# ---- binary_add_arbiter ----
Fig. 1: binary_add_arbiter, close-up of the layout
Window x 35 to 65, y 35 to 65 um. Cells in grey, sequential cells in the stronger grey; small squares are vias.
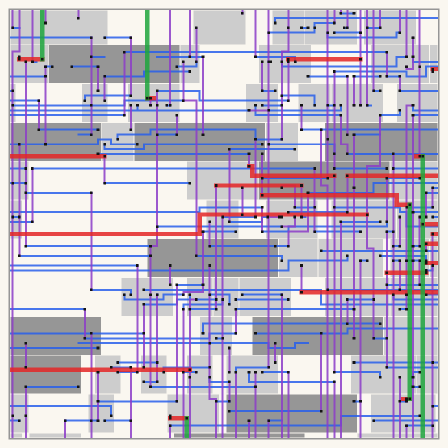
Fig. 2: binary_add_arbiter, signal wires by layer
Drawn at 4 px/um. Only two layers are drawn.
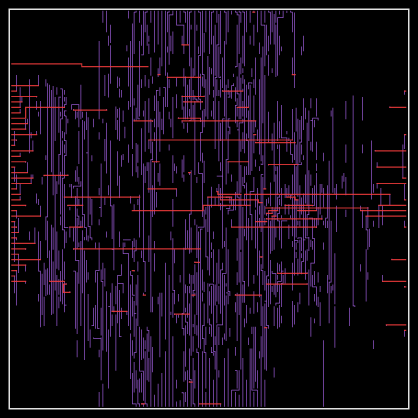
### config.mk
export PLATFORM = sky130hd
export DESIGN_NAME = binary_add_arbiter
export DESIGN_NICKNAME = d
export VERILOG_FILES = /design/src/rtl/binary_add_arbiter.sv
export SDC_FILE = /design/constraint.sdc
export NUM_CORES = 1
export LEC_CHECK = 0
export CAP_MARGIN = 10
export CORE_UTILIZATION = 39
export DETAILED_ROUTE_END_ITERATION = 8
export PLACE_DENSITY = 0.8
export SETUP_SLACK_MARGIN = 0.3
export SKIP_CTS_REPAIR_TIMING = 1
export SLEW_MARGIN = 20
export SYNTH_ARGS = -nofsm -noshare
export SYNTH_HDL_FRONTEND = slang
export SYNTH_SLANG_ARGS = --single-unit
### constraint.sdc
create_clock -name clk -period 5.1 [get_ports clk]
set_clock_uncertainty 0.05 [all_clocks]
set_input_delay 1.02 -clock clk [delete_from_list [all_inputs] [get_ports clk]]
set_output_delay 1.02 -clock clk [all_outputs]
set_load 0.02 [all_outputs]
### src/rtl/binary_add_arbiter.sv
// binary_add_arbiter: round-robin arbiter that time-shares one W-bit adder
// among NREQ requesters. Each grant takes three cycles: grant/capture,
// add, and hold until the consumer accepts the tagged result.
// Optional feature macro: ADD_ARB_CARRY_EN adds a registered res_carry_o
// output carrying the adder's carry-out.
module binary_add_arbiter #(
    parameter int unsigned NREQ = 4,
    parameter int unsigned W    = 14,
    parameter int unsigned IDW  = $clog2(NREQ)
) (
    input  logic              clk,
    input  logic              rst_n,
    input  logic [NREQ-1:0]   req_valid_i,
    output logic [NREQ-1:0]   req_ready_o,
    input  logic [NREQ*W-1:0] req_a_i,
    input  logic [NREQ*W-1:0] req_b_i,
    output logic              res_valid_o,
    input  logic              res_ready_i,
    output logic [W-1:0]      res_sum_o,
    output logic [IDW-1:0]    res_id_o
`ifdef ADD_ARB_CARRY_EN
    ,
    output logic              res_carry_o
`endif
);

`ifdef ADD_ARB_CARRY_EN
    localparam int unsigned AW = W + 1;
`else
    localparam int unsigned AW = W;
`endif

    typedef enum logic [1:0] {
        ST_IDLE = 2'd0,
        ST_ADD  = 2'd1,
        ST_HOLD = 2'd2
    } state_e;

    state_e           state_q;
    logic [IDW-1:0]   ptr_q;
    logic [IDW-1:0]   g_q;
    logic [W-1:0]     op_a_q;
    logic [W-1:0]     op_b_q;
    logic             res_valid_q;
    logic [W-1:0]     res_sum_q;
    logic [IDW-1:0]   res_id_q;
`ifdef ADD_ARB_CARRY_EN
    logic             res_carry_q;
`endif

    logic [W-1:0]     a_arr [NREQ];
    logic [W-1:0]     b_arr [NREQ];
    logic             gnt_found;
    logic [IDW-1:0]   gnt_idx;
    logic [IDW-1:0]   ptr_nxt;
    logic [AW-1:0]    sum_full;

    // Unpack the flat operand buses into per-requester words.
    for (genvar gi = 0; gi < NREQ; gi++) begin : g_unpack
        assign a_arr[gi] = req_a_i[gi*W +: W];
        assign b_arr[gi] = req_b_i[gi*W +: W];
    end

    // Round-robin search: first valid requester at or after ptr, wrapping.
    always_comb begin
        int unsigned cand;
        gnt_found = 1'b0;
        gnt_idx   = '0;
        cand      = 0;
        for (int unsigned k = 0; k < NREQ; k++) begin
            cand = (32'(ptr_q) + k) % NREQ;
            if (!gnt_found && req_valid_i[IDW'(cand)]) begin
                gnt_found = 1'b1;
                gnt_idx   = IDW'(cand);
            end
        end
    end

    // One-hot grant, only offered while idle and out of reset.
    always_comb begin
        req_ready_o = '0;
        if (rst_n && (state_q == ST_IDLE) && gnt_found) begin
            req_ready_o[gnt_idx] = 1'b1;
        end
    end

    // Shared adder; the extra MSB exists only when the carry is exported.
    always_comb begin
        sum_full = AW'(op_a_q) + AW'(op_b_q);
    end

    // Pointer moves past the served requester, wrapping explicitly at NREQ-1.
    always_comb begin
        if (g_q == IDW'(NREQ - 1)) begin
            ptr_nxt = '0;
        end else begin
            ptr_nxt = g_q + IDW'(1);
        end
    end

    // Sequencer: capture winner, add, then hold the result until accepted.
    always_ff @(posedge clk or negedge rst_n) begin
        if (!rst_n) begin
            state_q     <= ST_IDLE;
            ptr_q       <= '0;
            g_q         <= '0;
            op_a_q      <= '0;
            op_b_q      <= '0;
            res_valid_q <= 1'b0;
            res_sum_q   <= '0;
            res_id_q    <= '0;
`ifdef ADD_ARB_CARRY_EN
            res_carry_q <= 1'b0;
`endif
        end else begin
            case (state_q)
                ST_IDLE: begin
                    if (gnt_found) begin
                        op_a_q  <= a_arr[gnt_idx];
                        op_b_q  <= b_arr[gnt_idx];
                        g_q     <= gnt_idx;
                        state_q <= ST_ADD;
                    end
                end
                ST_ADD: begin
                    res_sum_q   <= sum_full[W-1:0];
                    res_id_q    <= g_q;
                    res_valid_q <= 1'b1;
`ifdef ADD_ARB_CARRY_EN
                    res_carry_q <= sum_full[AW-1];
`endif
                    state_q     <= ST_HOLD;
                end
                ST_HOLD: begin
                    if (res_ready_i) begin
                        res_valid_q <= 1'b0;
                        ptr_q       <= ptr_nxt;
                        state_q     <= ST_IDLE;
                    end
                end
                default: begin
                    state_q <= ST_IDLE;
                end
            endcase
        end
    end

    assign res_valid_o = res_valid_q;
    assign res_sum_o   = res_sum_q;
    assign res_id_o    = res_id_q;
`ifdef ADD_ARB_CARRY_EN
    assign res_carry_o = res_carry_q;
`endif

endmodule

==> reports/results.tsv <==
metric	value	unit
ys_seq_share	0.344	
finalHoldViolCount	0	
ir_worst_vdd	311	uV
flops	51	
status	complete, no violations	
grt_pass1_wl	18000	um
dp_slack	0.767	ns
whs	0.432	ns
avgSynthCellArea	8.93	um2
tap-cell-count	129	
p_clk	271	uW
grtUsageMet1	0.300	
final_cells	664	
fill_cells	830	
ioPinCount	140	
ys_sh_aoi	0.254	
r2r_start	state_q[1]	
intPower	1.61	mW
final_layout_top_logic_cells	clkdlybuf4s50_1 (138), dfrtp_1 (51), a21oi_1 (42), o21ai_0 (42), nand3_1 (32)	
cts_tree	done	
combinationalPower	1.85	mW
pg_seq	764	uW
p_comb_frac	0.641	
die_area	9900	um2
postLayoutCoreUtil	0.570	
net-switching-power	1.28	mW
clockBufferCount	6	
adder_share	0.0527	
grt_pass1_vias	3614	
core-area	9240	um2
About Fig. 1:
colour	layer
blue	met1
green	met4
purple	met2
red	met3
netlist names of flops here include	op_a_q (4), op_b_q (3)
cells with their middle in the window	57
most frequent	dfrtp_1 (10), and2_1 (8), a221o_1 (8)
sequential cells in the window	10

About Fig. 2:
colour	layer	wire length
red	met3	649 um
purple	met2	5,570 um

## worst max path at each step
stage	startpoint	endpoint	slack [ns]
finish	req_valid_i[0]	req_ready_o[1]	0.75
global route	req_valid_i[2]	req_ready_o[1]	0.61
CTS	req_valid_i[0]	req_ready_o[1]	0.77
detailed placement	req_valid_i[2]	req_ready_o[3]	0.77
global placement	req_valid_i[3]	req_ready_o[1]	0.84
floorplan	req_valid_i[3]	req_ready_o[1]	1.78
## state kept, by name, indices dropped and copies added (netlist names)
signal,count
op_a_q,14
op_b_q,14
res_sum_o,14
g_q,2
ptr_q,2
res_id_o,2
state_q,2
res_valid_o,1

# ---- rot_addr_ctrl ----
Fig. 3: rot_addr_ctrl, signal wires by layer
Drawn at 6 px/um. Only two layers are drawn.
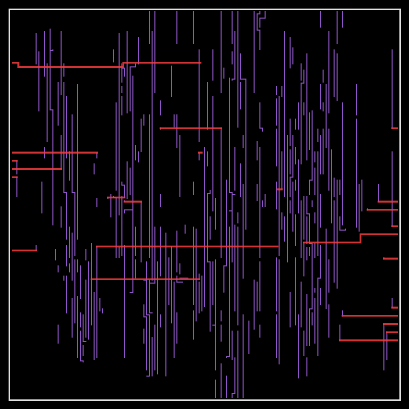
Fig. 4: rot_addr_ctrl, gate families picked out
Drawn at 6 px/um.
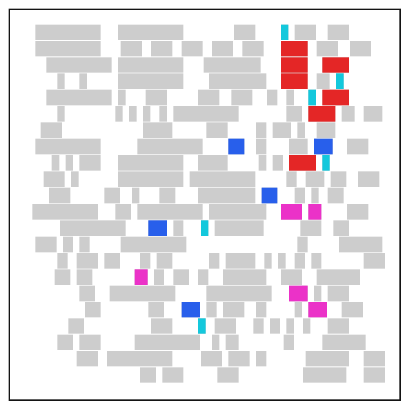
Fig. 5: rot_addr_ctrl, close-up of the layout
Window x 17 to 47, y 17 to 47 um. Cells in grey, sequential cells in the stronger grey; small squares are vias.
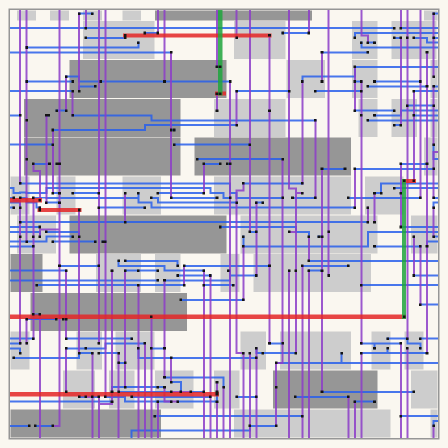
===== src/rtl/rot_addr_ctrl.sv =====
`default_nettype none
// ============================================================================
// Module   : rot_addr_ctrl
// Brief    : Multi-channel address stepper driven by a debounced rotary encoder
// Revision : 1.0 - initial release
// ============================================================================
module rot_addr_ctrl #(
    parameter int NUM_CH     = 4,
    parameter int CH_W       = 2,
    parameter int ADDR_W     = 5,
    parameter int MAX_ADDR   = 31,
    parameter int STEP       = 1,
    parameter int FAST_SHIFT = 2,
    parameter int WRAP       = 1,
    parameter int LOCKOUT    = 1
) (
    input  logic                     clk,
    input  logic                     rst,
    input  logic                     rot_a,
    input  logic                     rot_b,
    input  logic [CH_W-1:0]          ch_sel,
    input  logic                     fast,
    input  logic                     clr,
    output logic [ADDR_W-1:0]        addr_sel,
    output logic [NUM_CH*ADDR_W-1:0] addr_all,
    output logic                     evt_inc,
    output logic                     evt_dec,
    output logic                     evt_lim
);

    localparam logic [ADDR_W:0] c_max       = (ADDR_W+1)'(MAX_ADDR);
    localparam logic [ADDR_W:0] c_mod       = (ADDR_W+1)'(MAX_ADDR + 1);
    localparam logic [ADDR_W:0] c_step_norm = (ADDR_W+1)'(STEP);
    localparam logic [ADDR_W:0] c_step_fast = (ADDR_W+1)'(STEP << FAST_SHIFT);
    localparam logic [CH_W:0]   c_num_ch    = (CH_W+1)'(NUM_CH);

    typedef enum logic [0:0] {
        S_IDLE = 1'b0,
        S_LOCK = 1'b1
    } state_t;

    state_t            r_state;
    logic              r_a_q;
    logic              r_b_q;
    logic [ADDR_W-1:0] r_addr [NUM_CH];

    logic              w_dec_req;
    logic              w_inc_req;
    logic              w_accept;
    logic              w_ch_ok;
    logic              w_wr;
    logic [ADDR_W:0]   w_cur;
    logic [ADDR_W:0]   w_step;
    logic [ADDR_W:0]   w_sum;
    logic [ADDR_W-1:0] w_next;
    logic [ADDR_W-1:0] w_wdata;
    logic              w_lim;

    assign w_dec_req = rot_a & ~r_a_q & ~rot_b;
    assign w_inc_req = rot_b & ~r_b_q & ~rot_a;
    assign w_accept  = (w_inc_req | w_dec_req) & ((LOCKOUT == 0) | (r_state == S_IDLE));
    assign w_ch_ok   = ({1'b0, ch_sel} < c_num_ch);
    assign w_wr      = w_ch_ok & (clr | w_accept);
    assign w_wdata   = clr ? '0 : w_next;

    always_comb begin
        addr_sel = '0;
        for (int i = 0; i < NUM_CH; i++) begin
            if (ch_sel == CH_W'(i)) addr_sel = r_addr[i];
        end
    end

    for (genvar g = 0; g < NUM_CH; g++) begin : g_pack
        assign addr_all[g*ADDR_W +: ADDR_W] = r_addr[g];
    end

    // Arithmetic is one bit wider than the register so sums and wrap terms never overflow.
    assign w_cur  = {1'b0, addr_sel};
    assign w_step = fast ? c_step_fast : c_step_norm;
    assign w_sum  = w_cur + w_step;

    always_comb begin
        w_next = addr_sel;
        w_lim  = 1'b0;
        if (w_inc_req) begin
            if (w_sum > c_max) begin
                w_lim  = 1'b1;
                w_next = (WRAP != 0) ? ADDR_W'(w_sum - c_mod) : ADDR_W'(c_max);
            end else begin
                w_next = ADDR_W'(w_sum);
            end
        end else if (w_dec_req) begin
            if (w_cur >= w_step) begin
                w_next = ADDR_W'(w_cur - w_step);
            end else begin
                w_lim  = 1'b1;
                w_next = (WRAP != 0) ? ADDR_W'(w_cur + c_mod - w_step) : '0;
            end
        end
    end

    always_ff @(posedge clk) begin
        if (rst) begin
            // Capture current levels so an input already high at release is not an edge.
            r_a_q   <= rot_a;
            r_b_q   <= rot_b;
            r_state <= S_IDLE;
            evt_inc <= 1'b0;
            evt_dec <= 1'b0;
            evt_lim <= 1'b0;
            for (int i = 0; i < NUM_CH; i++) r_addr[i] <= '0;
        end else begin
            r_a_q <= rot_a;
            r_b_q <= rot_b;

            case (r_state)
                S_IDLE:  if (w_inc_req | w_dec_req) r_state <= S_LOCK;
                S_LOCK:  if (!rot_a && !rot_b)      r_state <= S_IDLE;
                default: r_state <= S_IDLE;
            endcase

            evt_inc <= w_accept & w_ch_ok & ~clr & w_inc_req;
            evt_dec <= w_accept & w_ch_ok & ~clr & w_dec_req;
            evt_lim <= w_accept & w_ch_ok & ~clr & w_lim;

            for (int i = 0; i < NUM_CH; i++) begin
                if (w_wr && ch_sel == CH_W'(i)) r_addr[i] <= w_wdata;
            end
        end
    end

endmodule
`default_nettype wire


===== config.mk =====
export PLATFORM = sky130hd
export DESIGN_NAME = rot_addr_ctrl
export DESIGN_NICKNAME = d
export VERILOG_FILES = /design/src/rtl/rot_addr_ctrl.sv
export SDC_FILE = /design/constraint.sdc
export NUM_CORES = 1
export LEC_CHECK = 0
export CELL_PAD_IN_SITES_DETAIL_PLACEMENT = 1
export CELL_PAD_IN_SITES_GLOBAL_PLACEMENT = 1
export CORE_MARGIN = 2
export CORE_UTILIZATION = 41
export CTS_CLUSTER_DIAMETER = 50
export DETAILED_ROUTE_END_ITERATION = 8
export GPL_ROUTABILITY_DRIVEN = 1
export PLACE_DENSITY_LB_ADDON = 0.12
export SYNTH_ARGS = -nofsm -noshare
export SYNTH_HDL_FRONTEND = slang
export SYNTH_SLANG_ARGS = --single-unit

===== constraint.sdc =====
create_clock -name clk -period 9.57 [get_ports clk]
set_input_delay 1.914 -clock clk [delete_from_list [all_inputs] [get_ports clk]]
set_output_delay 1.914 -clock clk [all_outputs]
set_load 0.01 [all_outputs]

==> reports/results.tsv <==
metric	value	unit
postLayoutCoreUtil	0.546	
clk_share	0.0362	
hold_path_end	r_state	
totalPowerFinal	279	uW
status	complete, no violations	
area_dominant_class	combinational gates	
ys_area	1520	um2
crit_required	7.66	ns
final_layout_size_suffix_gt1_frac	0.0765	
hold_start	r_state	
netlist_area	1520	um2
grt.overflow.total	0	
cpMaxStageDelayCell	mux4_1	
drt_iter0_drc	41	
worstSkewPairLatency	0.27	ns
crit_top_cell	clkdlybuf4s50_1	
About Fig. 3:
colour	layer	wire length
purple	met2	2,120 um
red	met3	177 um

About Fig. 4:
colour	family	cells	most used
magenta	AND and OR gates	5	or3b_2
red	adder and majority cells	7	ha_1
blue	AND-OR and OR-AND gates	5	a31o_2
cyan	inverters	6	inv_1

About Fig. 5:
colour	layer
purple	met2
blue	met1
red	met3
green	met4
most frequent	edfxtp_1 (7), a211oi_1 (4)
netlist names of flops here include	r_addr (7), r_state (1)
sequential cells in the window	8
cells with their middle in the window	43

[kinds of logic (layout without fill, tap and decap cells)]
logic type / count (synthesis) / count (layout) / synth area share
compound gates: 38 / 38 / 0.169
buf+inv: 12 / 45 / 0.0362
simple gates: 43 / 43 / 0.141
mux: 9 / 9 / 0.110
xor+xnor: 2 / 2 / 0.0115
fa+ha+maj: 7 / 7 / 0.0576
flops: 26 / 26 / 0.474
[per-stage QoR]
step           worst slack (ns)  instances
2_1_floorplan              4.88        137
6_report                   3.78        218
4_1_cts                    3.77        218
3_5_place_dp               3.77        214
5_1_grt                    3.70        218
3_3_place_gp               3.79        214

# ---- xrisc_multicycle_ctrl ----
===== config.mk =====
export PLATFORM = sky130hd
export DESIGN_NAME = xrisc_multicycle_ctrl
export DESIGN_NICKNAME = d
export VERILOG_FILES = /design/src/rtl/xrisc_multicycle_ctrl.sv
export SDC_FILE = /design/constraint.sdc
export NUM_CORES = 1
export LEC_CHECK = 0
export ABC_AREA = 1
export CAP_MARGIN = 20
export CELL_PAD_IN_SITES_DETAIL_PLACEMENT = 1
export CELL_PAD_IN_SITES_GLOBAL_PLACEMENT = 2
export CORE_ASPECT_RATIO = 1.4
export CORE_MARGIN = 3
export CORE_UTILIZATION = 18
export DETAILED_ROUTE_END_ITERATION = 6
export PLACE_DENSITY = 0.84
export SLEW_MARGIN = 20
export SYNTH_ARGS = -nofsm -noshare
export SYNTH_HDL_FRONTEND = slang
export SYNTH_SLANG_ARGS = --single-unit

===== constraint.sdc =====
create_clock -name clk -period 2.6 [get_ports clk]
set_input_delay 0.39 -clock clk [delete_from_list [all_inputs] [get_ports clk]]
set_output_delay 0.39 -clock clk [all_outputs]
set_load 0.02 [all_outputs]

===== src/rtl/xrisc_multicycle_ctrl.sv =====
// rtl/xrisc_multicycle_ctrl.sv - multicycle X-RISC control FSM (RV32I subset, shared memory port)
// Sequences fetch/decode/execute phases; holds memory phases until mem_ready.
module xrisc_multicycle_ctrl #(
  parameter int USE_MEM_READY = 1
) (
  input  logic       clk,
  input  logic       reset,
  input  logic [6:0] op,
  input  logic [2:0] funct3,
  input  logic       funct7b5,
  input  logic       zero,
  input  logic       mem_ready,
  output logic [1:0] ImmSrc,
  output logic [1:0] ALUSrcA,
  output logic [1:0] ALUSrcB,
  output logic [1:0] ResultSrc,
  output logic       AdrSrc,
  output logic [2:0] ALUControl,
  output logic       IRWrite,
  output logic       PCWrite,
  output logic       RegWrite,
  output logic       MemWrite,
  output logic       instr_done,
  output logic       illegal
);

  localparam logic [6:0] OP_LW  = 7'b0000011;
  localparam logic [6:0] OP_SW  = 7'b0100011;
  localparam logic [6:0] OP_R   = 7'b0110011;
  localparam logic [6:0] OP_I   = 7'b0010011;
  localparam logic [6:0] OP_JAL = 7'b1101111;
  localparam logic [6:0] OP_BEQ = 7'b1100011;

  typedef enum logic [3:0] {
    S_FETCH, S_DECODE, S_MEMADR, S_MEMREAD, S_MEMWB, S_MEMWRITE,
    S_EXECR, S_EXECI, S_ALUWB, S_JAL, S_BEQ, S_TRAP
  } state_t;

  typedef enum logic [1:0] {ALUOP_ADD, ALUOP_SUB, ALUOP_FUNCT} aluop_t;

  state_t state_q, state_d;
  aluop_t alu_op;
  logic   mem_ok;
  logic   ir_we, pc_we, reg_we, mem_we, done;

  assign mem_ok = (USE_MEM_READY != 0) ? mem_ready : 1'b1;

  always_ff @(posedge clk or posedge reset) begin
    if (reset) state_q <= S_FETCH;
    else       state_q <= state_d;
  end

  always_comb begin
    state_d   = state_q;
    alu_op    = ALUOP_ADD;
    ALUSrcA   = 2'b00;
    ALUSrcB   = 2'b00;
    ResultSrc = 2'b00;
    AdrSrc    = 1'b0;
    ir_we     = 1'b0;
    pc_we     = 1'b0;
    reg_we    = 1'b0;
    mem_we    = 1'b0;
    done      = 1'b0;
    unique case (state_q)
      S_FETCH: begin
        ALUSrcB   = 2'b10;
        ResultSrc = 2'b10;
        ir_we     = mem_ok;
        pc_we     = mem_ok;
        if (mem_ok) state_d = S_DECODE;
      end
      S_DECODE: begin
        ALUSrcA = 2'b01;
        ALUSrcB = 2'b01;
        unique case (op)
          OP_LW, OP_SW: state_d = S_MEMADR;
          OP_R:         state_d = S_EXECR;
          OP_I:         state_d = S_EXECI;
          OP_JAL:       state_d = S_JAL;
          OP_BEQ:       state_d = S_BEQ;
          default:      state_d = S_TRAP;
        endcase
      end
      S_MEMADR: begin
        ALUSrcA = 2'b10;
        ALUSrcB = 2'b01;
        state_d = (op == OP_SW) ? S_MEMWRITE : S_MEMREAD;
      end
      S_MEMREAD: begin
        AdrSrc = 1'b1;
        if (mem_ok) state_d = S_MEMWB;
      end
      S_MEMWB: begin
        ResultSrc = 2'b01;
        reg_we    = 1'b1;
        done      = 1'b1;
        state_d   = S_FETCH;
      end
      S_MEMWRITE: begin
        AdrSrc = 1'b1;
        mem_we = 1'b1;
        done   = mem_ok;
        if (mem_ok) state_d = S_FETCH;
      end
      S_EXECR: begin
        ALUSrcA = 2'b10;
        alu_op  = ALUOP_FUNCT;
        state_d = S_ALUWB;
      end
      S_EXECI: begin
        ALUSrcA = 2'b10;
        ALUSrcB = 2'b01;
        alu_op  = ALUOP_FUNCT;
        state_d = S_ALUWB;
      end
      S_ALUWB: begin
        reg_we  = 1'b1;
        done    = 1'b1;
        state_d = S_FETCH;
      end
      // PC takes the target computed in DECODE while ALUOut captures PC+4 for rd.
      S_JAL: begin
        ALUSrcA = 2'b01;
        ALUSrcB = 2'b10;
        pc_we   = 1'b1;
        state_d = S_ALUWB;
      end
      S_BEQ: begin
        ALUSrcA = 2'b10;
        alu_op  = ALUOP_SUB;
        pc_we   = zero;
        done    = 1'b1;
        state_d = S_FETCH;
      end
      S_TRAP:  state_d = S_TRAP;
      default: state_d = S_FETCH;
    endcase
  end

  always_comb begin
    ALUControl = 3'b000;
    unique case (alu_op)
      ALUOP_SUB: ALUControl = 3'b001;
      ALUOP_FUNCT: begin
        unique case (funct3)
          3'b000:  ALUControl = (op[5] & funct7b5) ? 3'b001 : 3'b000;
          3'b010:  ALUControl = 3'b101;
          3'b110:  ALUControl = 3'b011;
          3'b111:  ALUControl = 3'b010;
          default: ALUControl = 3'b000;
        endcase
      end
      default: ALUControl = 3'b000;
    endcase
  end

  always_comb begin
    ImmSrc = 2'b00;
    unique case (op)
      OP_SW:   ImmSrc = 2'b01;
      OP_BEQ:  ImmSrc = 2'b10;
      OP_JAL:  ImmSrc = 2'b11;
      default: ImmSrc = 2'b00;
    endcase
  end

  // Gating with reset keeps enables low even in the FETCH state that reset forces.
  assign IRWrite    = ir_we  & ~reset;
  assign PCWrite    = pc_we  & ~reset;
  assign RegWrite   = reg_we & ~reset;
  assign MemWrite   = mem_we & ~reset;
  assign instr_done = done   & ~reset;
  assign illegal    = (state_q == S_TRAP) & ~reset;

endmodule


==> reports/results.tsv <==
metric	value	unit
top_cell_area_share	0.171	
intPower	492	uW
finalHoldViolCount	0	
cp-startpoint	state_q[2]	
drv_cap	0	
vias	814	
path_class	flop to output port	
rsz0062_at_grt	yes	
drv_slew	0	
crit_path_end_kind	output port	
path_cells	inv_1 -> nor2_1 -> inv_1 -> nor2_1 -> ha_1 -> nor2_1 -> nand2_1 -> o221ai_1 -> clkdlybuf4s15_1	
viasPerCell	4.40	
met1_length	849	um
ys_sh_xor	0	
largest_register_ffs	4	
p_comb_frac	0.736	
place_inst	182	
maxPowerGroup	combinational logic	
status	complete, no violations	
postCtsSetupBuffers	0	
==> cell type report <==
type,count,share of cell area
Sequential cell,4,0.100
Multi-Input combinational cell,80,0.382
Timing Repair Buffer,35,0.334
Tap cell,37,0.0458
Clock buffer,3,0.0408
Inverter,26,0.0965
==> worst register-to-register path, delay by kind of cell, from the launching register on <==
| family | cells | cell delay (ns) |
|---|---|---|
| DFF | 1 | 0.44 |
| buffers and inverters | 2 | 0.16 |
| and+or+nand+nor | 7 | 0.65 |
Fig. 6: xrisc_multicycle_ctrl, gate families picked out
Drawn at 4 px/um.
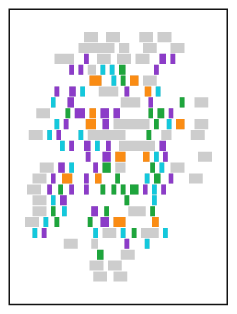
colour	family	cells	most used
cyan	inverters	26	inv_1
purple	NAND gates	40	nand2_1
green	NOR gates	25	nor2_1
orange	inverting AOI/OAI gates	12	o21ai_0


# ---- tx ----
==> config.mk <==
export PLATFORM = sky130hd
export DESIGN_NAME = tx
export DESIGN_NICKNAME = d
export VERILOG_FILES = /design/src/rtl/tx_pkg.sv /design/src/rtl/tx_ram.sv /design/src/rtl/tx.sv
export SDC_FILE = /design/constraint.sdc
export NUM_CORES = 1
export LEC_CHECK = 0
export ABC_AREA = 1
export CORE_ASPECT_RATIO = 1.4
export CORE_MARGIN = 4
export CORE_UTILIZATION = 30
export CTS_BUF_LIST = sky130_fd_sc_hd__clkbuf_16
export CTS_CLUSTER_SIZE = 30
export DETAILED_ROUTE_END_ITERATION = 16
export PLACE_DENSITY = 0.56
export SETUP_SLACK_MARGIN = 0.1
export SLEW_MARGIN = 20
export SYNTH_ARGS = -nofsm -noshare
export SYNTH_HDL_FRONTEND = slang
export SYNTH_SLANG_ARGS = --single-unit
export TNS_END_PERCENT = 1
==> constraint.sdc <==
create_clock -name clk -period 4.4 [get_ports clk]
set_input_delay 0.88 -clock clk [delete_from_list [all_inputs] [get_ports clk]]
set_output_delay 0.88 -clock clk [all_outputs]
set_load 0.005 [all_outputs]
==> src/rtl/tx_pkg.sv <==
// Shared types and default sizing for the buffered serial transmitter.
package tx_pkg;
    localparam int TX_DATA_WIDTH = 8;
    localparam int TX_ADDR_WIDTH = 2;

    typedef enum logic [2:0] {
        IDLE     = 3'd0,
        WAIT_RDY = 3'd1,
        LOAD     = 3'd2,
        SEND     = 3'd3,
        DONE     = 3'd4
    } state_e;
endpackage

==> src/rtl/tx_ram.sv <==
// Small host-loaded byte buffer: synchronous write, combinational read.
// Contents are deliberately not reset; the transmitter only reads after a host load.
module tx_ram
    import tx_pkg::*;
#(
    parameter int DATA_WIDTH = TX_DATA_WIDTH,
    parameter int ADDR_WIDTH = TX_ADDR_WIDTH
) (
    input  logic                  clk_i,
    input  logic                  wr_en_i,
    input  logic [ADDR_WIDTH-1:0] wr_addr_i,
    input  logic [DATA_WIDTH-1:0] wr_data_i,
    input  logic [ADDR_WIDTH-1:0] rd_addr_i,
    output logic [DATA_WIDTH-1:0] rd_data_o
);
    logic [DATA_WIDTH-1:0] mem_q [2**ADDR_WIDTH];

    always_ff @(posedge clk_i) begin
        if (wr_en_i) begin
            mem_q[wr_addr_i] <= wr_data_i;
        end
    end

    assign rd_data_o = mem_q[rd_addr_i];
endmodule

==> src/rtl/tx.sv <==
// Buffered LSB-first serialiser: start -> first tx_valid in 3 cycles, each byte gated by rx_ready
// sampled only between bytes; a started byte always completes all DATA_WIDTH bits.
module tx
    import tx_pkg::*;
#(
    parameter int DATA_WIDTH = TX_DATA_WIDTH,
    parameter int ADDR_WIDTH = TX_ADDR_WIDTH
) (
    input  logic                  clk,
    input  logic                  rst_n,
    input  logic                  ld_we,
    input  logic [ADDR_WIDTH-1:0] ld_addr,
    input  logic [DATA_WIDTH-1:0] ld_data,
    input  logic                  start,
    input  logic                  rx_ready,
    output logic                  tx_valid,
    output logic                  tx_data,
    output logic                  tx_busy,
    output logic                  tx_finish
);
    localparam int CNT_W = (DATA_WIDTH > 1) ? $clog2(DATA_WIDTH) : 1;
    localparam logic [CNT_W-1:0]      LAST_BIT  = CNT_W'(DATA_WIDTH - 1);
    localparam logic [ADDR_WIDTH-1:0] LAST_ADDR = '1;

    state_e                state_q, state_d;
    logic [ADDR_WIDTH-1:0] addr_q, addr_d;
    logic [CNT_W-1:0]      cnt_q, cnt_d;
    logic [DATA_WIDTH-1:0] shift_q, shift_d;
    logic [DATA_WIDTH-1:0] rd_data;
    logic                  last_bit;
    logic                  ram_we;

    // Host writes are only accepted while idle so an in-flight burst sees a stable buffer.
    assign ram_we   = ld_we && (state_q == IDLE);
    assign last_bit = (cnt_q == LAST_BIT);

    tx_ram #(
        .DATA_WIDTH(DATA_WIDTH),
        .ADDR_WIDTH(ADDR_WIDTH)
    ) u_ram (
        .clk_i    (clk),
        .wr_en_i  (ram_we),
        .wr_addr_i(ld_addr),
        .wr_data_i(ld_data),
        .rd_addr_i(addr_q),
        .rd_data_o(rd_data)
    );

    always_ff @(posedge clk or negedge rst_n) begin
        if (!rst_n) begin
            state_q <= IDLE;
            addr_q  <= '0;
            cnt_q   <= '0;
            shift_q <= '0;
        end else begin
            state_q <= state_d;
            addr_q  <= addr_d;
            cnt_q   <= cnt_d;
            shift_q <= shift_d;
        end
    end

    always_comb begin
        state_d = state_q;
        case (state_q)
            IDLE:     if (start) state_d = WAIT_RDY;
            WAIT_RDY: if (rx_ready) state_d = LOAD;
            LOAD:     state_d = SEND;
            SEND:     if (last_bit) state_d = (addr_q == LAST_ADDR) ? DONE : WAIT_RDY;
            DONE:     state_d = IDLE;
            default:  state_d = IDLE;
        endcase
    end

    always_comb begin
        addr_d  = addr_q;
        cnt_d   = cnt_q;
        shift_d = shift_q;
        case (state_q)
            LOAD: begin
                shift_d = rd_data;
                cnt_d   = '0;
            end
            SEND: begin
                shift_d = shift_q >> 1;
                cnt_d   = cnt_q + CNT_W'(1);
                if (last_bit && (addr_q != LAST_ADDR)) begin
                    addr_d = addr_q + ADDR_WIDTH'(1);
                end
            end
            DONE:    addr_d = '0;
            default: ;
        endcase
    end

    // Outputs decode state only, so no input reaches them combinationally.
    always_comb begin
        tx_valid  = (state_q == SEND);
        tx_data   = (state_q == SEND) & shift_q[0];
        tx_busy   = (state_q != IDLE);
        tx_finish = (state_q == DONE);
    end
endmodule

Fig. 7: tx, signal wires by layer
Drawn at 4 px/um. Only two layers are drawn.
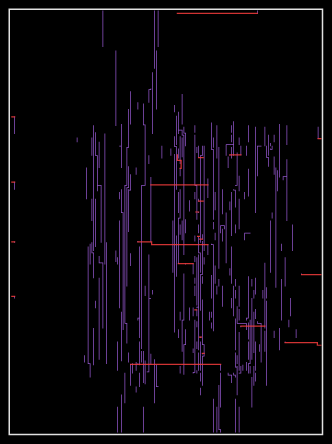
colour	layer	wire length
purple	met2	1,960 um
red	met3	115 um

Fig. 8: tx, close-up of the layout
Window x 24 to 54, y 38 to 68 um. Cells in grey, sequential cells in the stronger grey; small squares are vias.
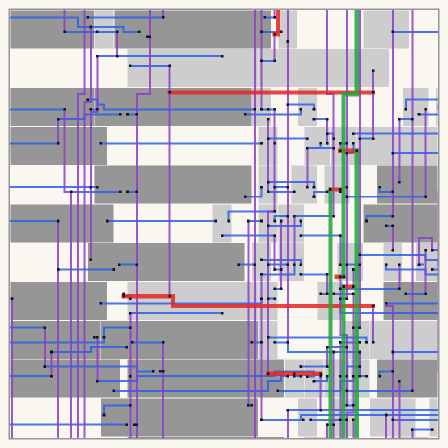
colour	layer
red	met3
purple	met2
green	met4
blue	met1
netlist names of flops here include	u_ram.mem_q (14), shift_q (1)
most frequent	edfxtp_1 (14), nand2_1 (13), nand3_1 (13)
cells with their middle in the window	51
sequential cells in the window	15

==> reports/results.tsv <==
metric	value	unit
comb_share	0.240	
place_inst	299	
power_frac_clock	0.283	
yosys.area.top_type	edfxtp_1	
yosys-stat-cells	195	
max_slew.worst_pin.slew	1.01	ns
placed_area	2300	um2
clock_path_buffers	2	
cp_data_arrival_time	1.78	ns
synth_flops	48	
root_buffer	clkbuf_16	
viasPerCell	4.33	
track_usage	0.0984	
rsz0062_at_grt	no	
status	complete, no violations	
syn_inst	195	
die_area	8260	um2
combinationalPower	322	uW
final_common_cell	nand2_1	
area_dominant_class	sequential cells	
crit_path_max_fanout	14	
drv_slew	0	
final_cells	307	
rows	35	
## routing by layer
metal  up-vias  routed length (um)  track usage
li1        687                   -            -
met1       598                1620        0.112
met2        33                1960        0.170
met3        10                 114       0.0212
met4         0                 143       0.0538
met5         -                   0            0
## worst max-delay path, cell delays in order (launching register included)
cell and delay [ns]:
dfrtp_1 0.46, nand2_2 0.09, nor2_4 0.26, inv_1 0.10, nor2_1 0.09, clkdlybuf4s50_1 0.50
## stage by stage
stage,total power [mW],setup slack [ns]
finish,1.31,1.74
global route,1.40,1.60
CTS,1.32,1.71
detailed placement,0.952,1.61
global placement,0.948,1.62
floorplan,0.867,2.40

# ---- truth_table_sweeper_flat ----
Fig. 9: truth_table_sweeper_flat, cell placement
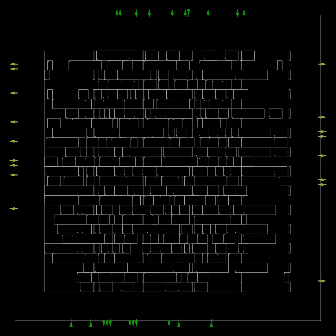
Fig. 10: truth_table_sweeper_flat, wire density map
Drawn at 3 px/um. 17 x 17 tiles, from dark purple (low) to yellow (high), scaled to the fullest tile. Values are wire area over tile area, all layers added.
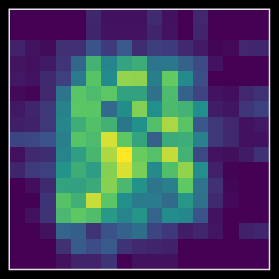
Fig. 11: truth_table_sweeper_flat, gate families picked out
Drawn at 4 px/um.
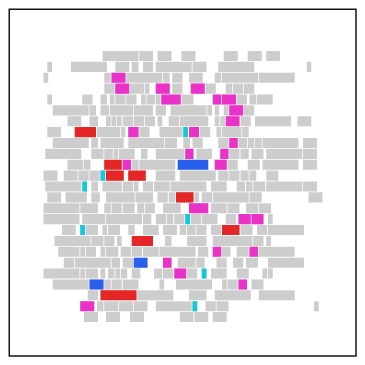
==> src/rtl/truth_table_sweeper_if.sv <==
// Control/status and function-block bus for truth_table_sweeper.
// The slave modport is the sweeper. It takes start/abort and the function
// output F, and drives A..D plus the sweep results. The master modport is
// whoever controls the sweep and hosts the function block.
interface truth_table_sweeper_if;
  logic        start;
  logic        abort;
  logic        F;
  logic        A;
  logic        B;
  logic        C;
  logic        D;
  logic        busy;
  logic        done;
  logic        pass;
  logic [15:0] tt;
  logic [4:0]  mismatch_cnt;
  logic [3:0]  first_fail_idx;
  logic        first_fail_vld;

  modport slave (
    input  start, abort, F,
    output A, B, C, D, busy, done, pass, tt, mismatch_cnt,
           first_fail_idx, first_fail_vld
  );

  modport master (
    output start, abort, F,
    input  A, B, C, D, busy, done, pass, tt, mismatch_cnt,
           first_fail_idx, first_fail_vld
  );
endinterface

==> src/rtl/truth_table_sweeper.sv <==
// truth_table_sweeper: walks {A,B,C,D} through 0..15, holds each combination
// for SETTLE_CYCLES+1 clocks, samples F into tt[idx] on the last edge of the
// window, and counts mismatches against EXP_MASK.
// Optional feature: define FIRST_FAIL_EN to capture the index of the first
// mismatching combination of a sweep. Without it, first_fail_idx and
// first_fail_vld are tied to 0.
module truth_table_sweeper #(
  parameter int unsigned SETTLE_CYCLES = 2,
  parameter logic [15:0] EXP_MASK      = 16'hF444
) (
  input logic                 clk,
  input logic                 rst_n,
  truth_table_sweeper_if.slave bus
);

  localparam logic [7:0] SETTLE_LAST = 8'(SETTLE_CYCLES);
  localparam logic [3:0] LAST_IDX    = 4'hF;

  typedef enum logic [1:0] {
    IDLE   = 2'd0,
    SETTLE = 2'd1,
    DONE   = 2'd2
  } state_t;

  state_t      state_q, state_d;
  logic [3:0]  idx_q, idx_d;
  logic [7:0]  cnt_q, cnt_d;
  logic [3:0]  abcd_q, abcd_d;
  logic        busy_q, busy_d;
  logic        done_q, done_d;
  logic        pass_q, pass_d;
  logic [15:0] tt_q, tt_d;
  logic [4:0]  mcnt_q, mcnt_d;

  logic        sample;
  logic        miss;
  logic [4:0]  mcnt_inc;

  // The last edge of a settle window is the one that samples F.
  assign sample   = (state_q == SETTLE) && (cnt_q == SETTLE_LAST);
  assign miss     = (bus.F != EXP_MASK[idx_q]);
  // At most 16 increments per sweep, so 5 bits never wrap.
  assign mcnt_inc = mcnt_q + {4'd0, miss};

`ifdef FIRST_FAIL_EN
  logic [3:0] ff_idx_q, ff_idx_d;
  logic       ff_vld_q, ff_vld_d;
`endif

  // Next-state and next-output decode for the sweep controller.
  // NOTE: combinational logic uses blocking '=' and assigns every target a
  // default first, so no path leaves a value unassigned and no latch is inferred.
  always_comb begin
    state_d = state_q;
    idx_d   = idx_q;
    cnt_d   = cnt_q;
    abcd_d  = abcd_q;
    busy_d  = busy_q;
    done_d  = done_q;
    pass_d  = pass_q;
    tt_d    = tt_q;
    mcnt_d  = mcnt_q;
`ifdef FIRST_FAIL_EN
    ff_idx_d = ff_idx_q;
    ff_vld_d = ff_vld_q;
`endif

    if (bus.abort) begin
      // Abort wins over start and drops every partial result.
      state_d = IDLE;
      idx_d   = 4'd0;
      cnt_d   = 8'd0;
      abcd_d  = 4'd0;
      busy_d  = 1'b0;
      done_d  = 1'b0;
      pass_d  = 1'b0;
      tt_d    = 16'd0;
      mcnt_d  = 5'd0;
`ifdef FIRST_FAIL_EN
      ff_idx_d = 4'd0;
      ff_vld_d = 1'b0;
`endif
    end else begin
      case (state_q)
        IDLE, DONE: begin
          if (bus.start) begin
            state_d = SETTLE;
            idx_d   = 4'd0;
            cnt_d   = 8'd0;
            abcd_d  = 4'd0;
            busy_d  = 1'b1;
            done_d  = 1'b0;
            pass_d  = 1'b0;
            tt_d    = 16'd0;
            mcnt_d  = 5'd0;
`ifdef FIRST_FAIL_EN
            ff_idx_d = 4'd0;
            ff_vld_d = 1'b0;
`endif
          end
        end

        SETTLE: begin
          // start is deliberately not decoded here: a sweep cannot be restarted.
          if (!sample) begin
            cnt_d = cnt_q + 8'd1;
          end else begin
            tt_d[idx_q] = bus.F;
            mcnt_d      = mcnt_inc;
`ifdef FIRST_FAIL_EN
            if (miss && !ff_vld_q) begin
              ff_idx_d = idx_q;
              ff_vld_d = 1'b1;
            end
`endif
            if (idx_q != LAST_IDX) begin
              idx_d  = idx_q + 4'd1;
              abcd_d = idx_q + 4'd1;
              cnt_d  = 8'd0;
            end else begin
              state_d = DONE;
              idx_d   = 4'd0;
              cnt_d   = 8'd0;
              abcd_d  = 4'd0;
              busy_d  = 1'b0;
              done_d  = 1'b1;
              pass_d  = (mcnt_inc == 5'd0);
            end
          end
        end

        default: state_d = IDLE;
      endcase
    end
  end

  // State and result registers; everything clears on reset, including tt.
  // NOTE: sequential state uses non-blocking '<=' so every flop samples
  // pre-edge values regardless of statement order.
  always_ff @(posedge clk or negedge rst_n) begin
    if (!rst_n) begin
      state_q <= IDLE;
      idx_q   <= 4'd0;
      cnt_q   <= 8'd0;
      abcd_q  <= 4'd0;
      busy_q  <= 1'b0;
      done_q  <= 1'b0;
      pass_q  <= 1'b0;
      tt_q    <= 16'd0;
      mcnt_q  <= 5'd0;
    end else begin
      state_q <= state_d;
      idx_q   <= idx_d;
      cnt_q   <= cnt_d;
      abcd_q  <= abcd_d;
      busy_q  <= busy_d;
      done_q  <= done_d;
      pass_q  <= pass_d;
      tt_q    <= tt_d;
      mcnt_q  <= mcnt_d;
    end
  end

`ifdef FIRST_FAIL_EN
  // First-failure capture registers, cleared by reset, start and abort.
  always_ff @(posedge clk or negedge rst_n) begin
    if (!rst_n) begin
      ff_idx_q <= 4'd0;
      ff_vld_q <= 1'b0;
    end else begin
      ff_idx_q <= ff_idx_d;
      ff_vld_q <= ff_vld_d;
    end
  end

  assign bus.first_fail_idx = ff_idx_q;
  assign bus.first_fail_vld = ff_vld_q;
`else
  assign bus.first_fail_idx = 4'h0;
  assign bus.first_fail_vld = 1'b0;
`endif

  assign {bus.A, bus.B, bus.C, bus.D} = abcd_q;
  assign bus.busy         = busy_q;
  assign bus.done         = done_q;
  assign bus.pass         = pass_q;
  assign bus.tt           = tt_q;
  assign bus.mismatch_cnt = mcnt_q;

endmodule

==> src/flat_wrapper.sv <==
// flat-port wrapper written by rule: the top's interface ports become plain ports
module truth_table_sweeper_flat 
#(
  parameter int unsigned SETTLE_CYCLES = 2,
  parameter logic [15:0] EXP_MASK      = 16'hF444
)
  (clk, rst_n, bus_start, bus_abort, bus_F, bus_A, bus_B, bus_C, bus_D, bus_busy, bus_done, bus_pass, bus_tt, bus_mismatch_cnt, bus_first_fail_idx, bus_first_fail_vld);
  truth_table_sweeper_if bus_i ();
  input logic clk;
  input logic rst_n;
  input wire logic [$bits(bus_i.start)-1:0] bus_start;
  input wire logic [$bits(bus_i.abort)-1:0] bus_abort;
  input wire logic [$bits(bus_i.F)-1:0] bus_F;
  output wire logic [$bits(bus_i.A)-1:0] bus_A;
  output wire logic [$bits(bus_i.B)-1:0] bus_B;
  output wire logic [$bits(bus_i.C)-1:0] bus_C;
  output wire logic [$bits(bus_i.D)-1:0] bus_D;
  output wire logic [$bits(bus_i.busy)-1:0] bus_busy;
  output wire logic [$bits(bus_i.done)-1:0] bus_done;
  output wire logic [$bits(bus_i.pass)-1:0] bus_pass;
  output wire logic [$bits(bus_i.tt)-1:0] bus_tt;
  output wire logic [$bits(bus_i.mismatch_cnt)-1:0] bus_mismatch_cnt;
  output wire logic [$bits(bus_i.first_fail_idx)-1:0] bus_first_fail_idx;
  output wire logic [$bits(bus_i.first_fail_vld)-1:0] bus_first_fail_vld;
  assign bus_i.start = bus_start;
  assign bus_i.abort = bus_abort;
  assign bus_i.F = bus_F;
  assign bus_A = bus_i.A;
  assign bus_B = bus_i.B;
  assign bus_C = bus_i.C;
  assign bus_D = bus_i.D;
  assign bus_busy = bus_i.busy;
  assign bus_done = bus_i.done;
  assign bus_pass = bus_i.pass;
  assign bus_tt = bus_i.tt;
  assign bus_mismatch_cnt = bus_i.mismatch_cnt;
  assign bus_first_fail_idx = bus_i.first_fail_idx;
  assign bus_first_fail_vld = bus_i.first_fail_vld;
  truth_table_sweeper #(.SETTLE_CYCLES(SETTLE_CYCLES), .EXP_MASK(EXP_MASK)) u_core (.clk(clk), .rst_n(rst_n), .bus(bus_i));
endmodule
==> config.mk <==
export PLATFORM = sky130hd
export DESIGN_NAME = truth_table_sweeper_flat
export DESIGN_NICKNAME = d
export VERILOG_FILES = /design/src/rtl/truth_table_sweeper_if.sv /design/src/rtl/truth_table_sweeper.sv /design/src/flat_wrapper.sv
export SDC_FILE = /design/constraint.sdc
export NUM_CORES = 1
export LEC_CHECK = 0
export ABC_AREA = 0
export CORE_MARGIN = 8
export CORE_UTILIZATION = 45
export CTS_CLUSTER_DIAMETER = 80
export DETAILED_ROUTE_END_ITERATION = 8
export PLACE_DENSITY = 0.72
export SETUP_SLACK_MARGIN = 0.1
export SYNTH_ARGS = -nofsm -noshare
export SYNTH_HDL_FRONTEND = slang
export SYNTH_SLANG_ARGS = --single-unit
==> constraint.sdc <==
create_clock -name clk -period 2.1 [get_ports clk]
set_input_delay 0.315 -clock clk [delete_from_list [all_inputs] [get_ports clk]]
set_output_delay 0.315 -clock clk [all_outputs]
set_load 0.01 [all_outputs]
==> reports/results.tsv <==
metric	value	unit
status	finished, violations left	
violations	negative setup slack	
path_class	flop to flop	
logic_gates	170	
wl_met3	262	um
max_stage_delay	0.52	ns
dp_slack	-0.236	ns
cts_tree	done	
p_comb_frac	0.422	
setup_viol	36	
cts_sinks	38	
worst_slack	-0.224	ns
antenna_found_initial	0	
r2r-end	u_core.bus.tt[4]	
final_layout_top_logic_cells	buf_4 (40), dfrtp_1 (38), clkdlybuf4s50_1 (31), nand2_1 (18), a21oi_1 (18)	
About Fig. 9:
FILL cells: 362
tap cells: 67
Core Util, Final: 0.680
CORE AREA: 4750 um2

About Fig. 10:
densest ninth of the die	centre
tiles over half the peak	23%
emptiest ninth of the die	north-east
fullest tile	0.50
mean over tiles	0.13
nearly empty tiles	23%

About Fig. 11:
colour	family	cells	most used
cyan	inverters	7	inv_1
red	adder and majority cells	8	ha_1
magenta	AND and OR gates	25	or4b_1
blue	AND-OR and OR-AND gates	3	a32o_1

-- registers in the layout (all words and copies together), names as in the netlist --
| name | flops |
|---|---|
| u_core.bus.done | 1 |
| u_core.bus.pass | 1 |
| u_core.state_q | 2 |
| u_core.bus.busy | 1 |
| u_core.idx_q | 4 |
| u_core.bus.mismatch_cnt | 5 |
| u_core.bus.tt | 16 |
| u_core.cnt_q | 8 |
-- timing repair --
action / in CTS / in global routing
buffers inserted: 10 / 4
pin swaps: 23 / 6
cloned: 0 / 1
endpoints found under the setup margin: 34 / 38
gates resized: 33 / 21

# ---- cmp_seq_ctrl ----
$ cat src/rtl/cmp_pkg.sv
// Shared types for the sequential magnitude comparator: FSM states, slice
// result encoding and the slice width.
package cmp_pkg;

  localparam int SLICE_W = 2;

  typedef enum logic [1:0] {
    IDLE = 2'b00,
    RUN  = 2'b01,
    DONE = 2'b10
  } state_t;

  typedef enum logic [1:0] {
    SL_EQ = 2'b00,
    SL_GT = 2'b01,
    SL_LT = 2'b10
  } slice_res_t;

  // Illegal flag combinations are folded to EQ so they can never decide.
  function automatic slice_res_t encode_slice(input logic gt, input logic eq, input logic lt);
    slice_res_t res;
    res = SL_EQ;
    unique case ({gt, eq, lt})
      3'b100:  res = SL_GT;
      3'b001:  res = SL_LT;
      default: res = SL_EQ;
    endcase
    return res;
  endfunction

endpackage

$ cat src/rtl/cmp2_slice.sv
// Purely combinational 2-bit magnitude comparator slice.
module cmp2_slice
  import cmp_pkg::*;
(
  input  logic [SLICE_W-1:0] a,
  input  logic [SLICE_W-1:0] b,
  output logic               gt,
  output logic               eq,
  output logic               lt
);

  assign gt = (a > b);
  assign eq = (a == b);
  assign lt = (a < b);

endmodule

$ cat src/rtl/cmp_seq_ctrl.sv
// Sequential WIDTH-bit comparator reusing one 2-bit slice, MSB slice first.
// Optional macro CMP_EARLY_EXIT_EN ends the walk at the first unequal slice.
module cmp_seq_ctrl
  import cmp_pkg::*;
#(
  parameter int WIDTH = 8
) (
  input  logic             clk,
  input  logic             reset_n,
  input  logic             start,
  input  logic [WIDTH-1:0] inA,
  input  logic [WIDTH-1:0] inB,
  output logic             busy,
  output logic             done,
  output logic             outGT,
  output logic             outEQ,
  output logic             outLT
);

  localparam int SLICES = WIDTH / SLICE_W;
  localparam int IDX_W  = (SLICES > 1) ? $clog2(SLICES) : 1;

  state_t             state;
  logic [IDX_W-1:0]   idx;
  logic [WIDTH-1:0]   op_a;
  logic [WIDTH-1:0]   op_b;
  logic               decided;
  logic               dec_gt;

  logic [SLICE_W-1:0] slice_a;
  logic [SLICE_W-1:0] slice_b;
  logic               s_gt;
  logic               s_eq;
  logic               s_lt;
  slice_res_t         s_res;
  logic               new_dec;
  logic               next_decided;
  logic               next_gt;
  logic               finish;

  assign slice_a = op_a[idx*SLICE_W +: SLICE_W];
  assign slice_b = op_b[idx*SLICE_W +: SLICE_W];

  cmp2_slice u_slice (
    .a  (slice_a),
    .b  (slice_b),
    .gt (s_gt),
    .eq (s_eq),
    .lt (s_lt)
  );

  assign s_res = encode_slice(s_gt, s_eq, s_lt);

  // A decision, once taken, is sticky: lower slices only matter while undecided.
  always_comb begin
    new_dec      = (s_res != SL_EQ) && !decided;
    next_decided = decided || (s_res != SL_EQ);
    next_gt      = decided ? dec_gt : (s_res == SL_GT);
`ifdef CMP_EARLY_EXIT_EN
    finish       = new_dec || (idx == '0);
`else
    finish       = (idx == '0);
`endif
  end

  always_ff @(posedge clk or negedge reset_n) begin
    if (!reset_n) begin
      state   <= IDLE;
      idx     <= '0;
      op_a    <= '0;
      op_b    <= '0;
      decided <= 1'b0;
      dec_gt  <= 1'b0;
      busy    <= 1'b0;
      done    <= 1'b0;
      outGT   <= 1'b0;
      outEQ   <= 1'b0;
      outLT   <= 1'b0;
    end else begin
      unique case (state)
        IDLE: begin
          done <= 1'b0;
          if (start) begin
            op_a    <= inA;
            op_b    <= inB;
            idx     <= IDX_W'(SLICES - 1);
            decided <= 1'b0;
            dec_gt  <= 1'b0;
            outGT   <= 1'b0;
            outEQ   <= 1'b0;
            outLT   <= 1'b0;
            busy    <= 1'b1;
            state   <= RUN;
          end
        end
        RUN: begin
          if (new_dec) begin
            decided <= 1'b1;
            dec_gt  <= (s_res == SL_GT);
          end
          if (finish) begin
            if (next_decided) begin
              outGT <= next_gt;
              outLT <= !next_gt;
            end else begin
              outEQ <= 1'b1;
            end
            done  <= 1'b1;
            state <= DONE;
          end else begin
            idx <= idx - 1'b1;
          end
        end
        DONE: begin
          done  <= 1'b0;
          busy  <= 1'b0;
          state <= IDLE;
        end
        default: begin
          done  <= 1'b0;
          busy  <= 1'b0;
          state <= IDLE;
        end
      endcase
    end
  end

endmodule

$ cat config.mk
export PLATFORM = sky130hd
export DESIGN_NAME = cmp_seq_ctrl
export DESIGN_NICKNAME = d
export VERILOG_FILES = /design/src/rtl/cmp_pkg.sv /design/src/rtl/cmp2_slice.sv /design/src/rtl/cmp_seq_ctrl.sv
export SDC_FILE = /design/constraint.sdc
export NUM_CORES = 1
export LEC_CHECK = 0
export CAP_MARGIN = 20
export CORE_MARGIN = 2
export CORE_UTILIZATION = 54
export CTS_CLUSTER_SIZE = 28
export DETAILED_ROUTE_END_ITERATION = 8
export GPL_ROUTABILITY_DRIVEN = 0
export GPL_TIMING_DRIVEN = 0
export PLACE_DENSITY = 0.83
export SLEW_MARGIN = 20
export SYNTH_ARGS = -nofsm -noshare
export SYNTH_HDL_FRONTEND = slang
export SYNTH_SLANG_ARGS = --single-unit
$ cat constraint.sdc
create_clock -name clk -period 4.2 [get_ports clk]
set_input_delay 0.84 -clock clk [delete_from_list [all_inputs] [get_ports clk]]
set_output_delay 0.84 -clock clk [all_outputs]
set_load 0.005 [all_outputs]
==> reports/results.tsv <==
metric	value	unit
comb_share	0.339	
skew	0.00900	ns
clk_pin_slew	0.15	ns
status	complete, no violations	
swShare	0.386	
track_usage	0.210	
fin_setup_tns	0	ns
ys_area	1250	um2
yosys.area.top_type	dfrtp_1	
fp.dieW	52.1	um
grtUsageMet1	0.242	
edf_count	0	
max_stage_delay	0.54	ns
drv_slew	0	
simple_gate_share	0.248	
tap-cell-count	28	
route.detailed.drc	0	
synth_flops	27	
max_freq	0.439	GHz
final_cells	189	
firstDrtPassIters	4	
path_cells	buf_2 -> mux4_2 -> ha_1 -> and2_1 -> or3_1 -> nand3_1 -> o21ai_0	
rsz0062_at_grt	no	
top_cell_area_share	0.540	
final timing paths:
check | slack, ns | start | cells past startpoint | to
worst max register to register | 1.92 | idx[0] | 7 | dec_gt
min in group clk | 0.49 | op_a[1] | 2 | op_a[1]
worst min-delay path | 0.49 | reset_n | 1 | decided
max in group asynchronous | 3.32 | reset_n | 1 | op_a[3]
worst max-delay path | 1.92 | idx[0] | 7 | dec_gt
worst min register to register | 0.49 | op_a[1] | 2 | op_a[1]
Fig. 12: cmp_seq_ctrl, wire density map
Drawn at 6 px/um. 10 x 10 tiles, from dark purple (low) to yellow (high), scaled to the fullest tile. Values are wire area over tile area, all layers added.
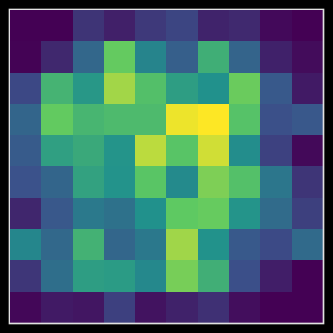
mean over tiles	0.14
emptiest ninth of the die	south-east
densest ninth of the die	centre
tiles over half the peak	38%
fullest tile	0.37
nearly empty tiles	8.0%

Fig. 13: cmp_seq_ctrl, cell placement
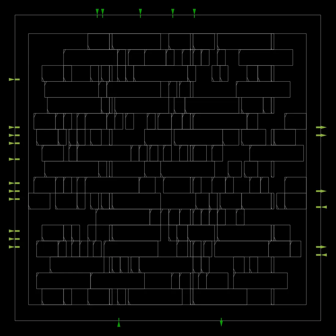
Rows: 17
Seq area share: 0.439


# ---- score_keeper_multi ----
Fig. 14: score_keeper_multi, cell placement
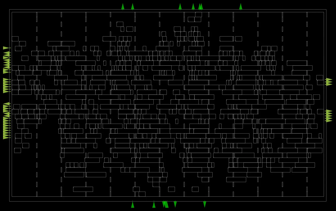
`src/rtl/score_keeper_multi.sv`:
```
// score_keeper_multi
//   Accumulates a BCD score for one selected mini-game out of NUM_GAMES channels.
//   Supports an optional miss penalty, saturation at all-9s and a floor at zero.
//   A per-game best-score table is updated when a round stops.
//
// Ports
//   clk          system clock, all state on the rising edge
//   rst          synchronous reset, active-high
//   game_en      one-hot game select, sampled on start
//   start        pulse: clear score, latch game, run
//   stop         pulse: end round, update best table (wins over start)
//   point_pulse  per-game point pulses
//   miss_pulse   per-game miss pulses
//   best_sel     index of the best-score entry to read
//   score_bcd    current score, digit 0 in [3:0]
//   best_bcd     best[best_sel], zero when best_sel is out of range
//   state        0=IDLE 1=RUN 2=DONE
//   new_record   last stop raised best[active]
//   sel_err      last start saw a non-one-hot game_en
module score_keeper_multi #(
  parameter int unsigned NUM_GAMES  = 6,
  parameter int unsigned DIGITS     = 3,
  parameter bit          PENALTY_EN = 1'b1
) (
  input  logic                   clk,
  input  logic                   rst,
  input  logic [NUM_GAMES-1:0]   game_en,
  input  logic                   start,
  input  logic                   stop,
  input  logic [NUM_GAMES-1:0]   point_pulse,
  input  logic [NUM_GAMES-1:0]   miss_pulse,
  input  logic [2:0]             best_sel,
  output logic [4*DIGITS-1:0]    score_bcd,
  output logic [4*DIGITS-1:0]    best_bcd,
  output logic [1:0]             state,
  output logic                   new_record,
  output logic                   sel_err
);

  localparam int unsigned ScoreW = 4 * DIGITS;

  typedef enum logic [1:0] {
    StIdle = 2'd0,
    StRun  = 2'd1,
    StDone = 2'd2
  } state_e;

  state_e            state_q;
  logic [ScoreW-1:0] score_q;
  logic [ScoreW-1:0] best_q [NUM_GAMES];
  logic [2:0]        active_q;
  logic              new_record_q;
  logic              sel_err_q;

  logic              sel_onehot;
  logic [2:0]        sel_idx;
  logic              pt;
  logic              ms;
  logic [ScoreW-1:0] score_inc;
  logic [ScoreW-1:0] score_dec;
  logic [ScoreW-1:0] all_nines;
  logic              carry;
  logic              borrow;

  // Game select decode.
  always_comb begin
    sel_onehot = ($countones(game_en) == 1);
    sel_idx    = '0;
    for (int unsigned i = 0; i < NUM_GAMES; i++) begin
      if (game_en[i]) sel_idx = 3'(i);
    end
  end

  assign pt = point_pulse[active_q];
  assign ms = miss_pulse[active_q] & PENALTY_EN;

  // Decimal increment/decrement; digits ripple only while a carry/borrow is pending, so the
  // result is always a valid BCD value. All-9s and zero are held.
  always_comb begin
    all_nines = '0;
    score_inc = score_q;
    score_dec = score_q;
    carry     = 1'b1;
    borrow    = 1'b1;
    for (int unsigned d = 0; d < DIGITS; d++) begin
      all_nines[4*d +: 4] = 4'd9;
      if (carry) begin
        if (score_q[4*d +: 4] == 4'd9) begin
          score_inc[4*d +: 4] = 4'd0;
        end else begin
          score_inc[4*d +: 4] = score_q[4*d +: 4] + 4'd1;
          carry = 1'b0;
        end
      end
      if (borrow) begin
        if (score_q[4*d +: 4] == 4'd0) begin
          score_dec[4*d +: 4] = 4'd9;
        end else begin
          score_dec[4*d +: 4] = score_q[4*d +: 4] - 4'd1;
          borrow = 1'b0;
        end
      end
    end
    if (score_q == all_nines) score_inc = score_q;
    if (score_q == '0)        score_dec = score_q;
  end

  always_ff @(posedge clk) begin
    if (rst) begin
      state_q      <= StIdle;
      score_q      <= '0;
      active_q     <= '0;
      new_record_q <= 1'b0;
      sel_err_q    <= 1'b0;
      for (int unsigned g = 0; g < NUM_GAMES; g++) best_q[g] <= '0;
    end else begin
      case (state_q)
        StRun: begin
          if (stop) begin
            state_q <= StDone;
            // Packed BCD orders the same as its decimal value.
            if (score_q > best_q[active_q]) begin
              best_q[active_q] <= score_q;
              new_record_q     <= 1'b1;
            end else begin
              new_record_q     <= 1'b0;
            end
          end else if (start) begin
            // Restart; a bad select keeps the current round running untouched.
            if (sel_onehot) begin
              active_q     <= sel_idx;
              score_q      <= '0;
              new_record_q <= 1'b0;
              sel_err_q    <= 1'b0;
            end else begin
              sel_err_q    <= 1'b1;
            end
          end else if (pt && !ms) begin
            score_q <= score_inc;
          end else if (ms && !pt) begin
            score_q <= score_dec;
          end
        end
        default: begin
          if (start) begin
            if (sel_onehot) begin
              active_q     <= sel_idx;
              score_q      <= '0;
              new_record_q <= 1'b0;
              sel_err_q    <= 1'b0;
              state_q      <= StRun;
            end else begin
              sel_err_q    <= 1'b1;
            end
          end
        end
      endcase
    end
  end

  always_comb begin
    best_bcd = '0;
    if (32'(best_sel) < NUM_GAMES) best_bcd = best_q[best_sel];
  end

  assign score_bcd  = score_q;
  assign state      = state_q;
  assign new_record = new_record_q;
  assign sel_err    = sel_err_q;

endmodule

```
`config.mk`:
```
export PLATFORM = sky130hd
export DESIGN_NAME = score_keeper_multi
export DESIGN_NICKNAME = d
export VERILOG_FILES = /design/src/rtl/score_keeper_multi.sv
export SDC_FILE = /design/constraint.sdc
export NUM_CORES = 1
export LEC_CHECK = 0
export CORE_ASPECT_RATIO = 0.6
export CORE_UTILIZATION = 35
export CTS_BUF_LIST = sky130_fd_sc_hd__clkbuf_2
export DETAILED_ROUTE_END_ITERATION = 10
export GPL_ROUTABILITY_DRIVEN = 0
export SLEW_MARGIN = 10
export SYNTH_ARGS = -nofsm -noshare
export SYNTH_HDL_FRONTEND = slang
export SYNTH_SLANG_ARGS = --single-unit
```
`constraint.sdc`:
```
create_clock -name clk -period 4.8 [get_ports clk]
set_input_delay 0.72 -clock clk [delete_from_list [all_inputs] [get_ports clk]]
set_output_delay 0.72 -clock clk [all_outputs]
set_load 0.02 [all_outputs]
```
==> reports/results.tsv <==
metric	value	unit
status	complete, no violations	
postRouteAntennaNets	0	
clock_path_buffers	2	
clockBufferCount	19	
fill_cells	1691	
drt_iter0_drc	522	
hold_buffers	0	
r2r-end	best_q[0][10]	
fp.dieW	178	um
yosys.area.top_type	edfxtp_1	
fin_setup_tns	0	ns
totalPowerFinal	2.17	mW
num_antenna_cells	0	
pg_seq	1.16	mW
non_clock_buffer_area_share	0.0869	
yosysWarnings	0	
cts_buffers	17	
setup_viol	0	
core-area	18100	um2
intPower	1.50	mW
ctsResizeCount	0	
## Picture notes: Fig. 14
Rows: 38
Core Util, Final: 0.413
tap cells: 240

## critical path, stage by stage, from the launching register on
cell and delay (ns):
dfxtp_1 0.37, buf_4 0.45, mux4_2 0.58, mux2i_1 0.26
ha_1 0.30, a21oi_1 0.18, o21ai_0 0.14, a211o_1 0.36
o211ai_4 0.52, buf_4 0.47, nor4_1 0.12
## registers in the layout, indices dropped and copies added (netlist names), named ones only
register,cells
active_q,3
best_q,96
new_record,1
score_bcd,12
sel_err,1
state,2

# ---- cfs_md_source ----
Fig. 15: cfs_md_source, close-up of the layout
Window x 74 to 104, y 74 to 104 um. Cells in grey, sequential cells in the stronger grey; small squares are vias.
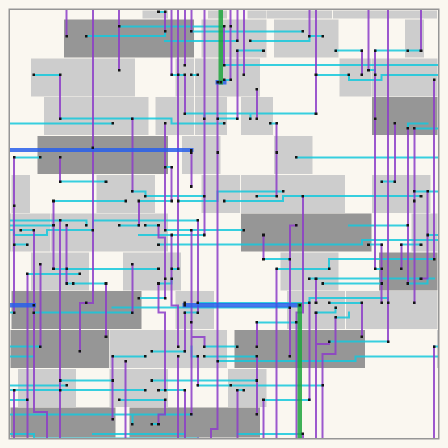
Fig. 16: cfs_md_source, wire density map
Drawn at 1.5 px/um. 36 x 36 tiles, from dark purple (low) to yellow (high), scaled to the fullest tile. Values are wire area over tile area, all layers added.
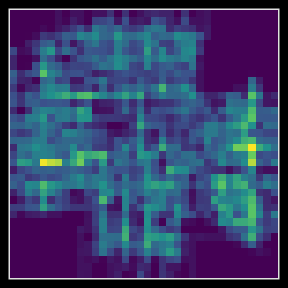
File: config.mk
export PLATFORM = sky130hd
export DESIGN_NAME = cfs_md_source
export DESIGN_NICKNAME = d
export VERILOG_FILES = /design/src/rtl/cfs_md_source.sv
export SDC_FILE = /design/constraint.sdc
export NUM_CORES = 1
export LEC_CHECK = 0
export ABC_CLOCK_PERIOD_IN_PS = 2600
export CORE_MARGIN = 2
export CORE_UTILIZATION = 36
export CTS_BUF_LIST = sky130_fd_sc_hd__clkbuf_4
export DETAILED_ROUTE_END_ITERATION = 12
export HOLD_SLACK_MARGIN = 0.08
export PLACE_DENSITY = 0.64
export SLEW_MARGIN = 20
export SYNTH_ARGS = -nofsm -noshare
export SYNTH_HDL_FRONTEND = slang
export SYNTH_SLANG_ARGS = --single-unit
File: constraint.sdc
create_clock -name clk -period 2.6 [get_ports clk]
set_clock_uncertainty 0.15 [all_clocks]
set_input_delay 0.65 -clock clk [delete_from_list [all_inputs] [get_ports clk]]
set_output_delay 0.65 -clock clk [all_outputs]
set_load 0.01 [all_outputs]
File: src/rtl/cfs_md_source.sv
// MD-protocol initiator: queues data/offset/size/gap commands and
// replays each one as a single MD transfer towards an aligner RX port.
module cfs_md_source #(
    parameter int ALGN_DATA_WIDTH = 32,
    parameter int CMD_DEPTH       = 4,
    localparam int OW = $clog2(ALGN_DATA_WIDTH / 8),
    localparam int SW = $clog2(ALGN_DATA_WIDTH / 8) + 1
) (
    input  logic                       clk,
    input  logic                       reset_n,
    input  logic                       cmd_valid,
    output logic                       cmd_ready,
    input  logic [ALGN_DATA_WIDTH-1:0] cmd_data,
    input  logic [OW-1:0]              cmd_offset,
    input  logic [SW-1:0]              cmd_size,
    input  logic [3:0]                 cmd_gap,
    output logic                       md_valid,
    output logic [ALGN_DATA_WIDTH-1:0] md_data,
    output logic [OW-1:0]              md_offset,
    output logic [SW-1:0]              md_size,
    input  logic                       md_ready,
    input  logic                       md_err,
    output logic                       rsp_valid,
    output logic                       rsp_err,
    output logic [15:0]                sent_cnt,
    output logic [15:0]                err_cnt,
    input  logic                       clr_cnt,
    output logic                       busy
);

    localparam int PW = $clog2(CMD_DEPTH);
    localparam int CW = PW + 1;

    typedef struct packed {
        logic [ALGN_DATA_WIDTH-1:0] data;
        logic [OW-1:0]              offset;
        logic [SW-1:0]              size;
        logic [3:0]                 gap;
    } cmd_t;

    typedef enum logic [1:0] {
        IDLE,
        GAP,
        DRIVE
    } state_t;

    cmd_t                       mem_q [CMD_DEPTH];
    cmd_t                       wr_entry;
    cmd_t                       head;
    logic [PW-1:0]              wr_ptr_q, wr_ptr_d;
    logic [PW-1:0]              rd_ptr_q, rd_ptr_d;
    logic [CW-1:0]              cnt_q, cnt_d;
    logic                       ne_q, ne_d;
    state_t                     state_q, state_d;
    logic [3:0]                 gap_q, gap_d;
    logic [ALGN_DATA_WIDTH-1:0] data_q, data_d;
    logic [OW-1:0]              offset_q, offset_d;
    logic [SW-1:0]              size_q, size_d;
    logic                       rsp_valid_q, rsp_valid_d;
    logic                       rsp_err_q, rsp_err_d;
    logic [15:0]                sent_q, sent_d;
    logic [15:0]                err_q, err_d;
    logic                       push;
    logic                       pop;
    logic                       hs;
    logic                       fifo_ne;

    assign fifo_ne   = (cnt_q != '0);
    assign cmd_ready = (cnt_q != CW'(CMD_DEPTH));
    assign push      = cmd_valid & cmd_ready;
    assign head      = mem_q[rd_ptr_q];
    assign hs        = (state_q == DRIVE) & md_ready;

    always_comb begin
        wr_entry        = '0;
        wr_entry.data   = cmd_data;
        wr_entry.offset = cmd_offset;
        wr_entry.size   = cmd_size;
        wr_entry.gap    = cmd_gap;
    end

    always_comb begin
        wr_ptr_d = wr_ptr_q;
        rd_ptr_d = rd_ptr_q;
        ne_d     = fifo_ne;
        if (push) begin
            wr_ptr_d = wr_ptr_q + 1'b1;
        end
        if (pop) begin
            rd_ptr_d = rd_ptr_q + 1'b1;
        end
        cnt_d = cnt_q + CW'(push) - CW'(pop);
    end

    always_ff @(posedge clk or negedge reset_n) begin
        if (!reset_n) begin
            for (int i = 0; i < CMD_DEPTH; i++) begin
                mem_q[i] <= '0;
            end
        end else if (push) begin
            mem_q[wr_ptr_q] <= wr_entry;
        end
    end

    // From IDLE a fresh entry launches only after it has been resident for
    // a full cycle (ne_q); in DRIVE the live count allows back-to-back pops.
    always_comb begin
        state_d  = state_q;
        gap_d    = gap_q;
        data_d   = data_q;
        offset_d = offset_q;
        size_d   = size_q;
        pop      = 1'b0;
        unique case (state_q)
            IDLE: begin
                if (ne_q && fifo_ne) begin
                    pop = 1'b1;
                end
            end
            GAP: begin
                if (gap_q == 4'd1) begin
                    state_d = DRIVE;
                end else begin
                    gap_d = gap_q - 4'd1;
                end
            end
            DRIVE: begin
                if (md_ready) begin
                    if (fifo_ne) begin
                        pop = 1'b1;
                    end else begin
                        state_d = IDLE;
                    end
                end
            end
            default: begin
                state_d = IDLE;
            end
        endcase
        if (pop) begin
            data_d   = head.data;
            offset_d = head.offset;
            size_d   = head.size;
            gap_d    = head.gap;
            state_d  = (head.gap == 4'd0) ? DRIVE : GAP;
        end
    end

    always_comb begin
        sent_d      = sent_q;
        err_d       = err_q;
        rsp_valid_d = hs;
        rsp_err_d   = hs & md_err;
        if (clr_cnt) begin
            sent_d = '0;
            err_d  = '0;
        end else if (hs) begin
            if (sent_q != 16'hFFFF) begin
                sent_d = sent_q + 16'd1;
            end
            if (md_err && (err_q != 16'hFFFF)) begin
                err_d = err_q + 16'd1;
            end
        end
    end

    always_ff @(posedge clk or negedge reset_n) begin
        if (!reset_n) begin
            wr_ptr_q    <= '0;
            rd_ptr_q    <= '0;
            cnt_q       <= '0;
            ne_q        <= 1'b0;
            state_q     <= IDLE;
            gap_q       <= '0;
            data_q      <= '0;
            offset_q    <= '0;
            size_q      <= '0;
            rsp_valid_q <= 1'b0;
            rsp_err_q   <= 1'b0;
            sent_q      <= '0;
            err_q       <= '0;
        end else begin
            wr_ptr_q    <= wr_ptr_d;
            rd_ptr_q    <= rd_ptr_d;
            cnt_q       <= cnt_d;
            ne_q        <= ne_d;
            state_q     <= state_d;
            gap_q       <= gap_d;
            data_q      <= data_d;
            offset_q    <= offset_d;
            size_q      <= size_d;
            rsp_valid_q <= rsp_valid_d;
            rsp_err_q   <= rsp_err_d;
            sent_q      <= sent_d;
            err_q       <= err_d;
        end
    end

    assign md_valid  = (state_q == DRIVE);
    assign md_data   = data_q;
    assign md_offset = offset_q;
    assign md_size   = size_q;
    assign rsp_valid = rsp_valid_q;
    assign rsp_err   = rsp_err_q;
    assign sent_cnt  = sent_q;
    assign err_cnt   = err_q;
    assign busy      = fifo_ne | (state_q != IDLE);

endmodule

==> reports/results.tsv <==
metric	value	unit
status	complete, no violations	
wl_met3	1540	um
cp_data_arrival_time	1.76	ns
synth_flops	249	
route.detailed.drc	0	
crit_required	1.80	ns
placed_area	13000	um2
maxSlewHeadroom	0.500	
multiInputGateArea	4570	um2
ys_types	42	
initial_utilization	0.368	
place_inst	1259	
warning_count	32	
drv_cap	0	
whs	0.348	ns
post_drt_wl_per_cell	17.4	um
edf_count	0	
die_area	31900	um2
ioPinCount	121	
totalPowerFinal	16.4	mW
power_frac_clock	0.226	
r2r_setup_slack	0.35	ns
final_cells	1376	
rows	63	
die-height	179	um
cts_sinks	249	
net-switching-power	4.80	mW
logic_gates	442	
path_cells	nor3_4 -> inv_2 -> or3_4 -> buf_6	
final_layout_top_logic_cells	dfrtp_1 (240), mux2_2 (203), clkdlybuf4s50_1 (116), clkbuf_4 (100), mux4_2 (41)	
About Fig. 15:
colour	layer
cyan	met1
purple	met2
green	met4
blue	met3
netlist names of flops here include	mem_q (8), wr_ptr_q (1)
sequential cells in the window	9
cells with their middle in the window	40
most frequent	dfrtp_1 (9), mux2_2 (8)

About Fig. 16:
fullest tile	0.54
tiles over half the peak	7.4%
nearly empty tiles	22%
emptiest ninth of the die	north-east

==> path summary, 6_finish.rpt <==
check	from	to
min	mem_q[59]	mem_q[59]
min in group asynchronous	reset_n	sent_cnt[12]
max	cnt_q[1]	busy
max reg2reg	state_q[1]	cnt_q[2]
max in group asynchronous	reset_n	mem_q[71]
min reg2reg	mem_q[59]	mem_q[59]
==> per-layer routing <==
layer	vias to the layer above	track usage
li1	3234	-
met1	3601	0.211
met2	189	0.244
met3	45	0.0520
met4	4	0.0508
met5	-	0

# ---- writeback_arbiter_flat ----
<file path="config.mk">
export PLATFORM = sky130hd
export DESIGN_NAME = writeback_arbiter_flat
export DESIGN_NICKNAME = d
export VERILOG_FILES = /design/src/rtl/writeback_arbiter_if.sv /design/src/rtl/writeback_arbiter.sv /design/src/flat_wrapper.sv
export SDC_FILE = /design/constraint.sdc
export NUM_CORES = 1
export LEC_CHECK = 0
export ABC_AREA = 1
export ABC_CLOCK_PERIOD_IN_PS = 3300
export CAP_MARGIN = 20
export CORE_MARGIN = 8
export CORE_UTILIZATION = 65
export CTS_BUF_LIST = sky130_fd_sc_hd__clkbuf_4
export DETAILED_ROUTE_END_ITERATION = 12
export DONT_BUFFER_PORTS = 1
export GPL_TIMING_DRIVEN = 0
export HOLD_SLACK_MARGIN = 0.06
export PLACE_DENSITY = 0.82
export SLEW_MARGIN = 10
export SYNTH_ARGS = -nofsm -noshare
export SYNTH_HDL_FRONTEND = slang
export SYNTH_SLANG_ARGS = --single-unit
export TNS_END_PERCENT = 1
</file>
<file path="constraint.sdc">
create_clock -name clk_i -period 3.3 [get_ports clk_i]
set_input_delay 0.66 -clock clk_i [delete_from_list [all_inputs] [get_ports clk_i]]
set_output_delay 0.66 -clock clk_i [all_outputs]
set_load 0.01 [all_outputs]
</file>
<file path="src/rtl/writeback_arbiter_if.sv">
// Writeback arbiter bus bundle.
// Carries the ALU result input, the load result handshake, the register file write port,
// the decode busy-query pair and the load queue occupancy.
//   master : execute/memory/decode side (drives results and queries, observes writes)
//   slave  : the arbiter itself
interface writeback_arbiter_if #(
    parameter int unsigned DATA_WIDTH = 32,
    parameter int unsigned ADDR_WIDTH = 5,
    parameter int unsigned FIFO_DEPTH = 2
);
    logic                          alu_valid;
    logic [ADDR_WIDTH-1:0]         alu_register;
    logic [DATA_WIDTH-1:0]         alu_data;
    logic                          load_valid;
    logic                          load_ready;
    logic [ADDR_WIDTH-1:0]         load_register;
    logic [DATA_WIDTH-1:0]         load_data;
    logic                          register_write;
    logic [ADDR_WIDTH-1:0]         write_register;
    logic [DATA_WIDTH-1:0]         write_data;
    logic [ADDR_WIDTH-1:0]         query_register_1;
    logic [ADDR_WIDTH-1:0]         query_register_2;
    logic                          query_busy_1;
    logic                          query_busy_2;
    logic [$clog2(FIFO_DEPTH):0]   pending_count;

    modport master (
        output alu_valid, alu_register, alu_data,
        output load_valid, load_register, load_data,
        output query_register_1, query_register_2,
        input  load_ready, register_write, write_register, write_data,
        input  query_busy_1, query_busy_2, pending_count
    );

    modport slave (
        input  alu_valid, alu_register, alu_data,
        input  load_valid, load_register, load_data,
        input  query_register_1, query_register_2,
        output load_ready, register_write, write_register, write_data,
        output query_busy_1, query_busy_2, pending_count
    );
endinterface

</file>
<file path="src/rtl/writeback_arbiter.sv">
// Register file write-port arbiter.
// ALU results always take the write port; load results are queued in a small circular
// FIFO and retire in cycles where the ALU does not write. Decode can ask whether a
// register has a queued load pending via two combinational busy queries.
// Ports:
//   clk_i  : clock, all state updates on the rising edge
//   rst_ni : asynchronous active-low reset
//   bus    : writeback_arbiter_if slave modport (results in, register file write out,
//            busy queries, pending load count)
module writeback_arbiter #(
    parameter int unsigned DATA_WIDTH = 32,
    parameter int unsigned ADDR_WIDTH = 5,
    parameter int unsigned FIFO_DEPTH = 2
) (
    input  logic               clk_i,
    input  logic               rst_ni,
    writeback_arbiter_if.slave bus
);
    localparam int unsigned PtrW = $clog2(FIFO_DEPTH);
    localparam int unsigned CntW = PtrW + 1;

    logic [ADDR_WIDTH-1:0] fifo_reg_q  [FIFO_DEPTH];
    logic [DATA_WIDTH-1:0] fifo_data_q [FIFO_DEPTH];
    logic [PtrW-1:0]       wr_ptr_q, wr_ptr_d;
    logic [PtrW-1:0]       rd_ptr_q, rd_ptr_d;
    logic [CntW-1:0]       count_q, count_d;

    logic                  we_q, we_d;
    logic [ADDR_WIDTH-1:0] wreg_q, wreg_d;
    logic [DATA_WIDTH-1:0] wdata_q, wdata_d;

    logic                  alu_write;
    logic                  load_ready;
    logic                  push;
    logic                  pop;
    logic [FIFO_DEPTH-1:0] entry_valid;
    logic [PtrW-1:0]       offset;

    // Readiness comes from the registered count only, so a same-cycle pop never frees space.
    assign load_ready = rst_ni && (count_q < CntW'(FIFO_DEPTH));
    assign alu_write  = bus.alu_valid && (bus.alu_register != '0);
    assign push       = bus.load_valid && load_ready && (bus.load_register != '0);
    assign pop        = !alu_write && (count_q != '0);

    always_comb begin
        we_d     = 1'b0;
        wreg_d   = wreg_q;
        wdata_d  = wdata_q;
        rd_ptr_d = rd_ptr_q;
        wr_ptr_d = wr_ptr_q;
        count_d  = count_q;
        if (alu_write) begin
            we_d    = 1'b1;
            wreg_d  = bus.alu_register;
            wdata_d = bus.alu_data;
        end else if (pop) begin
            we_d     = 1'b1;
            wreg_d   = fifo_reg_q[rd_ptr_q];
            wdata_d  = fifo_data_q[rd_ptr_q];
            rd_ptr_d = rd_ptr_q + PtrW'(1);
        end
        if (push) begin
            wr_ptr_d = wr_ptr_q + PtrW'(1);
        end
        if (push && !pop) begin
            count_d = count_q + CntW'(1);
        end else if (pop && !push) begin
            count_d = count_q - CntW'(1);
        end
    end

    // An entry is live when its distance from the head is below the occupancy.
    always_comb begin
        entry_valid = '0;
        offset      = '0;
        for (int unsigned i = 0; i < FIFO_DEPTH; i++) begin
            offset         = PtrW'(i) - rd_ptr_q;
            entry_valid[i] = ({1'b0, offset} < count_q);
        end
    end

    always_comb begin
        bus.query_busy_1 = 1'b0;
        bus.query_busy_2 = 1'b0;
        for (int unsigned i = 0; i < FIFO_DEPTH; i++) begin
            if (entry_valid[i] && (fifo_reg_q[i] == bus.query_register_1)
                && (bus.query_register_1 != '0)) begin
                bus.query_busy_1 = 1'b1;
            end
            if (entry_valid[i] && (fifo_reg_q[i] == bus.query_register_2)
                && (bus.query_register_2 != '0)) begin
                bus.query_busy_2 = 1'b1;
            end
        end
    end

    always_ff @(posedge clk_i or negedge rst_ni) begin
        if (!rst_ni) begin
            wr_ptr_q <= '0;
            rd_ptr_q <= '0;
            count_q  <= '0;
            we_q     <= 1'b0;
            wreg_q   <= '0;
            wdata_q  <= '0;
            for (int unsigned i = 0; i < FIFO_DEPTH; i++) begin
                fifo_reg_q[i]  <= '0;
                fifo_data_q[i] <= '0;
            end
        end else begin
            wr_ptr_q <= wr_ptr_d;
            rd_ptr_q <= rd_ptr_d;
            count_q  <= count_d;
            we_q     <= we_d;
            wreg_q   <= wreg_d;
            wdata_q  <= wdata_d;
            if (push) begin
                fifo_reg_q[wr_ptr_q]  <= bus.load_register;
                fifo_data_q[wr_ptr_q] <= bus.load_data;
            end
        end
    end

    assign bus.load_ready     = load_ready;
    assign bus.register_write = we_q;
    assign bus.write_register = wreg_q;
    assign bus.write_data     = wdata_q;
    assign bus.pending_count  = count_q;
endmodule
</file>
<file path="src/flat_wrapper.sv">
// flat-port wrapper written by rule: the top's interface ports become plain ports
module writeback_arbiter_flat 
#(
    parameter int unsigned DATA_WIDTH = 32,
    parameter int unsigned ADDR_WIDTH = 5,
    parameter int unsigned FIFO_DEPTH = 2
)
  (clk_i, rst_ni, bus_alu_valid, bus_alu_register, bus_alu_data, bus_load_valid, bus_load_register, bus_load_data, bus_query_register_1, bus_query_register_2, bus_load_ready, bus_register_write, bus_write_register, bus_write_data, bus_query_busy_1, bus_query_busy_2, bus_pending_count);
  writeback_arbiter_if #(.DATA_WIDTH(DATA_WIDTH), .ADDR_WIDTH(ADDR_WIDTH), .FIFO_DEPTH(FIFO_DEPTH)) bus_i ();
  input  logic clk_i;
  input  logic rst_ni;
  input wire logic [$bits(bus_i.alu_valid)-1:0] bus_alu_valid;
  input wire logic [$bits(bus_i.alu_register)-1:0] bus_alu_register;
  input wire logic [$bits(bus_i.alu_data)-1:0] bus_alu_data;
  input wire logic [$bits(bus_i.load_valid)-1:0] bus_load_valid;
  input wire logic [$bits(bus_i.load_register)-1:0] bus_load_register;
  input wire logic [$bits(bus_i.load_data)-1:0] bus_load_data;
  input wire logic [$bits(bus_i.query_register_1)-1:0] bus_query_register_1;
  input wire logic [$bits(bus_i.query_register_2)-1:0] bus_query_register_2;
  output wire logic [$bits(bus_i.load_ready)-1:0] bus_load_ready;
  output wire logic [$bits(bus_i.register_write)-1:0] bus_register_write;
  output wire logic [$bits(bus_i.write_register)-1:0] bus_write_register;
  output wire logic [$bits(bus_i.write_data)-1:0] bus_write_data;
  output wire logic [$bits(bus_i.query_busy_1)-1:0] bus_query_busy_1;
  output wire logic [$bits(bus_i.query_busy_2)-1:0] bus_query_busy_2;
  output wire logic [$bits(bus_i.pending_count)-1:0] bus_pending_count;
  assign bus_i.alu_valid = bus_alu_valid;
  assign bus_i.alu_register = bus_alu_register;
  assign bus_i.alu_data = bus_alu_data;
  assign bus_i.load_valid = bus_load_valid;
  assign bus_i.load_register = bus_load_register;
  assign bus_i.load_data = bus_load_data;
  assign bus_i.query_register_1 = bus_query_register_1;
  assign bus_i.query_register_2 = bus_query_register_2;
  assign bus_load_ready = bus_i.load_ready;
  assign bus_register_write = bus_i.register_write;
  assign bus_write_register = bus_i.write_register;
  assign bus_write_data = bus_i.write_data;
  assign bus_query_busy_1 = bus_i.query_busy_1;
  assign bus_query_busy_2 = bus_i.query_busy_2;
  assign bus_pending_count = bus_i.pending_count;
  writeback_arbiter #(.DATA_WIDTH(DATA_WIDTH), .ADDR_WIDTH(ADDR_WIDTH), .FIFO_DEPTH(FIFO_DEPTH)) u_core (.clk_i(clk_i), .rst_ni(rst_ni), .bus(bus_i));
endmodule
</file>
Fig. 17: writeback_arbiter_flat, wire density map
Drawn at 2 px/um. 22 x 22 tiles, from dark purple (low) to yellow (high), scaled to the fullest tile. Values are wire area over tile area, all layers added.
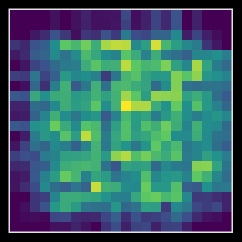
nearly empty tiles	8.1%
fullest tile	0.54
tiles over half the peak	36%
mean over tiles	0.21
emptiest ninth of the die	north-west
densest ninth of the die	centre

Fig. 18: writeback_arbiter_flat, signal wires by layer
Drawn at 3 px/um. Only two layers are drawn.
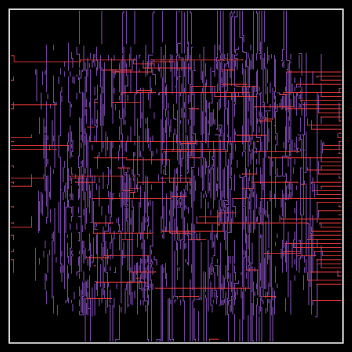
colour	layer	wire length
red	met3	1,340 um
purple	met2	7,440 um

Fig. 19: writeback_arbiter_flat, cell placement
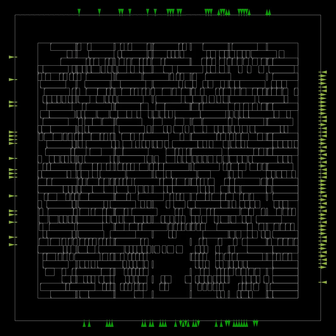
Core Util, Final: 0.718
Non-Filler Instances: 866
Seq area share: 0.464
seq_cells: 116

==> reports/results.tsv <==
metric	value	unit
status	complete, no violations	
yosys.area.top_type	dfrtp_1	
hold_class	primary input to asynchronous set/reset pin	
postRouteAntennaNets	0	
cts_buffers	17	
inv_count	64	
nNetsFinal	836	
combinationalPower	2.15	mW
topCellsByArea	dfrtp_1 (50%), nand2_1 (17%), nand3_1 (9.2%), o21ai_2 (7.5%), inv_1 (3.9%)	
simple_gate_share	0.292	
yosysMostFrequentCell	nand2_1	
cts_tree	done	
synthToLayoutAreaGrowth	7.18	%
logic_gates	505	
busiest_layer	met2	
skew	0.0262	ns
cpMaxStageDelayCell	dfrtp_1	
met1_length	7000	um
synth_flops	116	
ys_top_cells_by_count	nand2_1 (268), dfrtp_1 (116), nand3_1 (107)	
max_slew.worst_pin.slew	0.690	ns
## how the worst max path moves through the flow
stage | startpoint | slack [ns] | cells after the start | to
finish | u_core.bus.pending_count[0] | 0.89 | 6 | bus_query_busy_1
floorplan | bus_alu_register[2] | 1.35 | 9 | u_core.bus.pending_count[1]
CTS | u_core.bus.pending_count[0] | 0.85 | 6 | bus_query_busy_1
global route | u_core.bus.pending_count[0] | 0.70 | 6 | bus_query_busy_1
detailed placement | bus_alu_register[2] | 1.15 | 9 | u_core.bus.pending_count[1]
global placement | bus_alu_register[2] | 1.23 | 9 | u_core.bus.pending_count[1]

# ---- demux4x32_stage ----
Fig. 20: demux4x32_stage, close-up of the layout
Window x 32 to 62, y 32 to 62 um. Cells in grey, sequential cells in the stronger grey; small squares are vias.
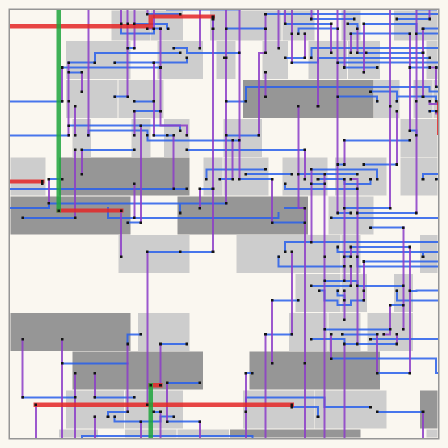
===== src/rtl/demux4x32_stage.sv =====
`default_nettype none
// ============================================================================
// Module      : demux4x32_stage
// Description : Registered 1-to-4 demultiplexer for a 32-bit valid/ready
//               stream. One source word plus a 2-bit destination select is
//               captured into a single output register and presented to
//               exactly one of four sink channels. Words aimed at a disabled
//               channel are consumed, dropped and counted in a saturating
//               drop counter.
//
// Ports       :
//   clk_i       in   1           clock, all state on rising edge
//   rst_ni      in   1           asynchronous active-low reset
//   valid_i     in   1           source word valid
//   ready_o     out  1           stage can accept a source word this cycle
//   data_i      in   32          source word
//   sel_i       in   2           destination channel (0..3)
//   chan_en_i   in   4           per-channel enable, sampled at acceptance
//   valid_o     out  4           per-channel valid, one-hot or zero
//   ready_i     in   4           per-channel sink ready
//   data_o      out  32          held word, shared by all channels
//   drop_cnt_o  out  DROP_CNT_W  saturating count of dropped words
//   clr_drop_i  in   1           synchronous clear of drop_cnt_o
//
// Revision    : 1.0 - initial release
// ============================================================================
module demux4x32_stage #(
    parameter int DROP_CNT_W = 16
) (
    input  logic                  clk_i,
    input  logic                  rst_ni,
    input  logic                  valid_i,
    output logic                  ready_o,
    input  logic [31:0]           data_i,
    input  logic [1:0]            sel_i,
    input  logic [3:0]            chan_en_i,
    output logic [3:0]            valid_o,
    input  logic [3:0]            ready_i,
    output logic [31:0]           data_o,
    output logic [DROP_CNT_W-1:0] drop_cnt_o,
    input  logic                  clr_drop_i
);

    localparam logic [DROP_CNT_W-1:0] c_drop_max = {DROP_CNT_W{1'b1}};
    localparam logic [DROP_CNT_W-1:0] c_drop_one = {{(DROP_CNT_W-1){1'b0}}, 1'b1};

    // ------------------------------------------------------------------------
    // State
    // ------------------------------------------------------------------------
    logic                  r_full;
    logic [1:0]            r_dest;
    logic [31:0]           r_data;
    logic [DROP_CNT_W-1:0] r_drop;

    // ------------------------------------------------------------------------
    // Handshake decode
    // ------------------------------------------------------------------------
    logic w_out_fire;
    logic w_in_fire;
    logic w_sel_en;
    logic w_load;
    logic w_drop;
    logic w_drop_sat;

    // Only the ready of the channel the held word is aimed at matters.
    assign w_out_fire = r_full & ready_i[r_dest];

    // Ready depends on slot state and sink ready only, so there is no path
    // from valid_i/sel_i/chan_en_i back to the source.
    assign ready_o    = ~r_full | w_out_fire;

    assign w_in_fire  = valid_i & ready_o;
    assign w_sel_en   = chan_en_i[sel_i];
    assign w_load     = w_in_fire & w_sel_en;
    assign w_drop     = w_in_fire & ~w_sel_en;
    assign w_drop_sat = (r_drop == c_drop_max);

    // ------------------------------------------------------------------------
    // Slot register
    // ------------------------------------------------------------------------
    always_ff @(posedge clk_i or negedge rst_ni) begin
        if (!rst_ni) begin
            r_full <= 1'b0;
            r_dest <= 2'd0;
            r_data <= 32'd0;
        end else begin
            if (w_load) begin
                // A new word may replace one draining on this same edge.
                r_full <= 1'b1;
                r_dest <= sel_i;
                r_data <= data_i;
            end else if (w_out_fire) begin
                // Drained with no replacement (including the drop case);
                // data and destination are held so data_o stays stable.
                r_full <= 1'b0;
            end
        end
    end

    // ------------------------------------------------------------------------
    // Drop counter: clear wins over a same-cycle drop, which is then lost.
    // ------------------------------------------------------------------------
    always_ff @(posedge clk_i or negedge rst_ni) begin
        if (!rst_ni) begin
            r_drop <= '0;
        end else if (clr_drop_i) begin
            r_drop <= '0;
        end else if (w_drop && !w_drop_sat) begin
            r_drop <= r_drop + c_drop_one;
        end
    end

    // ------------------------------------------------------------------------
    // Outputs
    // ------------------------------------------------------------------------
    generate
        for (genvar k = 0; k < 4; k++) begin : g_valid
            assign valid_o[k] = r_full & (r_dest == k[1:0]);
        end
    endgenerate

    assign data_o     = r_data;
    assign drop_cnt_o = r_drop;

endmodule
`default_nettype wire


===== config.mk =====
export PLATFORM = sky130hd
export DESIGN_NAME = demux4x32_stage
export DESIGN_NICKNAME = d
export VERILOG_FILES = /design/src/rtl/demux4x32_stage.sv
export SDC_FILE = /design/constraint.sdc
export NUM_CORES = 1
export LEC_CHECK = 0
export CAP_MARGIN = 20
export CORE_MARGIN = 3
export CORE_UTILIZATION = 30
export CTS_BUF_LIST = sky130_fd_sc_hd__clkbuf_8
export CTS_CLUSTER_DIAMETER = 150
export DETAILED_ROUTE_END_ITERATION = 8
export PLACE_DENSITY = 0.7
export SLEW_MARGIN = 20
export SYNTH_ARGS = -nofsm -noshare
export SYNTH_HDL_FRONTEND = slang
export SYNTH_SLANG_ARGS = --single-unit
export TNS_END_PERCENT = 50

===== constraint.sdc =====
create_clock -name clk_i -period 3.1 [get_ports clk_i]
set_clock_uncertainty 0.2 [all_clocks]
set_input_delay 0.62 -clock clk_i [delete_from_list [all_inputs] [get_ports clk_i]]
set_output_delay 0.62 -clock clk_i [all_outputs]
set_load 0.03 [all_outputs]

==> reports/results.tsv <==
metric	value	unit
fin_setup_tns	0	ns
tap-cell-count	99	
path_cells	clkdlybuf4s50_1 -> mux2i_1 -> a22oi_1 -> clkdlybuf4s50_1	
dpl.hpwl	4240	um
status	complete, no violations	
path_class	primary input to output port	
htree_levels	2	
synth.logic.top_family	multiplexers	
cp-startpoint	ready_i[3]	
hold_path_end	data_o[9]	
finalInstanceArea	3570	um2
top_cell_area_share	0.547	
finalHoldViolCount	0	
totalPowerFinal	2.70	mW
setup_viol	0	
grt_max_degree	36	
About Fig. 20:
colour	layer
green	met4
red	met3
purple	met2
blue	met1
netlist names of flops here include	drop_cnt_o (5), data_o (2)
sequential cells in the window	7
cells with their middle in the window	49
most frequent	dfrtp_1 (7), nor2_1 (4), clkbuf_8 (4)

## report_power, final
part / total (mW) / leakage [nW] / switching [mW] / internal, mW
Clock: 0.412 / 0.0557 / 0.211 / 0.201
Sequential: 0.981 / 0.632 / 0.109 / 0.871
Combinational: 1.31 / 0.793 / 0.682 / 0.626
## layer usage
layer	wire length, um	global-route usage	up-vias
met1	2240	0.157	927
met5	0	0	-
met3	433	0.0481	4
li1	-	-	853
met4	56	0.0349	0
met2	2800	0.230	57
## state kept, by name (all words and copies together), names as in the netlist
name	flops
r_dest	2
drop_cnt_o	16
data_o	32
r_full	1

# ---- spike_synapse ----
### config.mk
export PLATFORM = sky130hd
export DESIGN_NAME = spike_synapse
export DESIGN_NICKNAME = d
export VERILOG_FILES = /design/src/rtl/snn_pkg.sv /design/src/rtl/spike_edge_detect.sv /design/src/rtl/spike_synapse.sv
export SDC_FILE = /design/constraint.sdc
export NUM_CORES = 1
export LEC_CHECK = 0
export CAP_MARGIN = 30
export CORE_AREA = 2 2 178 180
export CTS_BUF_LIST = sky130_fd_sc_hd__clkbuf_8
export CTS_CLUSTER_SIZE = 24
export DETAILED_ROUTE_END_ITERATION = 6
export DIE_AREA = 0 0 180 182
export PLACE_DENSITY = 0.85
export SLEW_MARGIN = 0
export SYNTH_ARGS = -nofsm -noshare
export SYNTH_HDL_FRONTEND = slang
export SYNTH_SLANG_ARGS = --single-unit
### constraint.sdc
create_clock -name clk -period 16.8 [get_ports clk]
set_input_delay 3.36 -clock clk [delete_from_list [all_inputs] [get_ports clk]]
set_output_delay 3.36 -clock clk [all_outputs]
set_load 0.02 [all_outputs]
### src/rtl/snn_pkg.sv
// Shared fixed-point constants and helpers for the spiking neuron/synapse blocks.
// All currents and weights are signed Q16.16.
package snn_pkg;

    localparam int FRAC_BITS = 16;
    localparam int ACC_W     = 48;

    localparam logic signed [31:0] W_INIT_DEF = 32'sd10 <<< FRAC_BITS;
    localparam logic signed [31:0] I_MAX_DEF  = 32'sd100 <<< FRAC_BITS;

    function automatic logic [4:0] popcount16(input logic [15:0] v);
        logic [4:0] n;
        n = '0;
        for (int i = 0; i < 16; i++) begin
            n = n + 5'(v[i]);
        end
        return n;
    endfunction

endpackage

### src/rtl/spike_edge_detect.sv
// Rising-edge detector for level spike flags; the previous sample is
// refreshed every cycle, including during reset, so held lines never re-fire.
module spike_edge_detect #(
    parameter int N = 4
) (
    input  logic         clk,
    input  logic         reset,
    input  logic [N-1:0] din,
    output logic [N-1:0] rise
);

    logic [N-1:0] prev_q;
    logic [N-1:0] prev_d;

    always_comb begin
        prev_d = din;
        rise   = din & ~prev_q & {N{~reset}};
    end

    always_ff @(posedge clk) begin
        prev_q <= prev_d;
    end

endmodule

### src/rtl/spike_synapse.sv
// Weighted synapse: edge-triggered events add per-input weights to a
// leaky, saturating Q16.16 current with one cycle of latency.
module spike_synapse
    import snn_pkg::*;
#(
    parameter int                N_IN      = 4,
    parameter int                TAU_SHIFT = 4,
    parameter logic signed [31:0] I_MAX    = I_MAX_DEF,
    parameter logic signed [31:0] W_INIT   = W_INIT_DEF,
    localparam int               AW        = (N_IN > 1) ? $clog2(N_IN) : 1
) (
    input  logic                clk,
    input  logic                reset,
    input  logic [N_IN-1:0]     pre_spike,
    input  logic                enable,
    input  logic                w_we,
    input  logic [AW-1:0]       w_addr,
    input  logic signed [31:0]  w_data,
    output logic signed [31:0]  current,
    output logic [15:0]         event_cnt,
    output logic                sat
);

    logic [N_IN-1:0]    rise;
    logic [N_IN-1:0]    ev;

    logic signed [31:0] current_q, current_d;
    logic [15:0]        cnt_q, cnt_d;
    logic               sat_q, sat_d;
    logic signed [31:0] w_q [N_IN];
    logic signed [31:0] w_d [N_IN];

    logic signed [ACC_W-1:0] cur_ext;
    logic signed [ACC_W-1:0] step;
    logic signed [ACC_W-1:0] sum;
    logic signed [ACC_W-1:0] nxt;
    logic signed [ACC_W-1:0] lim_hi;
    logic signed [ACC_W-1:0] lim_lo;
    logic [16:0]             cnt_sum;

    spike_edge_detect #(
        .N(N_IN)
    ) u_edge (
        .clk  (clk),
        .reset(reset),
        .din  (pre_spike),
        .rise (rise)
    );

    always_comb begin
        ev      = rise & {N_IN{enable}};
        cur_ext = ACC_W'(current_q);
        lim_hi  = ACC_W'(I_MAX);
        lim_lo  = -lim_hi;

        sum = '0;
        for (int i = 0; i < N_IN; i++) begin
            if (ev[i]) begin
                sum = sum + ACC_W'(w_q[i]);
            end
        end

        // Minimum one-LSB leak so small currents still settle to exactly zero.
        step = cur_ext >>> TAU_SHIFT;
        if (step == '0 && cur_ext != '0) begin
            step = (cur_ext > 0) ? ACC_W'(1) : -ACC_W'(1);
        end

        nxt   = cur_ext - step + sum;
        sat_d = 1'b0;
        if (nxt > lim_hi) begin
            nxt   = lim_hi;
            sat_d = enable;
        end else if (nxt < lim_lo) begin
            nxt   = lim_lo;
            sat_d = enable;
        end

        current_d = enable ? 32'(nxt) : current_q;

        cnt_sum = {1'b0, cnt_q} + 17'(popcount16(16'(ev)));
        cnt_d   = cnt_sum[16] ? 16'hFFFF : cnt_sum[15:0];

        for (int i = 0; i < N_IN; i++) begin
            w_d[i] = w_q[i];
        end
        if (w_we && (32'(w_addr) < N_IN)) begin
            w_d[w_addr] = w_data;
        end
    end

    always_ff @(posedge clk) begin
        if (reset) begin
            current_q <= '0;
            cnt_q     <= '0;
            sat_q     <= 1'b0;
            for (int i = 0; i < N_IN; i++) begin
                w_q[i] <= W_INIT;
            end
        end else begin
            current_q <= current_d;
            cnt_q     <= cnt_d;
            sat_q     <= sat_d;
            for (int i = 0; i < N_IN; i++) begin
                w_q[i] <= w_d[i];
            end
        end
    end

    assign current   = current_q;
    assign event_cnt = cnt_q;
    assign sat       = sat_q;

endmodule

Fig. 21: spike_synapse, close-up of the layout
Window x 75 to 105, y 76 to 106 um. Cells in grey, sequential cells in the stronger grey; small squares are vias.
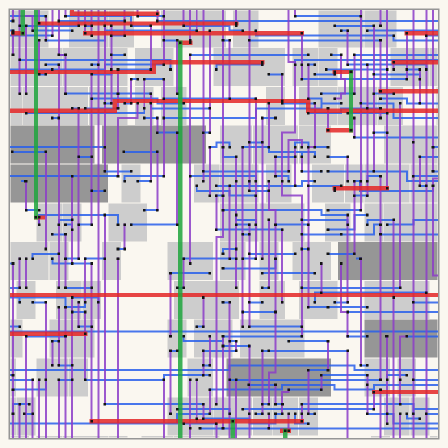
colour	layer
blue	met1
red	met3
green	met4
purple	met2
most frequent	nand2_1 (13), a21oi_1 (12)
sequential cells in the window	6
cells with their middle in the window	79
netlist names of flops here include	w_q (6)

Fig. 22: spike_synapse, signal wires by layer
Drawn at 2 px/um. Only two layers are drawn.
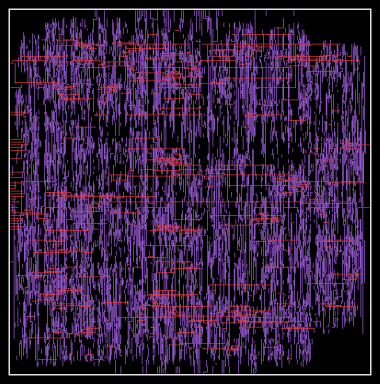
colour	layer	wire length
red	met3	3,680 um
purple	met2	28.3 mm

==> final timing paths <==
kind,startpoint,to,slack [ns],depth (start not counted)
worst max-delay path,enable,current[18],1.05,52
worst min-delay path,w_q[0][15],w_q[0][15],0.46,2
worst max register to register,u_edge.prev_q[0],current[18],4.02,51
worst min register to register,w_q[0][15],w_q[0][15],0.46,2
==> registers in the layout (all words and copies together), names as in the netlist <==
register,count
u_edge.prev_q,4
w_q,128
current,32
sat,1
event_cnt,16
==> timing repair <==
item                       in CTS  in global routing
gates resized                   0                  5
setup endpoints to repair       0                 33
setup buffers                   0                  3
==> reports/results.tsv <==
metric	value	unit
wl_met2	28300	um
clock_path_buffers	2	
cp_data_arrival_time	16.15	ns
period_needed	15.75	ns
setup_viol	0	
postRouteAntennaNets	0	
non_clock_buffer_area_share	0.0548	
dpl.hpwl	45500	um
path_class	primary input to flop	
yosysWarnings	0	
seqPwrFrac	0.144	
drv_slew	0	
rows	65	
status	complete, no violations	
max_freq	0.0635	GHz
finalHoldViolCount	0	
track_usage	0.355	
totalPowerFinal	3.86	mW
fill_cells	2707	
num_antenna_cells	1	

# ---- producto_escalar_driver ----
<file path="src/rtl/producto_escalar_pkg.sv">
// Shared constants for the productoEscalar driver: FSM encoding, default widths
// and the wr_sel bank codes.
package producto_escalar_pkg;

  localparam int STATE_W = 3;

  localparam logic [STATE_W-1:0] S_IDLE   = 3'd0;
  localparam logic [STATE_W-1:0] S_START  = 3'd1;
  localparam logic [STATE_W-1:0] S_STREAM = 3'd2;
  localparam logic [STATE_W-1:0] S_WAIT   = 3'd3;
  localparam logic [STATE_W-1:0] S_DONE   = 3'd4;

  localparam int DEFAULT_DATA_W = 8;
  localparam int DEFAULT_RES_W  = 16;

  localparam logic SEL_A = 1'b0;
  localparam logic SEL_B = 1'b1;

  // Index width for an n-entry bank; a single-entry bank still needs one bit.
  function automatic int addr_width(input int n);
    return (n > 1) ? $clog2(n) : 1;
  endfunction

endpackage

</file>
<file path="src/rtl/producto_escalar_driver_operand_bank.sv">
// N x DATA_W operand register file: synchronous write, combinational read,
// asynchronous clear on active-low reset.
module operand_bank #(
  parameter int N      = 4,
  parameter int DATA_W = 8,
  parameter int AW     = 2
) (
  input  logic              clk,
  input  logic              reset,
  input  logic              we,
  input  logic [AW-1:0]     waddr,
  input  logic [DATA_W-1:0] wdata,
  input  logic [AW-1:0]     raddr,
  output logic [DATA_W-1:0] rdata
);

  logic [DATA_W-1:0] mem [N];

  // Addresses past the last element (possible when N is not a power of two) are dropped.
  always_ff @(posedge clk or negedge reset) begin
    if (!reset) begin
      for (int i = 0; i < N; i++) mem[i] <= '0;
    end else if (we && (32'(waddr) < N)) begin
      mem[waddr] <= wdata;
    end
  end

  always_comb begin
    rdata = '0;
    if (32'(raddr) < N) rdata = mem[raddr];
  end

endmodule

</file>
<file path="src/rtl/producto_escalar_driver.sv">
// Streaming initiator for the productoEscalar dot-product unit.
// Optional watchdog on the WAIT state: define PRODUCTO_ESCALAR_DRIVER_TIMEOUT_EN.
module producto_escalar_driver
  import producto_escalar_pkg::*;
#(
  parameter int N       = 4,
  parameter int DATA_W  = DEFAULT_DATA_W,
  parameter int RES_W   = DEFAULT_RES_W,
  parameter int TIMEOUT = 64
) (
  input  logic                     clk,
  input  logic                     reset,
  input  logic                     wr_en,
  input  logic                     wr_sel,
  input  logic [addr_width(N)-1:0] wr_addr,
  input  logic [DATA_W-1:0]        wr_data,
  input  logic                     go,
  output logic                     start,
  output logic                     valid,
  output logic [DATA_W-1:0]        a,
  output logic [DATA_W-1:0]        b,
  input  logic                     busy,
  input  logic [RES_W-1:0]         result,
  output logic [RES_W-1:0]         res_out,
  output logic                     done,
  output logic                     running
`ifdef PRODUCTO_ESCALAR_DRIVER_TIMEOUT_EN
  ,
  output logic                     timeout
`endif
);

  localparam int AW = addr_width(N);
  localparam int CW = $clog2(N + 1);

  logic [STATE_W-1:0] state;
  logic [CW-1:0]      idx;
  logic               first_wait;
  logic [DATA_W-1:0]  rd_a;
  logic [DATA_W-1:0]  rd_b;
  logic               we_a;
  logic               we_b;

`ifdef PRODUCTO_ESCALAR_DRIVER_TIMEOUT_EN
  localparam int TW = $clog2(TIMEOUT + 1);
  logic [TW-1:0] wait_cnt;
`endif

  // Banks only accept writes while idle so operands stay frozen during a run.
  assign we_a = wr_en && (state == S_IDLE) && (wr_sel == SEL_A);
  assign we_b = wr_en && (state == S_IDLE) && (wr_sel == SEL_B);

  operand_bank #(.N(N), .DATA_W(DATA_W), .AW(AW)) u_bank_a (
    .clk   (clk),
    .reset (reset),
    .we    (we_a),
    .waddr (wr_addr),
    .wdata (wr_data),
    .raddr (idx[AW-1:0]),
    .rdata (rd_a)
  );

  operand_bank #(.N(N), .DATA_W(DATA_W), .AW(AW)) u_bank_b (
    .clk   (clk),
    .reset (reset),
    .we    (we_b),
    .waddr (wr_addr),
    .wdata (wr_data),
    .raddr (idx[AW-1:0]),
    .rdata (rd_b)
  );

  // idx names the element loaded at the next edge; reaching N ends the stream.
  always_ff @(posedge clk or negedge reset) begin
    if (!reset) begin
      state      <= S_IDLE;
      idx        <= '0;
      first_wait <= 1'b0;
      start      <= 1'b0;
      valid      <= 1'b0;
      a          <= '0;
      b          <= '0;
      res_out    <= '0;
      done       <= 1'b0;
      running    <= 1'b0;
`ifdef PRODUCTO_ESCALAR_DRIVER_TIMEOUT_EN
      wait_cnt   <= '0;
      timeout    <= 1'b0;
`endif
    end else begin
      start <= 1'b0;
      done  <= 1'b0;
`ifdef PRODUCTO_ESCALAR_DRIVER_TIMEOUT_EN
      timeout <= 1'b0;
`endif
      case (state)
        S_IDLE: begin
          if (go) begin
            state   <= S_START;
            start   <= 1'b1;
            running <= 1'b1;
            idx     <= '0;
          end
        end
        S_START: begin
          state <= S_STREAM;
          valid <= 1'b1;
          a     <= rd_a;
          b     <= rd_b;
          idx   <= CW'(1);
        end
        S_STREAM: begin
          if (idx == CW'(N)) begin
            state      <= S_WAIT;
            valid      <= 1'b0;
            a          <= '0;
            b          <= '0;
            idx        <= '0;
            first_wait <= 1'b1;
`ifdef PRODUCTO_ESCALAR_DRIVER_TIMEOUT_EN
            wait_cnt   <= '0;
`endif
          end else begin
            a   <= rd_a;
            b   <= rd_b;
            idx <= idx + 1'b1;
          end
        end
        S_WAIT: begin
          // The consumer's busy may lag our last valid, so the first WAIT cycle never completes.
          first_wait <= 1'b0;
          if (!first_wait && !busy) begin
            res_out <= result;
            done    <= 1'b1;
            state   <= S_DONE;
          end
`ifdef PRODUCTO_ESCALAR_DRIVER_TIMEOUT_EN
          else if (wait_cnt == TW'(TIMEOUT - 1)) begin
            done    <= 1'b1;
            timeout <= 1'b1;
            state   <= S_DONE;
          end else begin
            wait_cnt <= wait_cnt + 1'b1;
          end
`endif
        end
        S_DONE: begin
          running <= 1'b0;
          state   <= S_IDLE;
        end
        default: begin
          running <= 1'b0;
          valid   <= 1'b0;
          state   <= S_IDLE;
        end
      endcase
    end
  end

endmodule

</file>
<file path="config.mk">
export PLATFORM = sky130hd
export DESIGN_NAME = producto_escalar_driver
export DESIGN_NICKNAME = d
export VERILOG_FILES = /design/src/rtl/producto_escalar_pkg.sv /design/src/rtl/producto_escalar_driver_operand_bank.sv /design/src/rtl/producto_escalar_driver.sv
export SDC_FILE = /design/constraint.sdc
export NUM_CORES = 1
export LEC_CHECK = 0
export ABC_AREA = 1
export CAP_MARGIN = 20
export CORE_ASPECT_RATIO = 0.75
export CORE_UTILIZATION = 49
export CTS_CLUSTER_DIAMETER = 80
export DETAILED_ROUTE_END_ITERATION = 6
export PLACE_DENSITY_LB_ADDON = 0.1
export RECOVER_POWER = 25
export SLEW_MARGIN = 25
export SYNTH_ARGS = -nofsm -noshare
export SYNTH_HDL_FRONTEND = slang
export SYNTH_SLANG_ARGS = --single-unit
</file>
<file path="constraint.sdc">
create_clock -name clk -period 1.67 [get_ports clk]
set_input_delay 0.334 -clock clk [delete_from_list [all_inputs] [get_ports clk]]
set_output_delay 0.334 -clock clk [all_outputs]
set_load 0.01 [all_outputs]
</file>
==> reports/results.tsv <==
metric	value	unit
async_flop_share	1.00	
cp-startpoint	res_out[10]	
critPathTopFamily	buffers and inverters	
period_needed	1.60	ns
path_cells	clkdlybuf4s50_1	
r2r_setup_slack	0.16	ns
net-switching-power	4.01	mW
status	complete, no violations	
final_cells	809	
ys.flop_type	dfrtp_1	
drt_wl_total	11900	um
ys_types	22	
cts_sinks	107	
inv_count	19	
ys_area	4870	um2
swShare	0.368	
route.detailed.drc	0	
crit_path_end_kind	output port	
netlist_area	4870	um2
path_class	flop to output port	
rows	31	
postRouteAntennaNets	0	
place_congestion	0.802	
ys_seq_share	0.549	
dp_slack	-0.0243	ns
yosys.area.top_type	dfrtp_1	
layout by cell type (no fill, tap or decap), types with 3 or more instances in the layout:
cell / n
nor2_4: 10
o21ai_2: 10
inv_1: 14
dfrtp_1: 107
nand2_2: 11
a21oi_1: 3
clkbuf_16: 9
nand3_1: 37
nor2_1: 3
nor2_2: 3
buf_4: 10
nand2_1: 362
o21ai_0: 8
clkdlybuf4s50_1: 66
inv_2: 3
sequential cells by signal, summed over array words and instances, names as in the netlist:
name          cells
valid             1
start             1
res_out          16
u_bank_b.mem     32
idx               3
b                 8
u_bank_a.mem     32
first_wait        1
done              1
a                 8
state             3
running           1
Fig. 23: producto_escalar_driver, wire density map
Drawn at 2 px/um. 23 x 18 tiles, from dark purple (low) to yellow (high), scaled to the fullest tile. Values are wire area over tile area, all layers added.
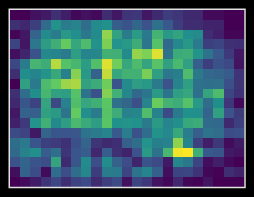
fullest tile	0.51
tiles over half the peak	28%
nearly empty tiles	4.8%
mean over tiles	0.18
densest ninth of the die	centre

Fig. 24: producto_escalar_driver, gate families picked out
Drawn at 3 px/um.
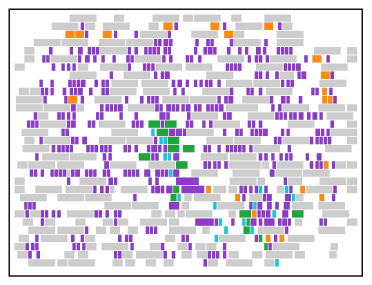
colour	family	cells	most used
orange	inverting AOI/OAI gates	21	o21ai_2
green	NOR gates	16	nor2_4
purple	NAND gates	416	nand2_1
cyan	inverters	19	inv_1


# ---- int_mult_issue_ctrl ----
**src/rtl/int_mult_pkg.sv**
```systemverilog
// Shared constants and helpers for the integer multiplier issue path.
// Requester ids, default geometry and result-width calculation.
package int_mult_pkg;

    localparam int NUM_REQ = 2;

    localparam logic REQ_ID_0 = 1'b0;
    localparam logic REQ_ID_1 = 1'b1;

    localparam int DEF_DATA_WIDTH = 32;
    localparam int DEF_NUM_STAGES = 5;
    localparam int DEF_TAG_WIDTH  = 4;

    function automatic int res_width(input int dw);
        return 2 * dw;
    endfunction

endpackage

```
**src/rtl/int_mult_rr_arb.sv**
```systemverilog
// Two-way round-robin arbiter for the multiplier input port.
// Ties go away from the last winner; winner recorded on take only.
module int_mult_rr_arb
    import int_mult_pkg::*;
(
    input  logic               clk,
    input  logic               rst_n,
    input  logic [NUM_REQ-1:0] valid_i,
    input  logic               advance_i,
    output logic [NUM_REQ-1:0] grant_o
);

    logic last_q;
    logic last_d;

    // Lone requester wins; a tie goes to the one that lost last time.
    always_comb begin
        grant_o = '0;
        case (valid_i)
            2'b01:   grant_o = 2'b01;
            2'b10:   grant_o = 2'b10;
            2'b11: begin
                if (last_q == REQ_ID_0) begin
                    grant_o = 2'b10;
                end else begin
                    grant_o = 2'b01;
                end
            end
            default: grant_o = '0;
        endcase
    end

    // Remember the winner only when its operation is actually taken.
    always_comb begin
        last_d = last_q;
        if (advance_i && (|grant_o)) begin
            last_d = grant_o[1] ? REQ_ID_1 : REQ_ID_0;
        end
    end

    // Out of reset requester 1 counts as last winner, so requester 0 wins first.
    always_ff @(posedge clk or negedge rst_n) begin
        if (!rst_n) begin
            last_q <= REQ_ID_1;
        end else begin
            last_q <= last_d;
        end
    end

endmodule

```
**src/rtl/int_mult_issue_ctrl.sv**
```systemverilog
// Issue controller for the pipelined integer multiplier core.
// Arbitrates two requesters and tracks in-flight ops against core latency.
module int_mult_issue_ctrl
    import int_mult_pkg::*;
#(
    parameter int DATA_WIDTH = DEF_DATA_WIDTH,
    parameter int NUM_STAGES = DEF_NUM_STAGES,
    parameter int TAG_WIDTH  = DEF_TAG_WIDTH
) (
    input  logic                             clk,
    input  logic                             rst_n,
    input  logic                             flush,
    input  logic                             req0_valid,
    output logic                             req0_ready,
    input  logic [DATA_WIDTH-1:0]            req0_a,
    input  logic [DATA_WIDTH-1:0]            req0_b,
    input  logic [TAG_WIDTH-1:0]             req0_tag,
    input  logic                             req1_valid,
    output logic                             req1_ready,
    input  logic [DATA_WIDTH-1:0]            req1_a,
    input  logic [DATA_WIDTH-1:0]            req1_b,
    input  logic [TAG_WIDTH-1:0]             req1_tag,
    output logic                             mult_en,
    output logic [DATA_WIDTH-1:0]            mult_a,
    output logic [DATA_WIDTH-1:0]            mult_b,
    input  logic [res_width(DATA_WIDTH)-1:0] mult_result,
    output logic                             res_valid,
    input  logic                             res_ready,
    output logic                             res_id,
    output logic [TAG_WIDTH-1:0]             res_tag,
    output logic [res_width(DATA_WIDTH)-1:0] res_data,
    output logic                             busy
);

    logic [NUM_STAGES-1:0]                v_q;
    logic [NUM_STAGES-1:0]                v_d;
    logic [NUM_STAGES-1:0]                id_q;
    logic [NUM_STAGES-1:0]                id_d;
    logic [NUM_STAGES-1:0][TAG_WIDTH-1:0] tag_q;
    logic [NUM_STAGES-1:0][TAG_WIDTH-1:0] tag_d;

    logic [NUM_REQ-1:0]   arb_valid;
    logic [NUM_REQ-1:0]   grant;
    logic                 fire;
    logic                 gnt_id;
    logic [TAG_WIDTH-1:0] gnt_tag;

    assign res_valid = v_q[NUM_STAGES-1];
    assign res_id    = id_q[NUM_STAGES-1];
    assign res_tag   = tag_q[NUM_STAGES-1];
    assign res_data  = mult_result;
    assign busy      = |v_q;

    // Whole pipe freezes while a result waits on the consumer.
    assign mult_en = !(res_valid && !res_ready);

    // A flush cycle offers nothing to the arbiter.
    assign arb_valid = {req1_valid, req0_valid} & {NUM_REQ{!flush}};

    assign req0_ready = mult_en && !flush && grant[0];
    assign req1_ready = mult_en && !flush && grant[1];

    assign fire = req0_ready || req1_ready;

    int_mult_rr_arb u_arb (
        .clk       (clk),
        .rst_n     (rst_n),
        .valid_i   (arb_valid),
        .advance_i (fire),
        .grant_o   (grant)
    );

    // Steer the granted requester's operands and identity to the core.
    always_comb begin
        mult_a  = '0;
        mult_b  = '0;
        gnt_id  = REQ_ID_0;
        gnt_tag = '0;
        unique case (1'b1)
            grant[0]: begin
                mult_a  = req0_a;
                mult_b  = req0_b;
                gnt_id  = REQ_ID_0;
                gnt_tag = req0_tag;
            end
            grant[1]: begin
                mult_a  = req1_a;
                mult_b  = req1_b;
                gnt_id  = REQ_ID_1;
                gnt_tag = req1_tag;
            end
            default: ;
        endcase
    end

    // Tracking pipe mirrors the core: shift on enable, kill all on flush.
    always_comb begin
        v_d   = v_q;
        id_d  = id_q;
        tag_d = tag_q;
        if (mult_en) begin
            v_d[0]   = fire;
            id_d[0]  = gnt_id;
            tag_d[0] = gnt_tag;
            for (int i = 1; i < NUM_STAGES; i++) begin
                v_d[i]   = v_q[i-1];
                id_d[i]  = id_q[i-1];
                tag_d[i] = tag_q[i-1];
            end
        end
        if (flush) begin
            v_d = '0;
        end
    end

    // In-flight state register; reset drops everything at once.
    always_ff @(posedge clk or negedge rst_n) begin
        if (!rst_n) begin
            v_q   <= '0;
            id_q  <= '0;
            tag_q <= '0;
        end else begin
            v_q   <= v_d;
            id_q  <= id_d;
            tag_q <= tag_d;
        end
    end

endmodule

```
**config.mk**
```make
export PLATFORM = sky130hd
export DESIGN_NAME = int_mult_issue_ctrl
export DESIGN_NICKNAME = d
export VERILOG_FILES = /design/src/rtl/int_mult_pkg.sv /design/src/rtl/int_mult_rr_arb.sv /design/src/rtl/int_mult_issue_ctrl.sv
export SDC_FILE = /design/constraint.sdc
export NUM_CORES = 1
export LEC_CHECK = 0
export CORE_AREA = 2 2 132 134
export DETAILED_ROUTE_END_ITERATION = 6
export DIE_AREA = 0 0 134 136
export GPL_TIMING_DRIVEN = 0
export HOLD_SLACK_MARGIN = 0.02
export SETUP_SLACK_MARGIN = 0.1
export SLEW_MARGIN = 20
export SYNTH_ARGS = -nofsm -noshare
export SYNTH_HDL_FRONTEND = slang
export SYNTH_HIERARCHICAL = 1
export SYNTH_SLANG_ARGS = --single-unit
```
**constraint.sdc**
```tcl
create_clock -name clk -period 4.3 [get_ports clk]
set_clock_uncertainty 0.2 [all_clocks]
set_input_delay 0.645 -clock clk [delete_from_list [all_inputs] [get_ports clk]]
set_output_delay 0.645 -clock clk [all_outputs]
set_load 0.03 [all_outputs]
```
Fig. 25: int_mult_issue_ctrl, close-up of the layout
Window x 52 to 82, y 53 to 83 um. Cells in grey, sequential cells in the stronger grey; small squares are vias.
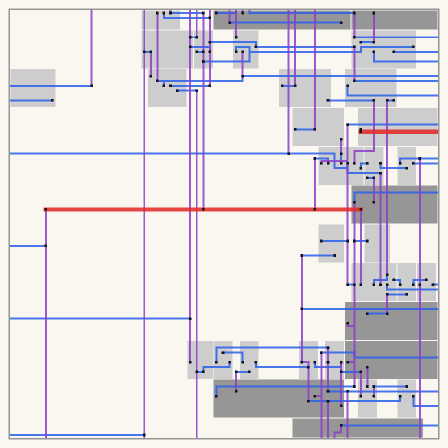
colour	layer
red	met3
blue	met1
purple	met2
most frequent	nand2_1 (6), dfrtp_1 (6)
netlist names of flops here include	tag_q (3), id_q (2)
sequential cells in the window	7
cells with their middle in the window	33

Fig. 26: int_mult_issue_ctrl, signal wires by layer
Drawn at 3 px/um. Only two layers are drawn.
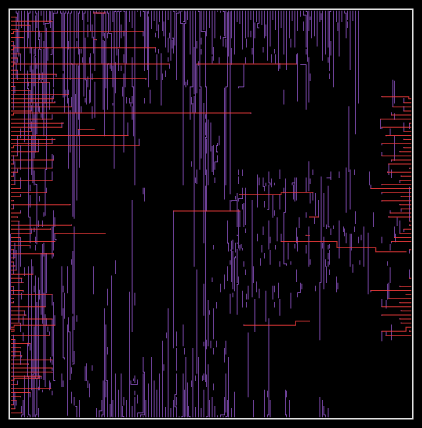
colour	layer	wire length
purple	met2	6,480 um
red	met3	1,440 um

==> reports/results.tsv <==
metric	value	unit
status	complete, no violations	
final_common_cell	clkdlybuf4s50_1	
yosys-stat-cells	291	
path_class	primary input to output port	
grt_pass1_wl	19000	um
power.density	246	nW/um2
maxPowerGroup	combinational logic	
start_kind	primary input	
worstRegToRegCells	8	
n_all_buffers	370	
yosysWarnings	6	
period_needed	3.89	ns
hold_buffers	0	
worst_slack	0.412	ns
area_dominant_class	buffers	
clock_path_buffers	2	
place_inst	794	
Fig. 27: int_mult_issue_ctrl, gate families picked out
Drawn at 3 px/um.
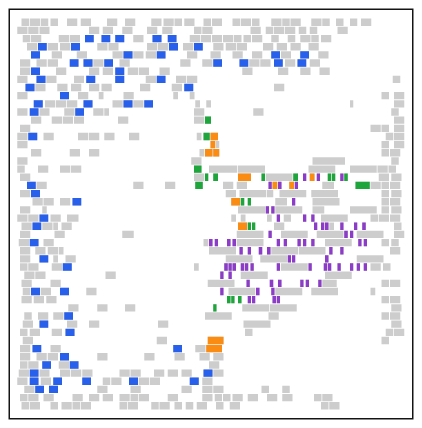
colour	family	cells	most used
purple	NAND gates	70	nand2_1
blue	AND-OR and OR-AND gates	64	a22o_1
orange	inverting AOI/OAI gates	12	a21oi_1
green	NOR gates	20	nor2_1

==> cells by family after synthesis <==
| family | after synthesis | share of synthesized area |
|---|---|---|
| DFF | 31 | 0.314 |
| and+or+nand+nor | 90 | 0.147 |
| buffers and inverters | 94 | 0.272 |
| AOI/OAI and AO/OA | 76 | 0.267 |
==> metal layers <==
metal | share of wire | vias up | routed length, um | global-route usage
li1 | - | 1516 | - | -
met1 | 0.41 | 1344 | 5710 | 0.180
met2 | 0.47 | 164 | 6480 | 0.228
met3 | 0.10 | 9 | 1440 | 0.0597
met4 | 0.011 | 0 | 152 | 0.0248
met5 | 0 | - | 0 | 0


## Gallery

Wire density map.
image #1
Drawn at 3 px/um. 19 x 19 tiles, from dark purple (low) to yellow (high), scaled to the fullest tile. Values are wire area over tile area, all layers added.
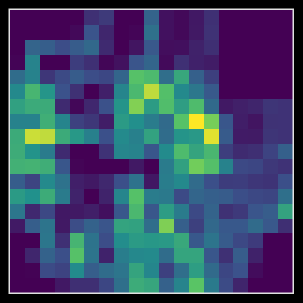
image #2
Drawn at 2 px/um. 27 x 27 tiles, from dark purple (low) to yellow (high), scaled to the fullest tile. Values are wire area over tile area, all layers added.
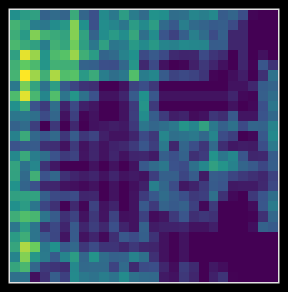
image #3
Drawn at 3 px/um. 20 x 20 tiles, from dark purple (low) to yellow (high), scaled to the fullest tile. Values are wire area over tile area, all layers added.
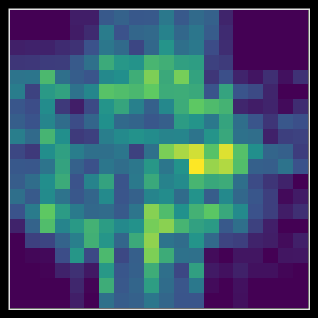
image #4
Drawn at 2 px/um. 16 x 21 tiles, from dark purple (low) to yellow (high), scaled to the fullest tile. Values are wire area over tile area, all layers added.
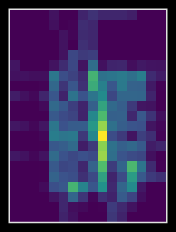
image #5
Drawn at 4 px/um. 13 x 13 tiles, from dark purple (low) to yellow (high), scaled to the fullest tile. Values are wire area over tile area, all layers added.
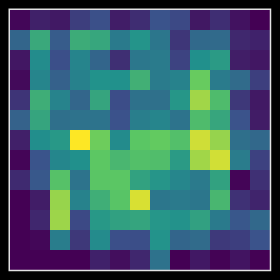
image #6
Drawn at 4 px/um. 11 x 15 tiles, from dark purple (low) to yellow (high), scaled to the fullest tile. Values are wire area over tile area, all layers added.
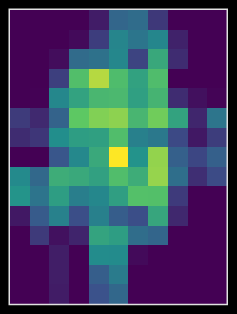
- largest die: image #2
Image #5 comes from rot_addr_ctrl.
Image #4 comes from tx.
Image #2 comes from int_mult_issue_ctrl.
Image #3 comes from binary_add_arbiter.
Image #6 comes from xrisc_multicycle_ctrl.
Image #1 comes from demux4x32_stage.

Key to image #6:
mean over tiles	0.085
tiles over half the peak	23%
emptiest ninth of the die	south-east
nearly empty tiles	35%


==> gallery <==
Close-up of the layout.
(a)
Window x 44 to 74, y 29 to 59 um. Cells in grey, sequential cells in the stronger grey; small squares are vias.
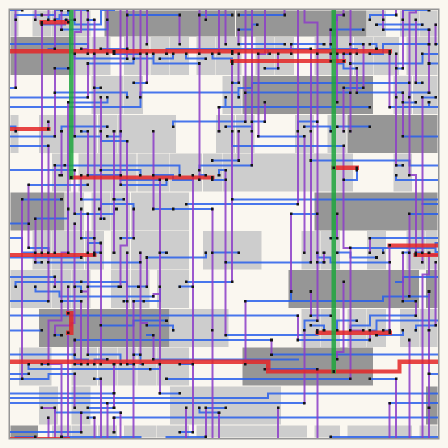
(b)
Window x 11 to 41, y 11 to 41 um. Cells in grey, sequential cells in the stronger grey; small squares are vias.
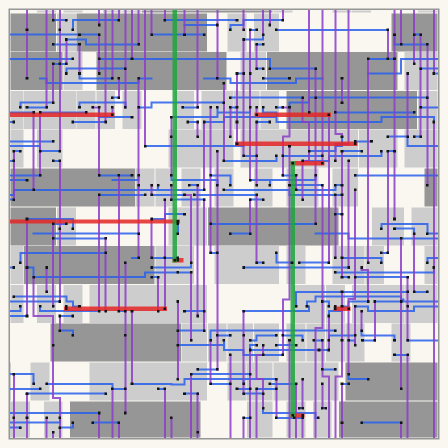
(c)
Window x 40 to 70, y 40 to 70 um. Cells in grey, sequential cells in the stronger grey; small squares are vias.
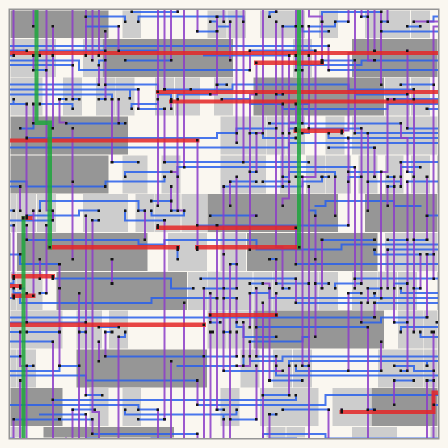
(d)
Window x 28 to 58, y 28 to 58 um. Cells in grey, sequential cells in the stronger grey; small squares are vias.
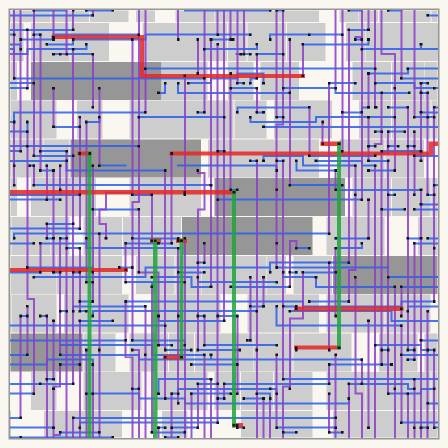
(e)
Window x 74 to 104, y 39 to 69 um. Cells in grey, sequential cells in the stronger grey; small squares are vias.
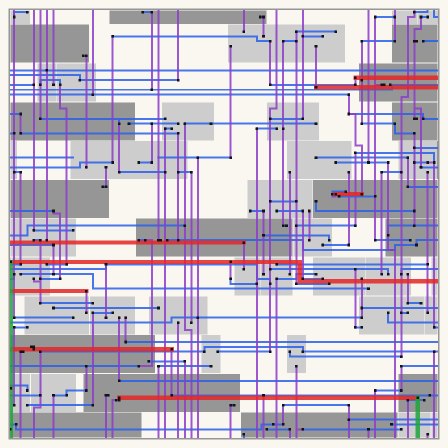
(f)
Window x 12 to 42, y 22 to 52 um. Cells in grey, sequential cells in the stronger grey; small squares are vias.
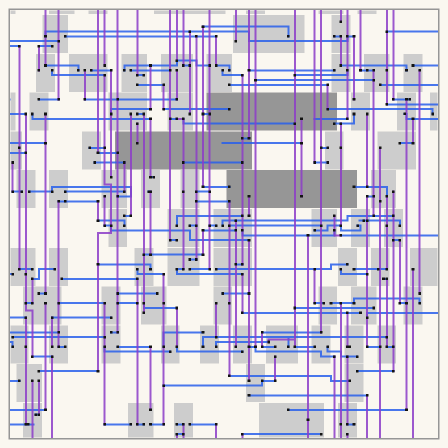
- (d) = truth_table_sweeper_flat
- (b) = cmp_seq_ctrl
- (e) = score_keeper_multi
- (f) = xrisc_multicycle_ctrl
- (a) = producto_escalar_driver
- (c) = writeback_arbiter_flat

Power figures rest on the tool's default switching activity, not on a simulated workload.
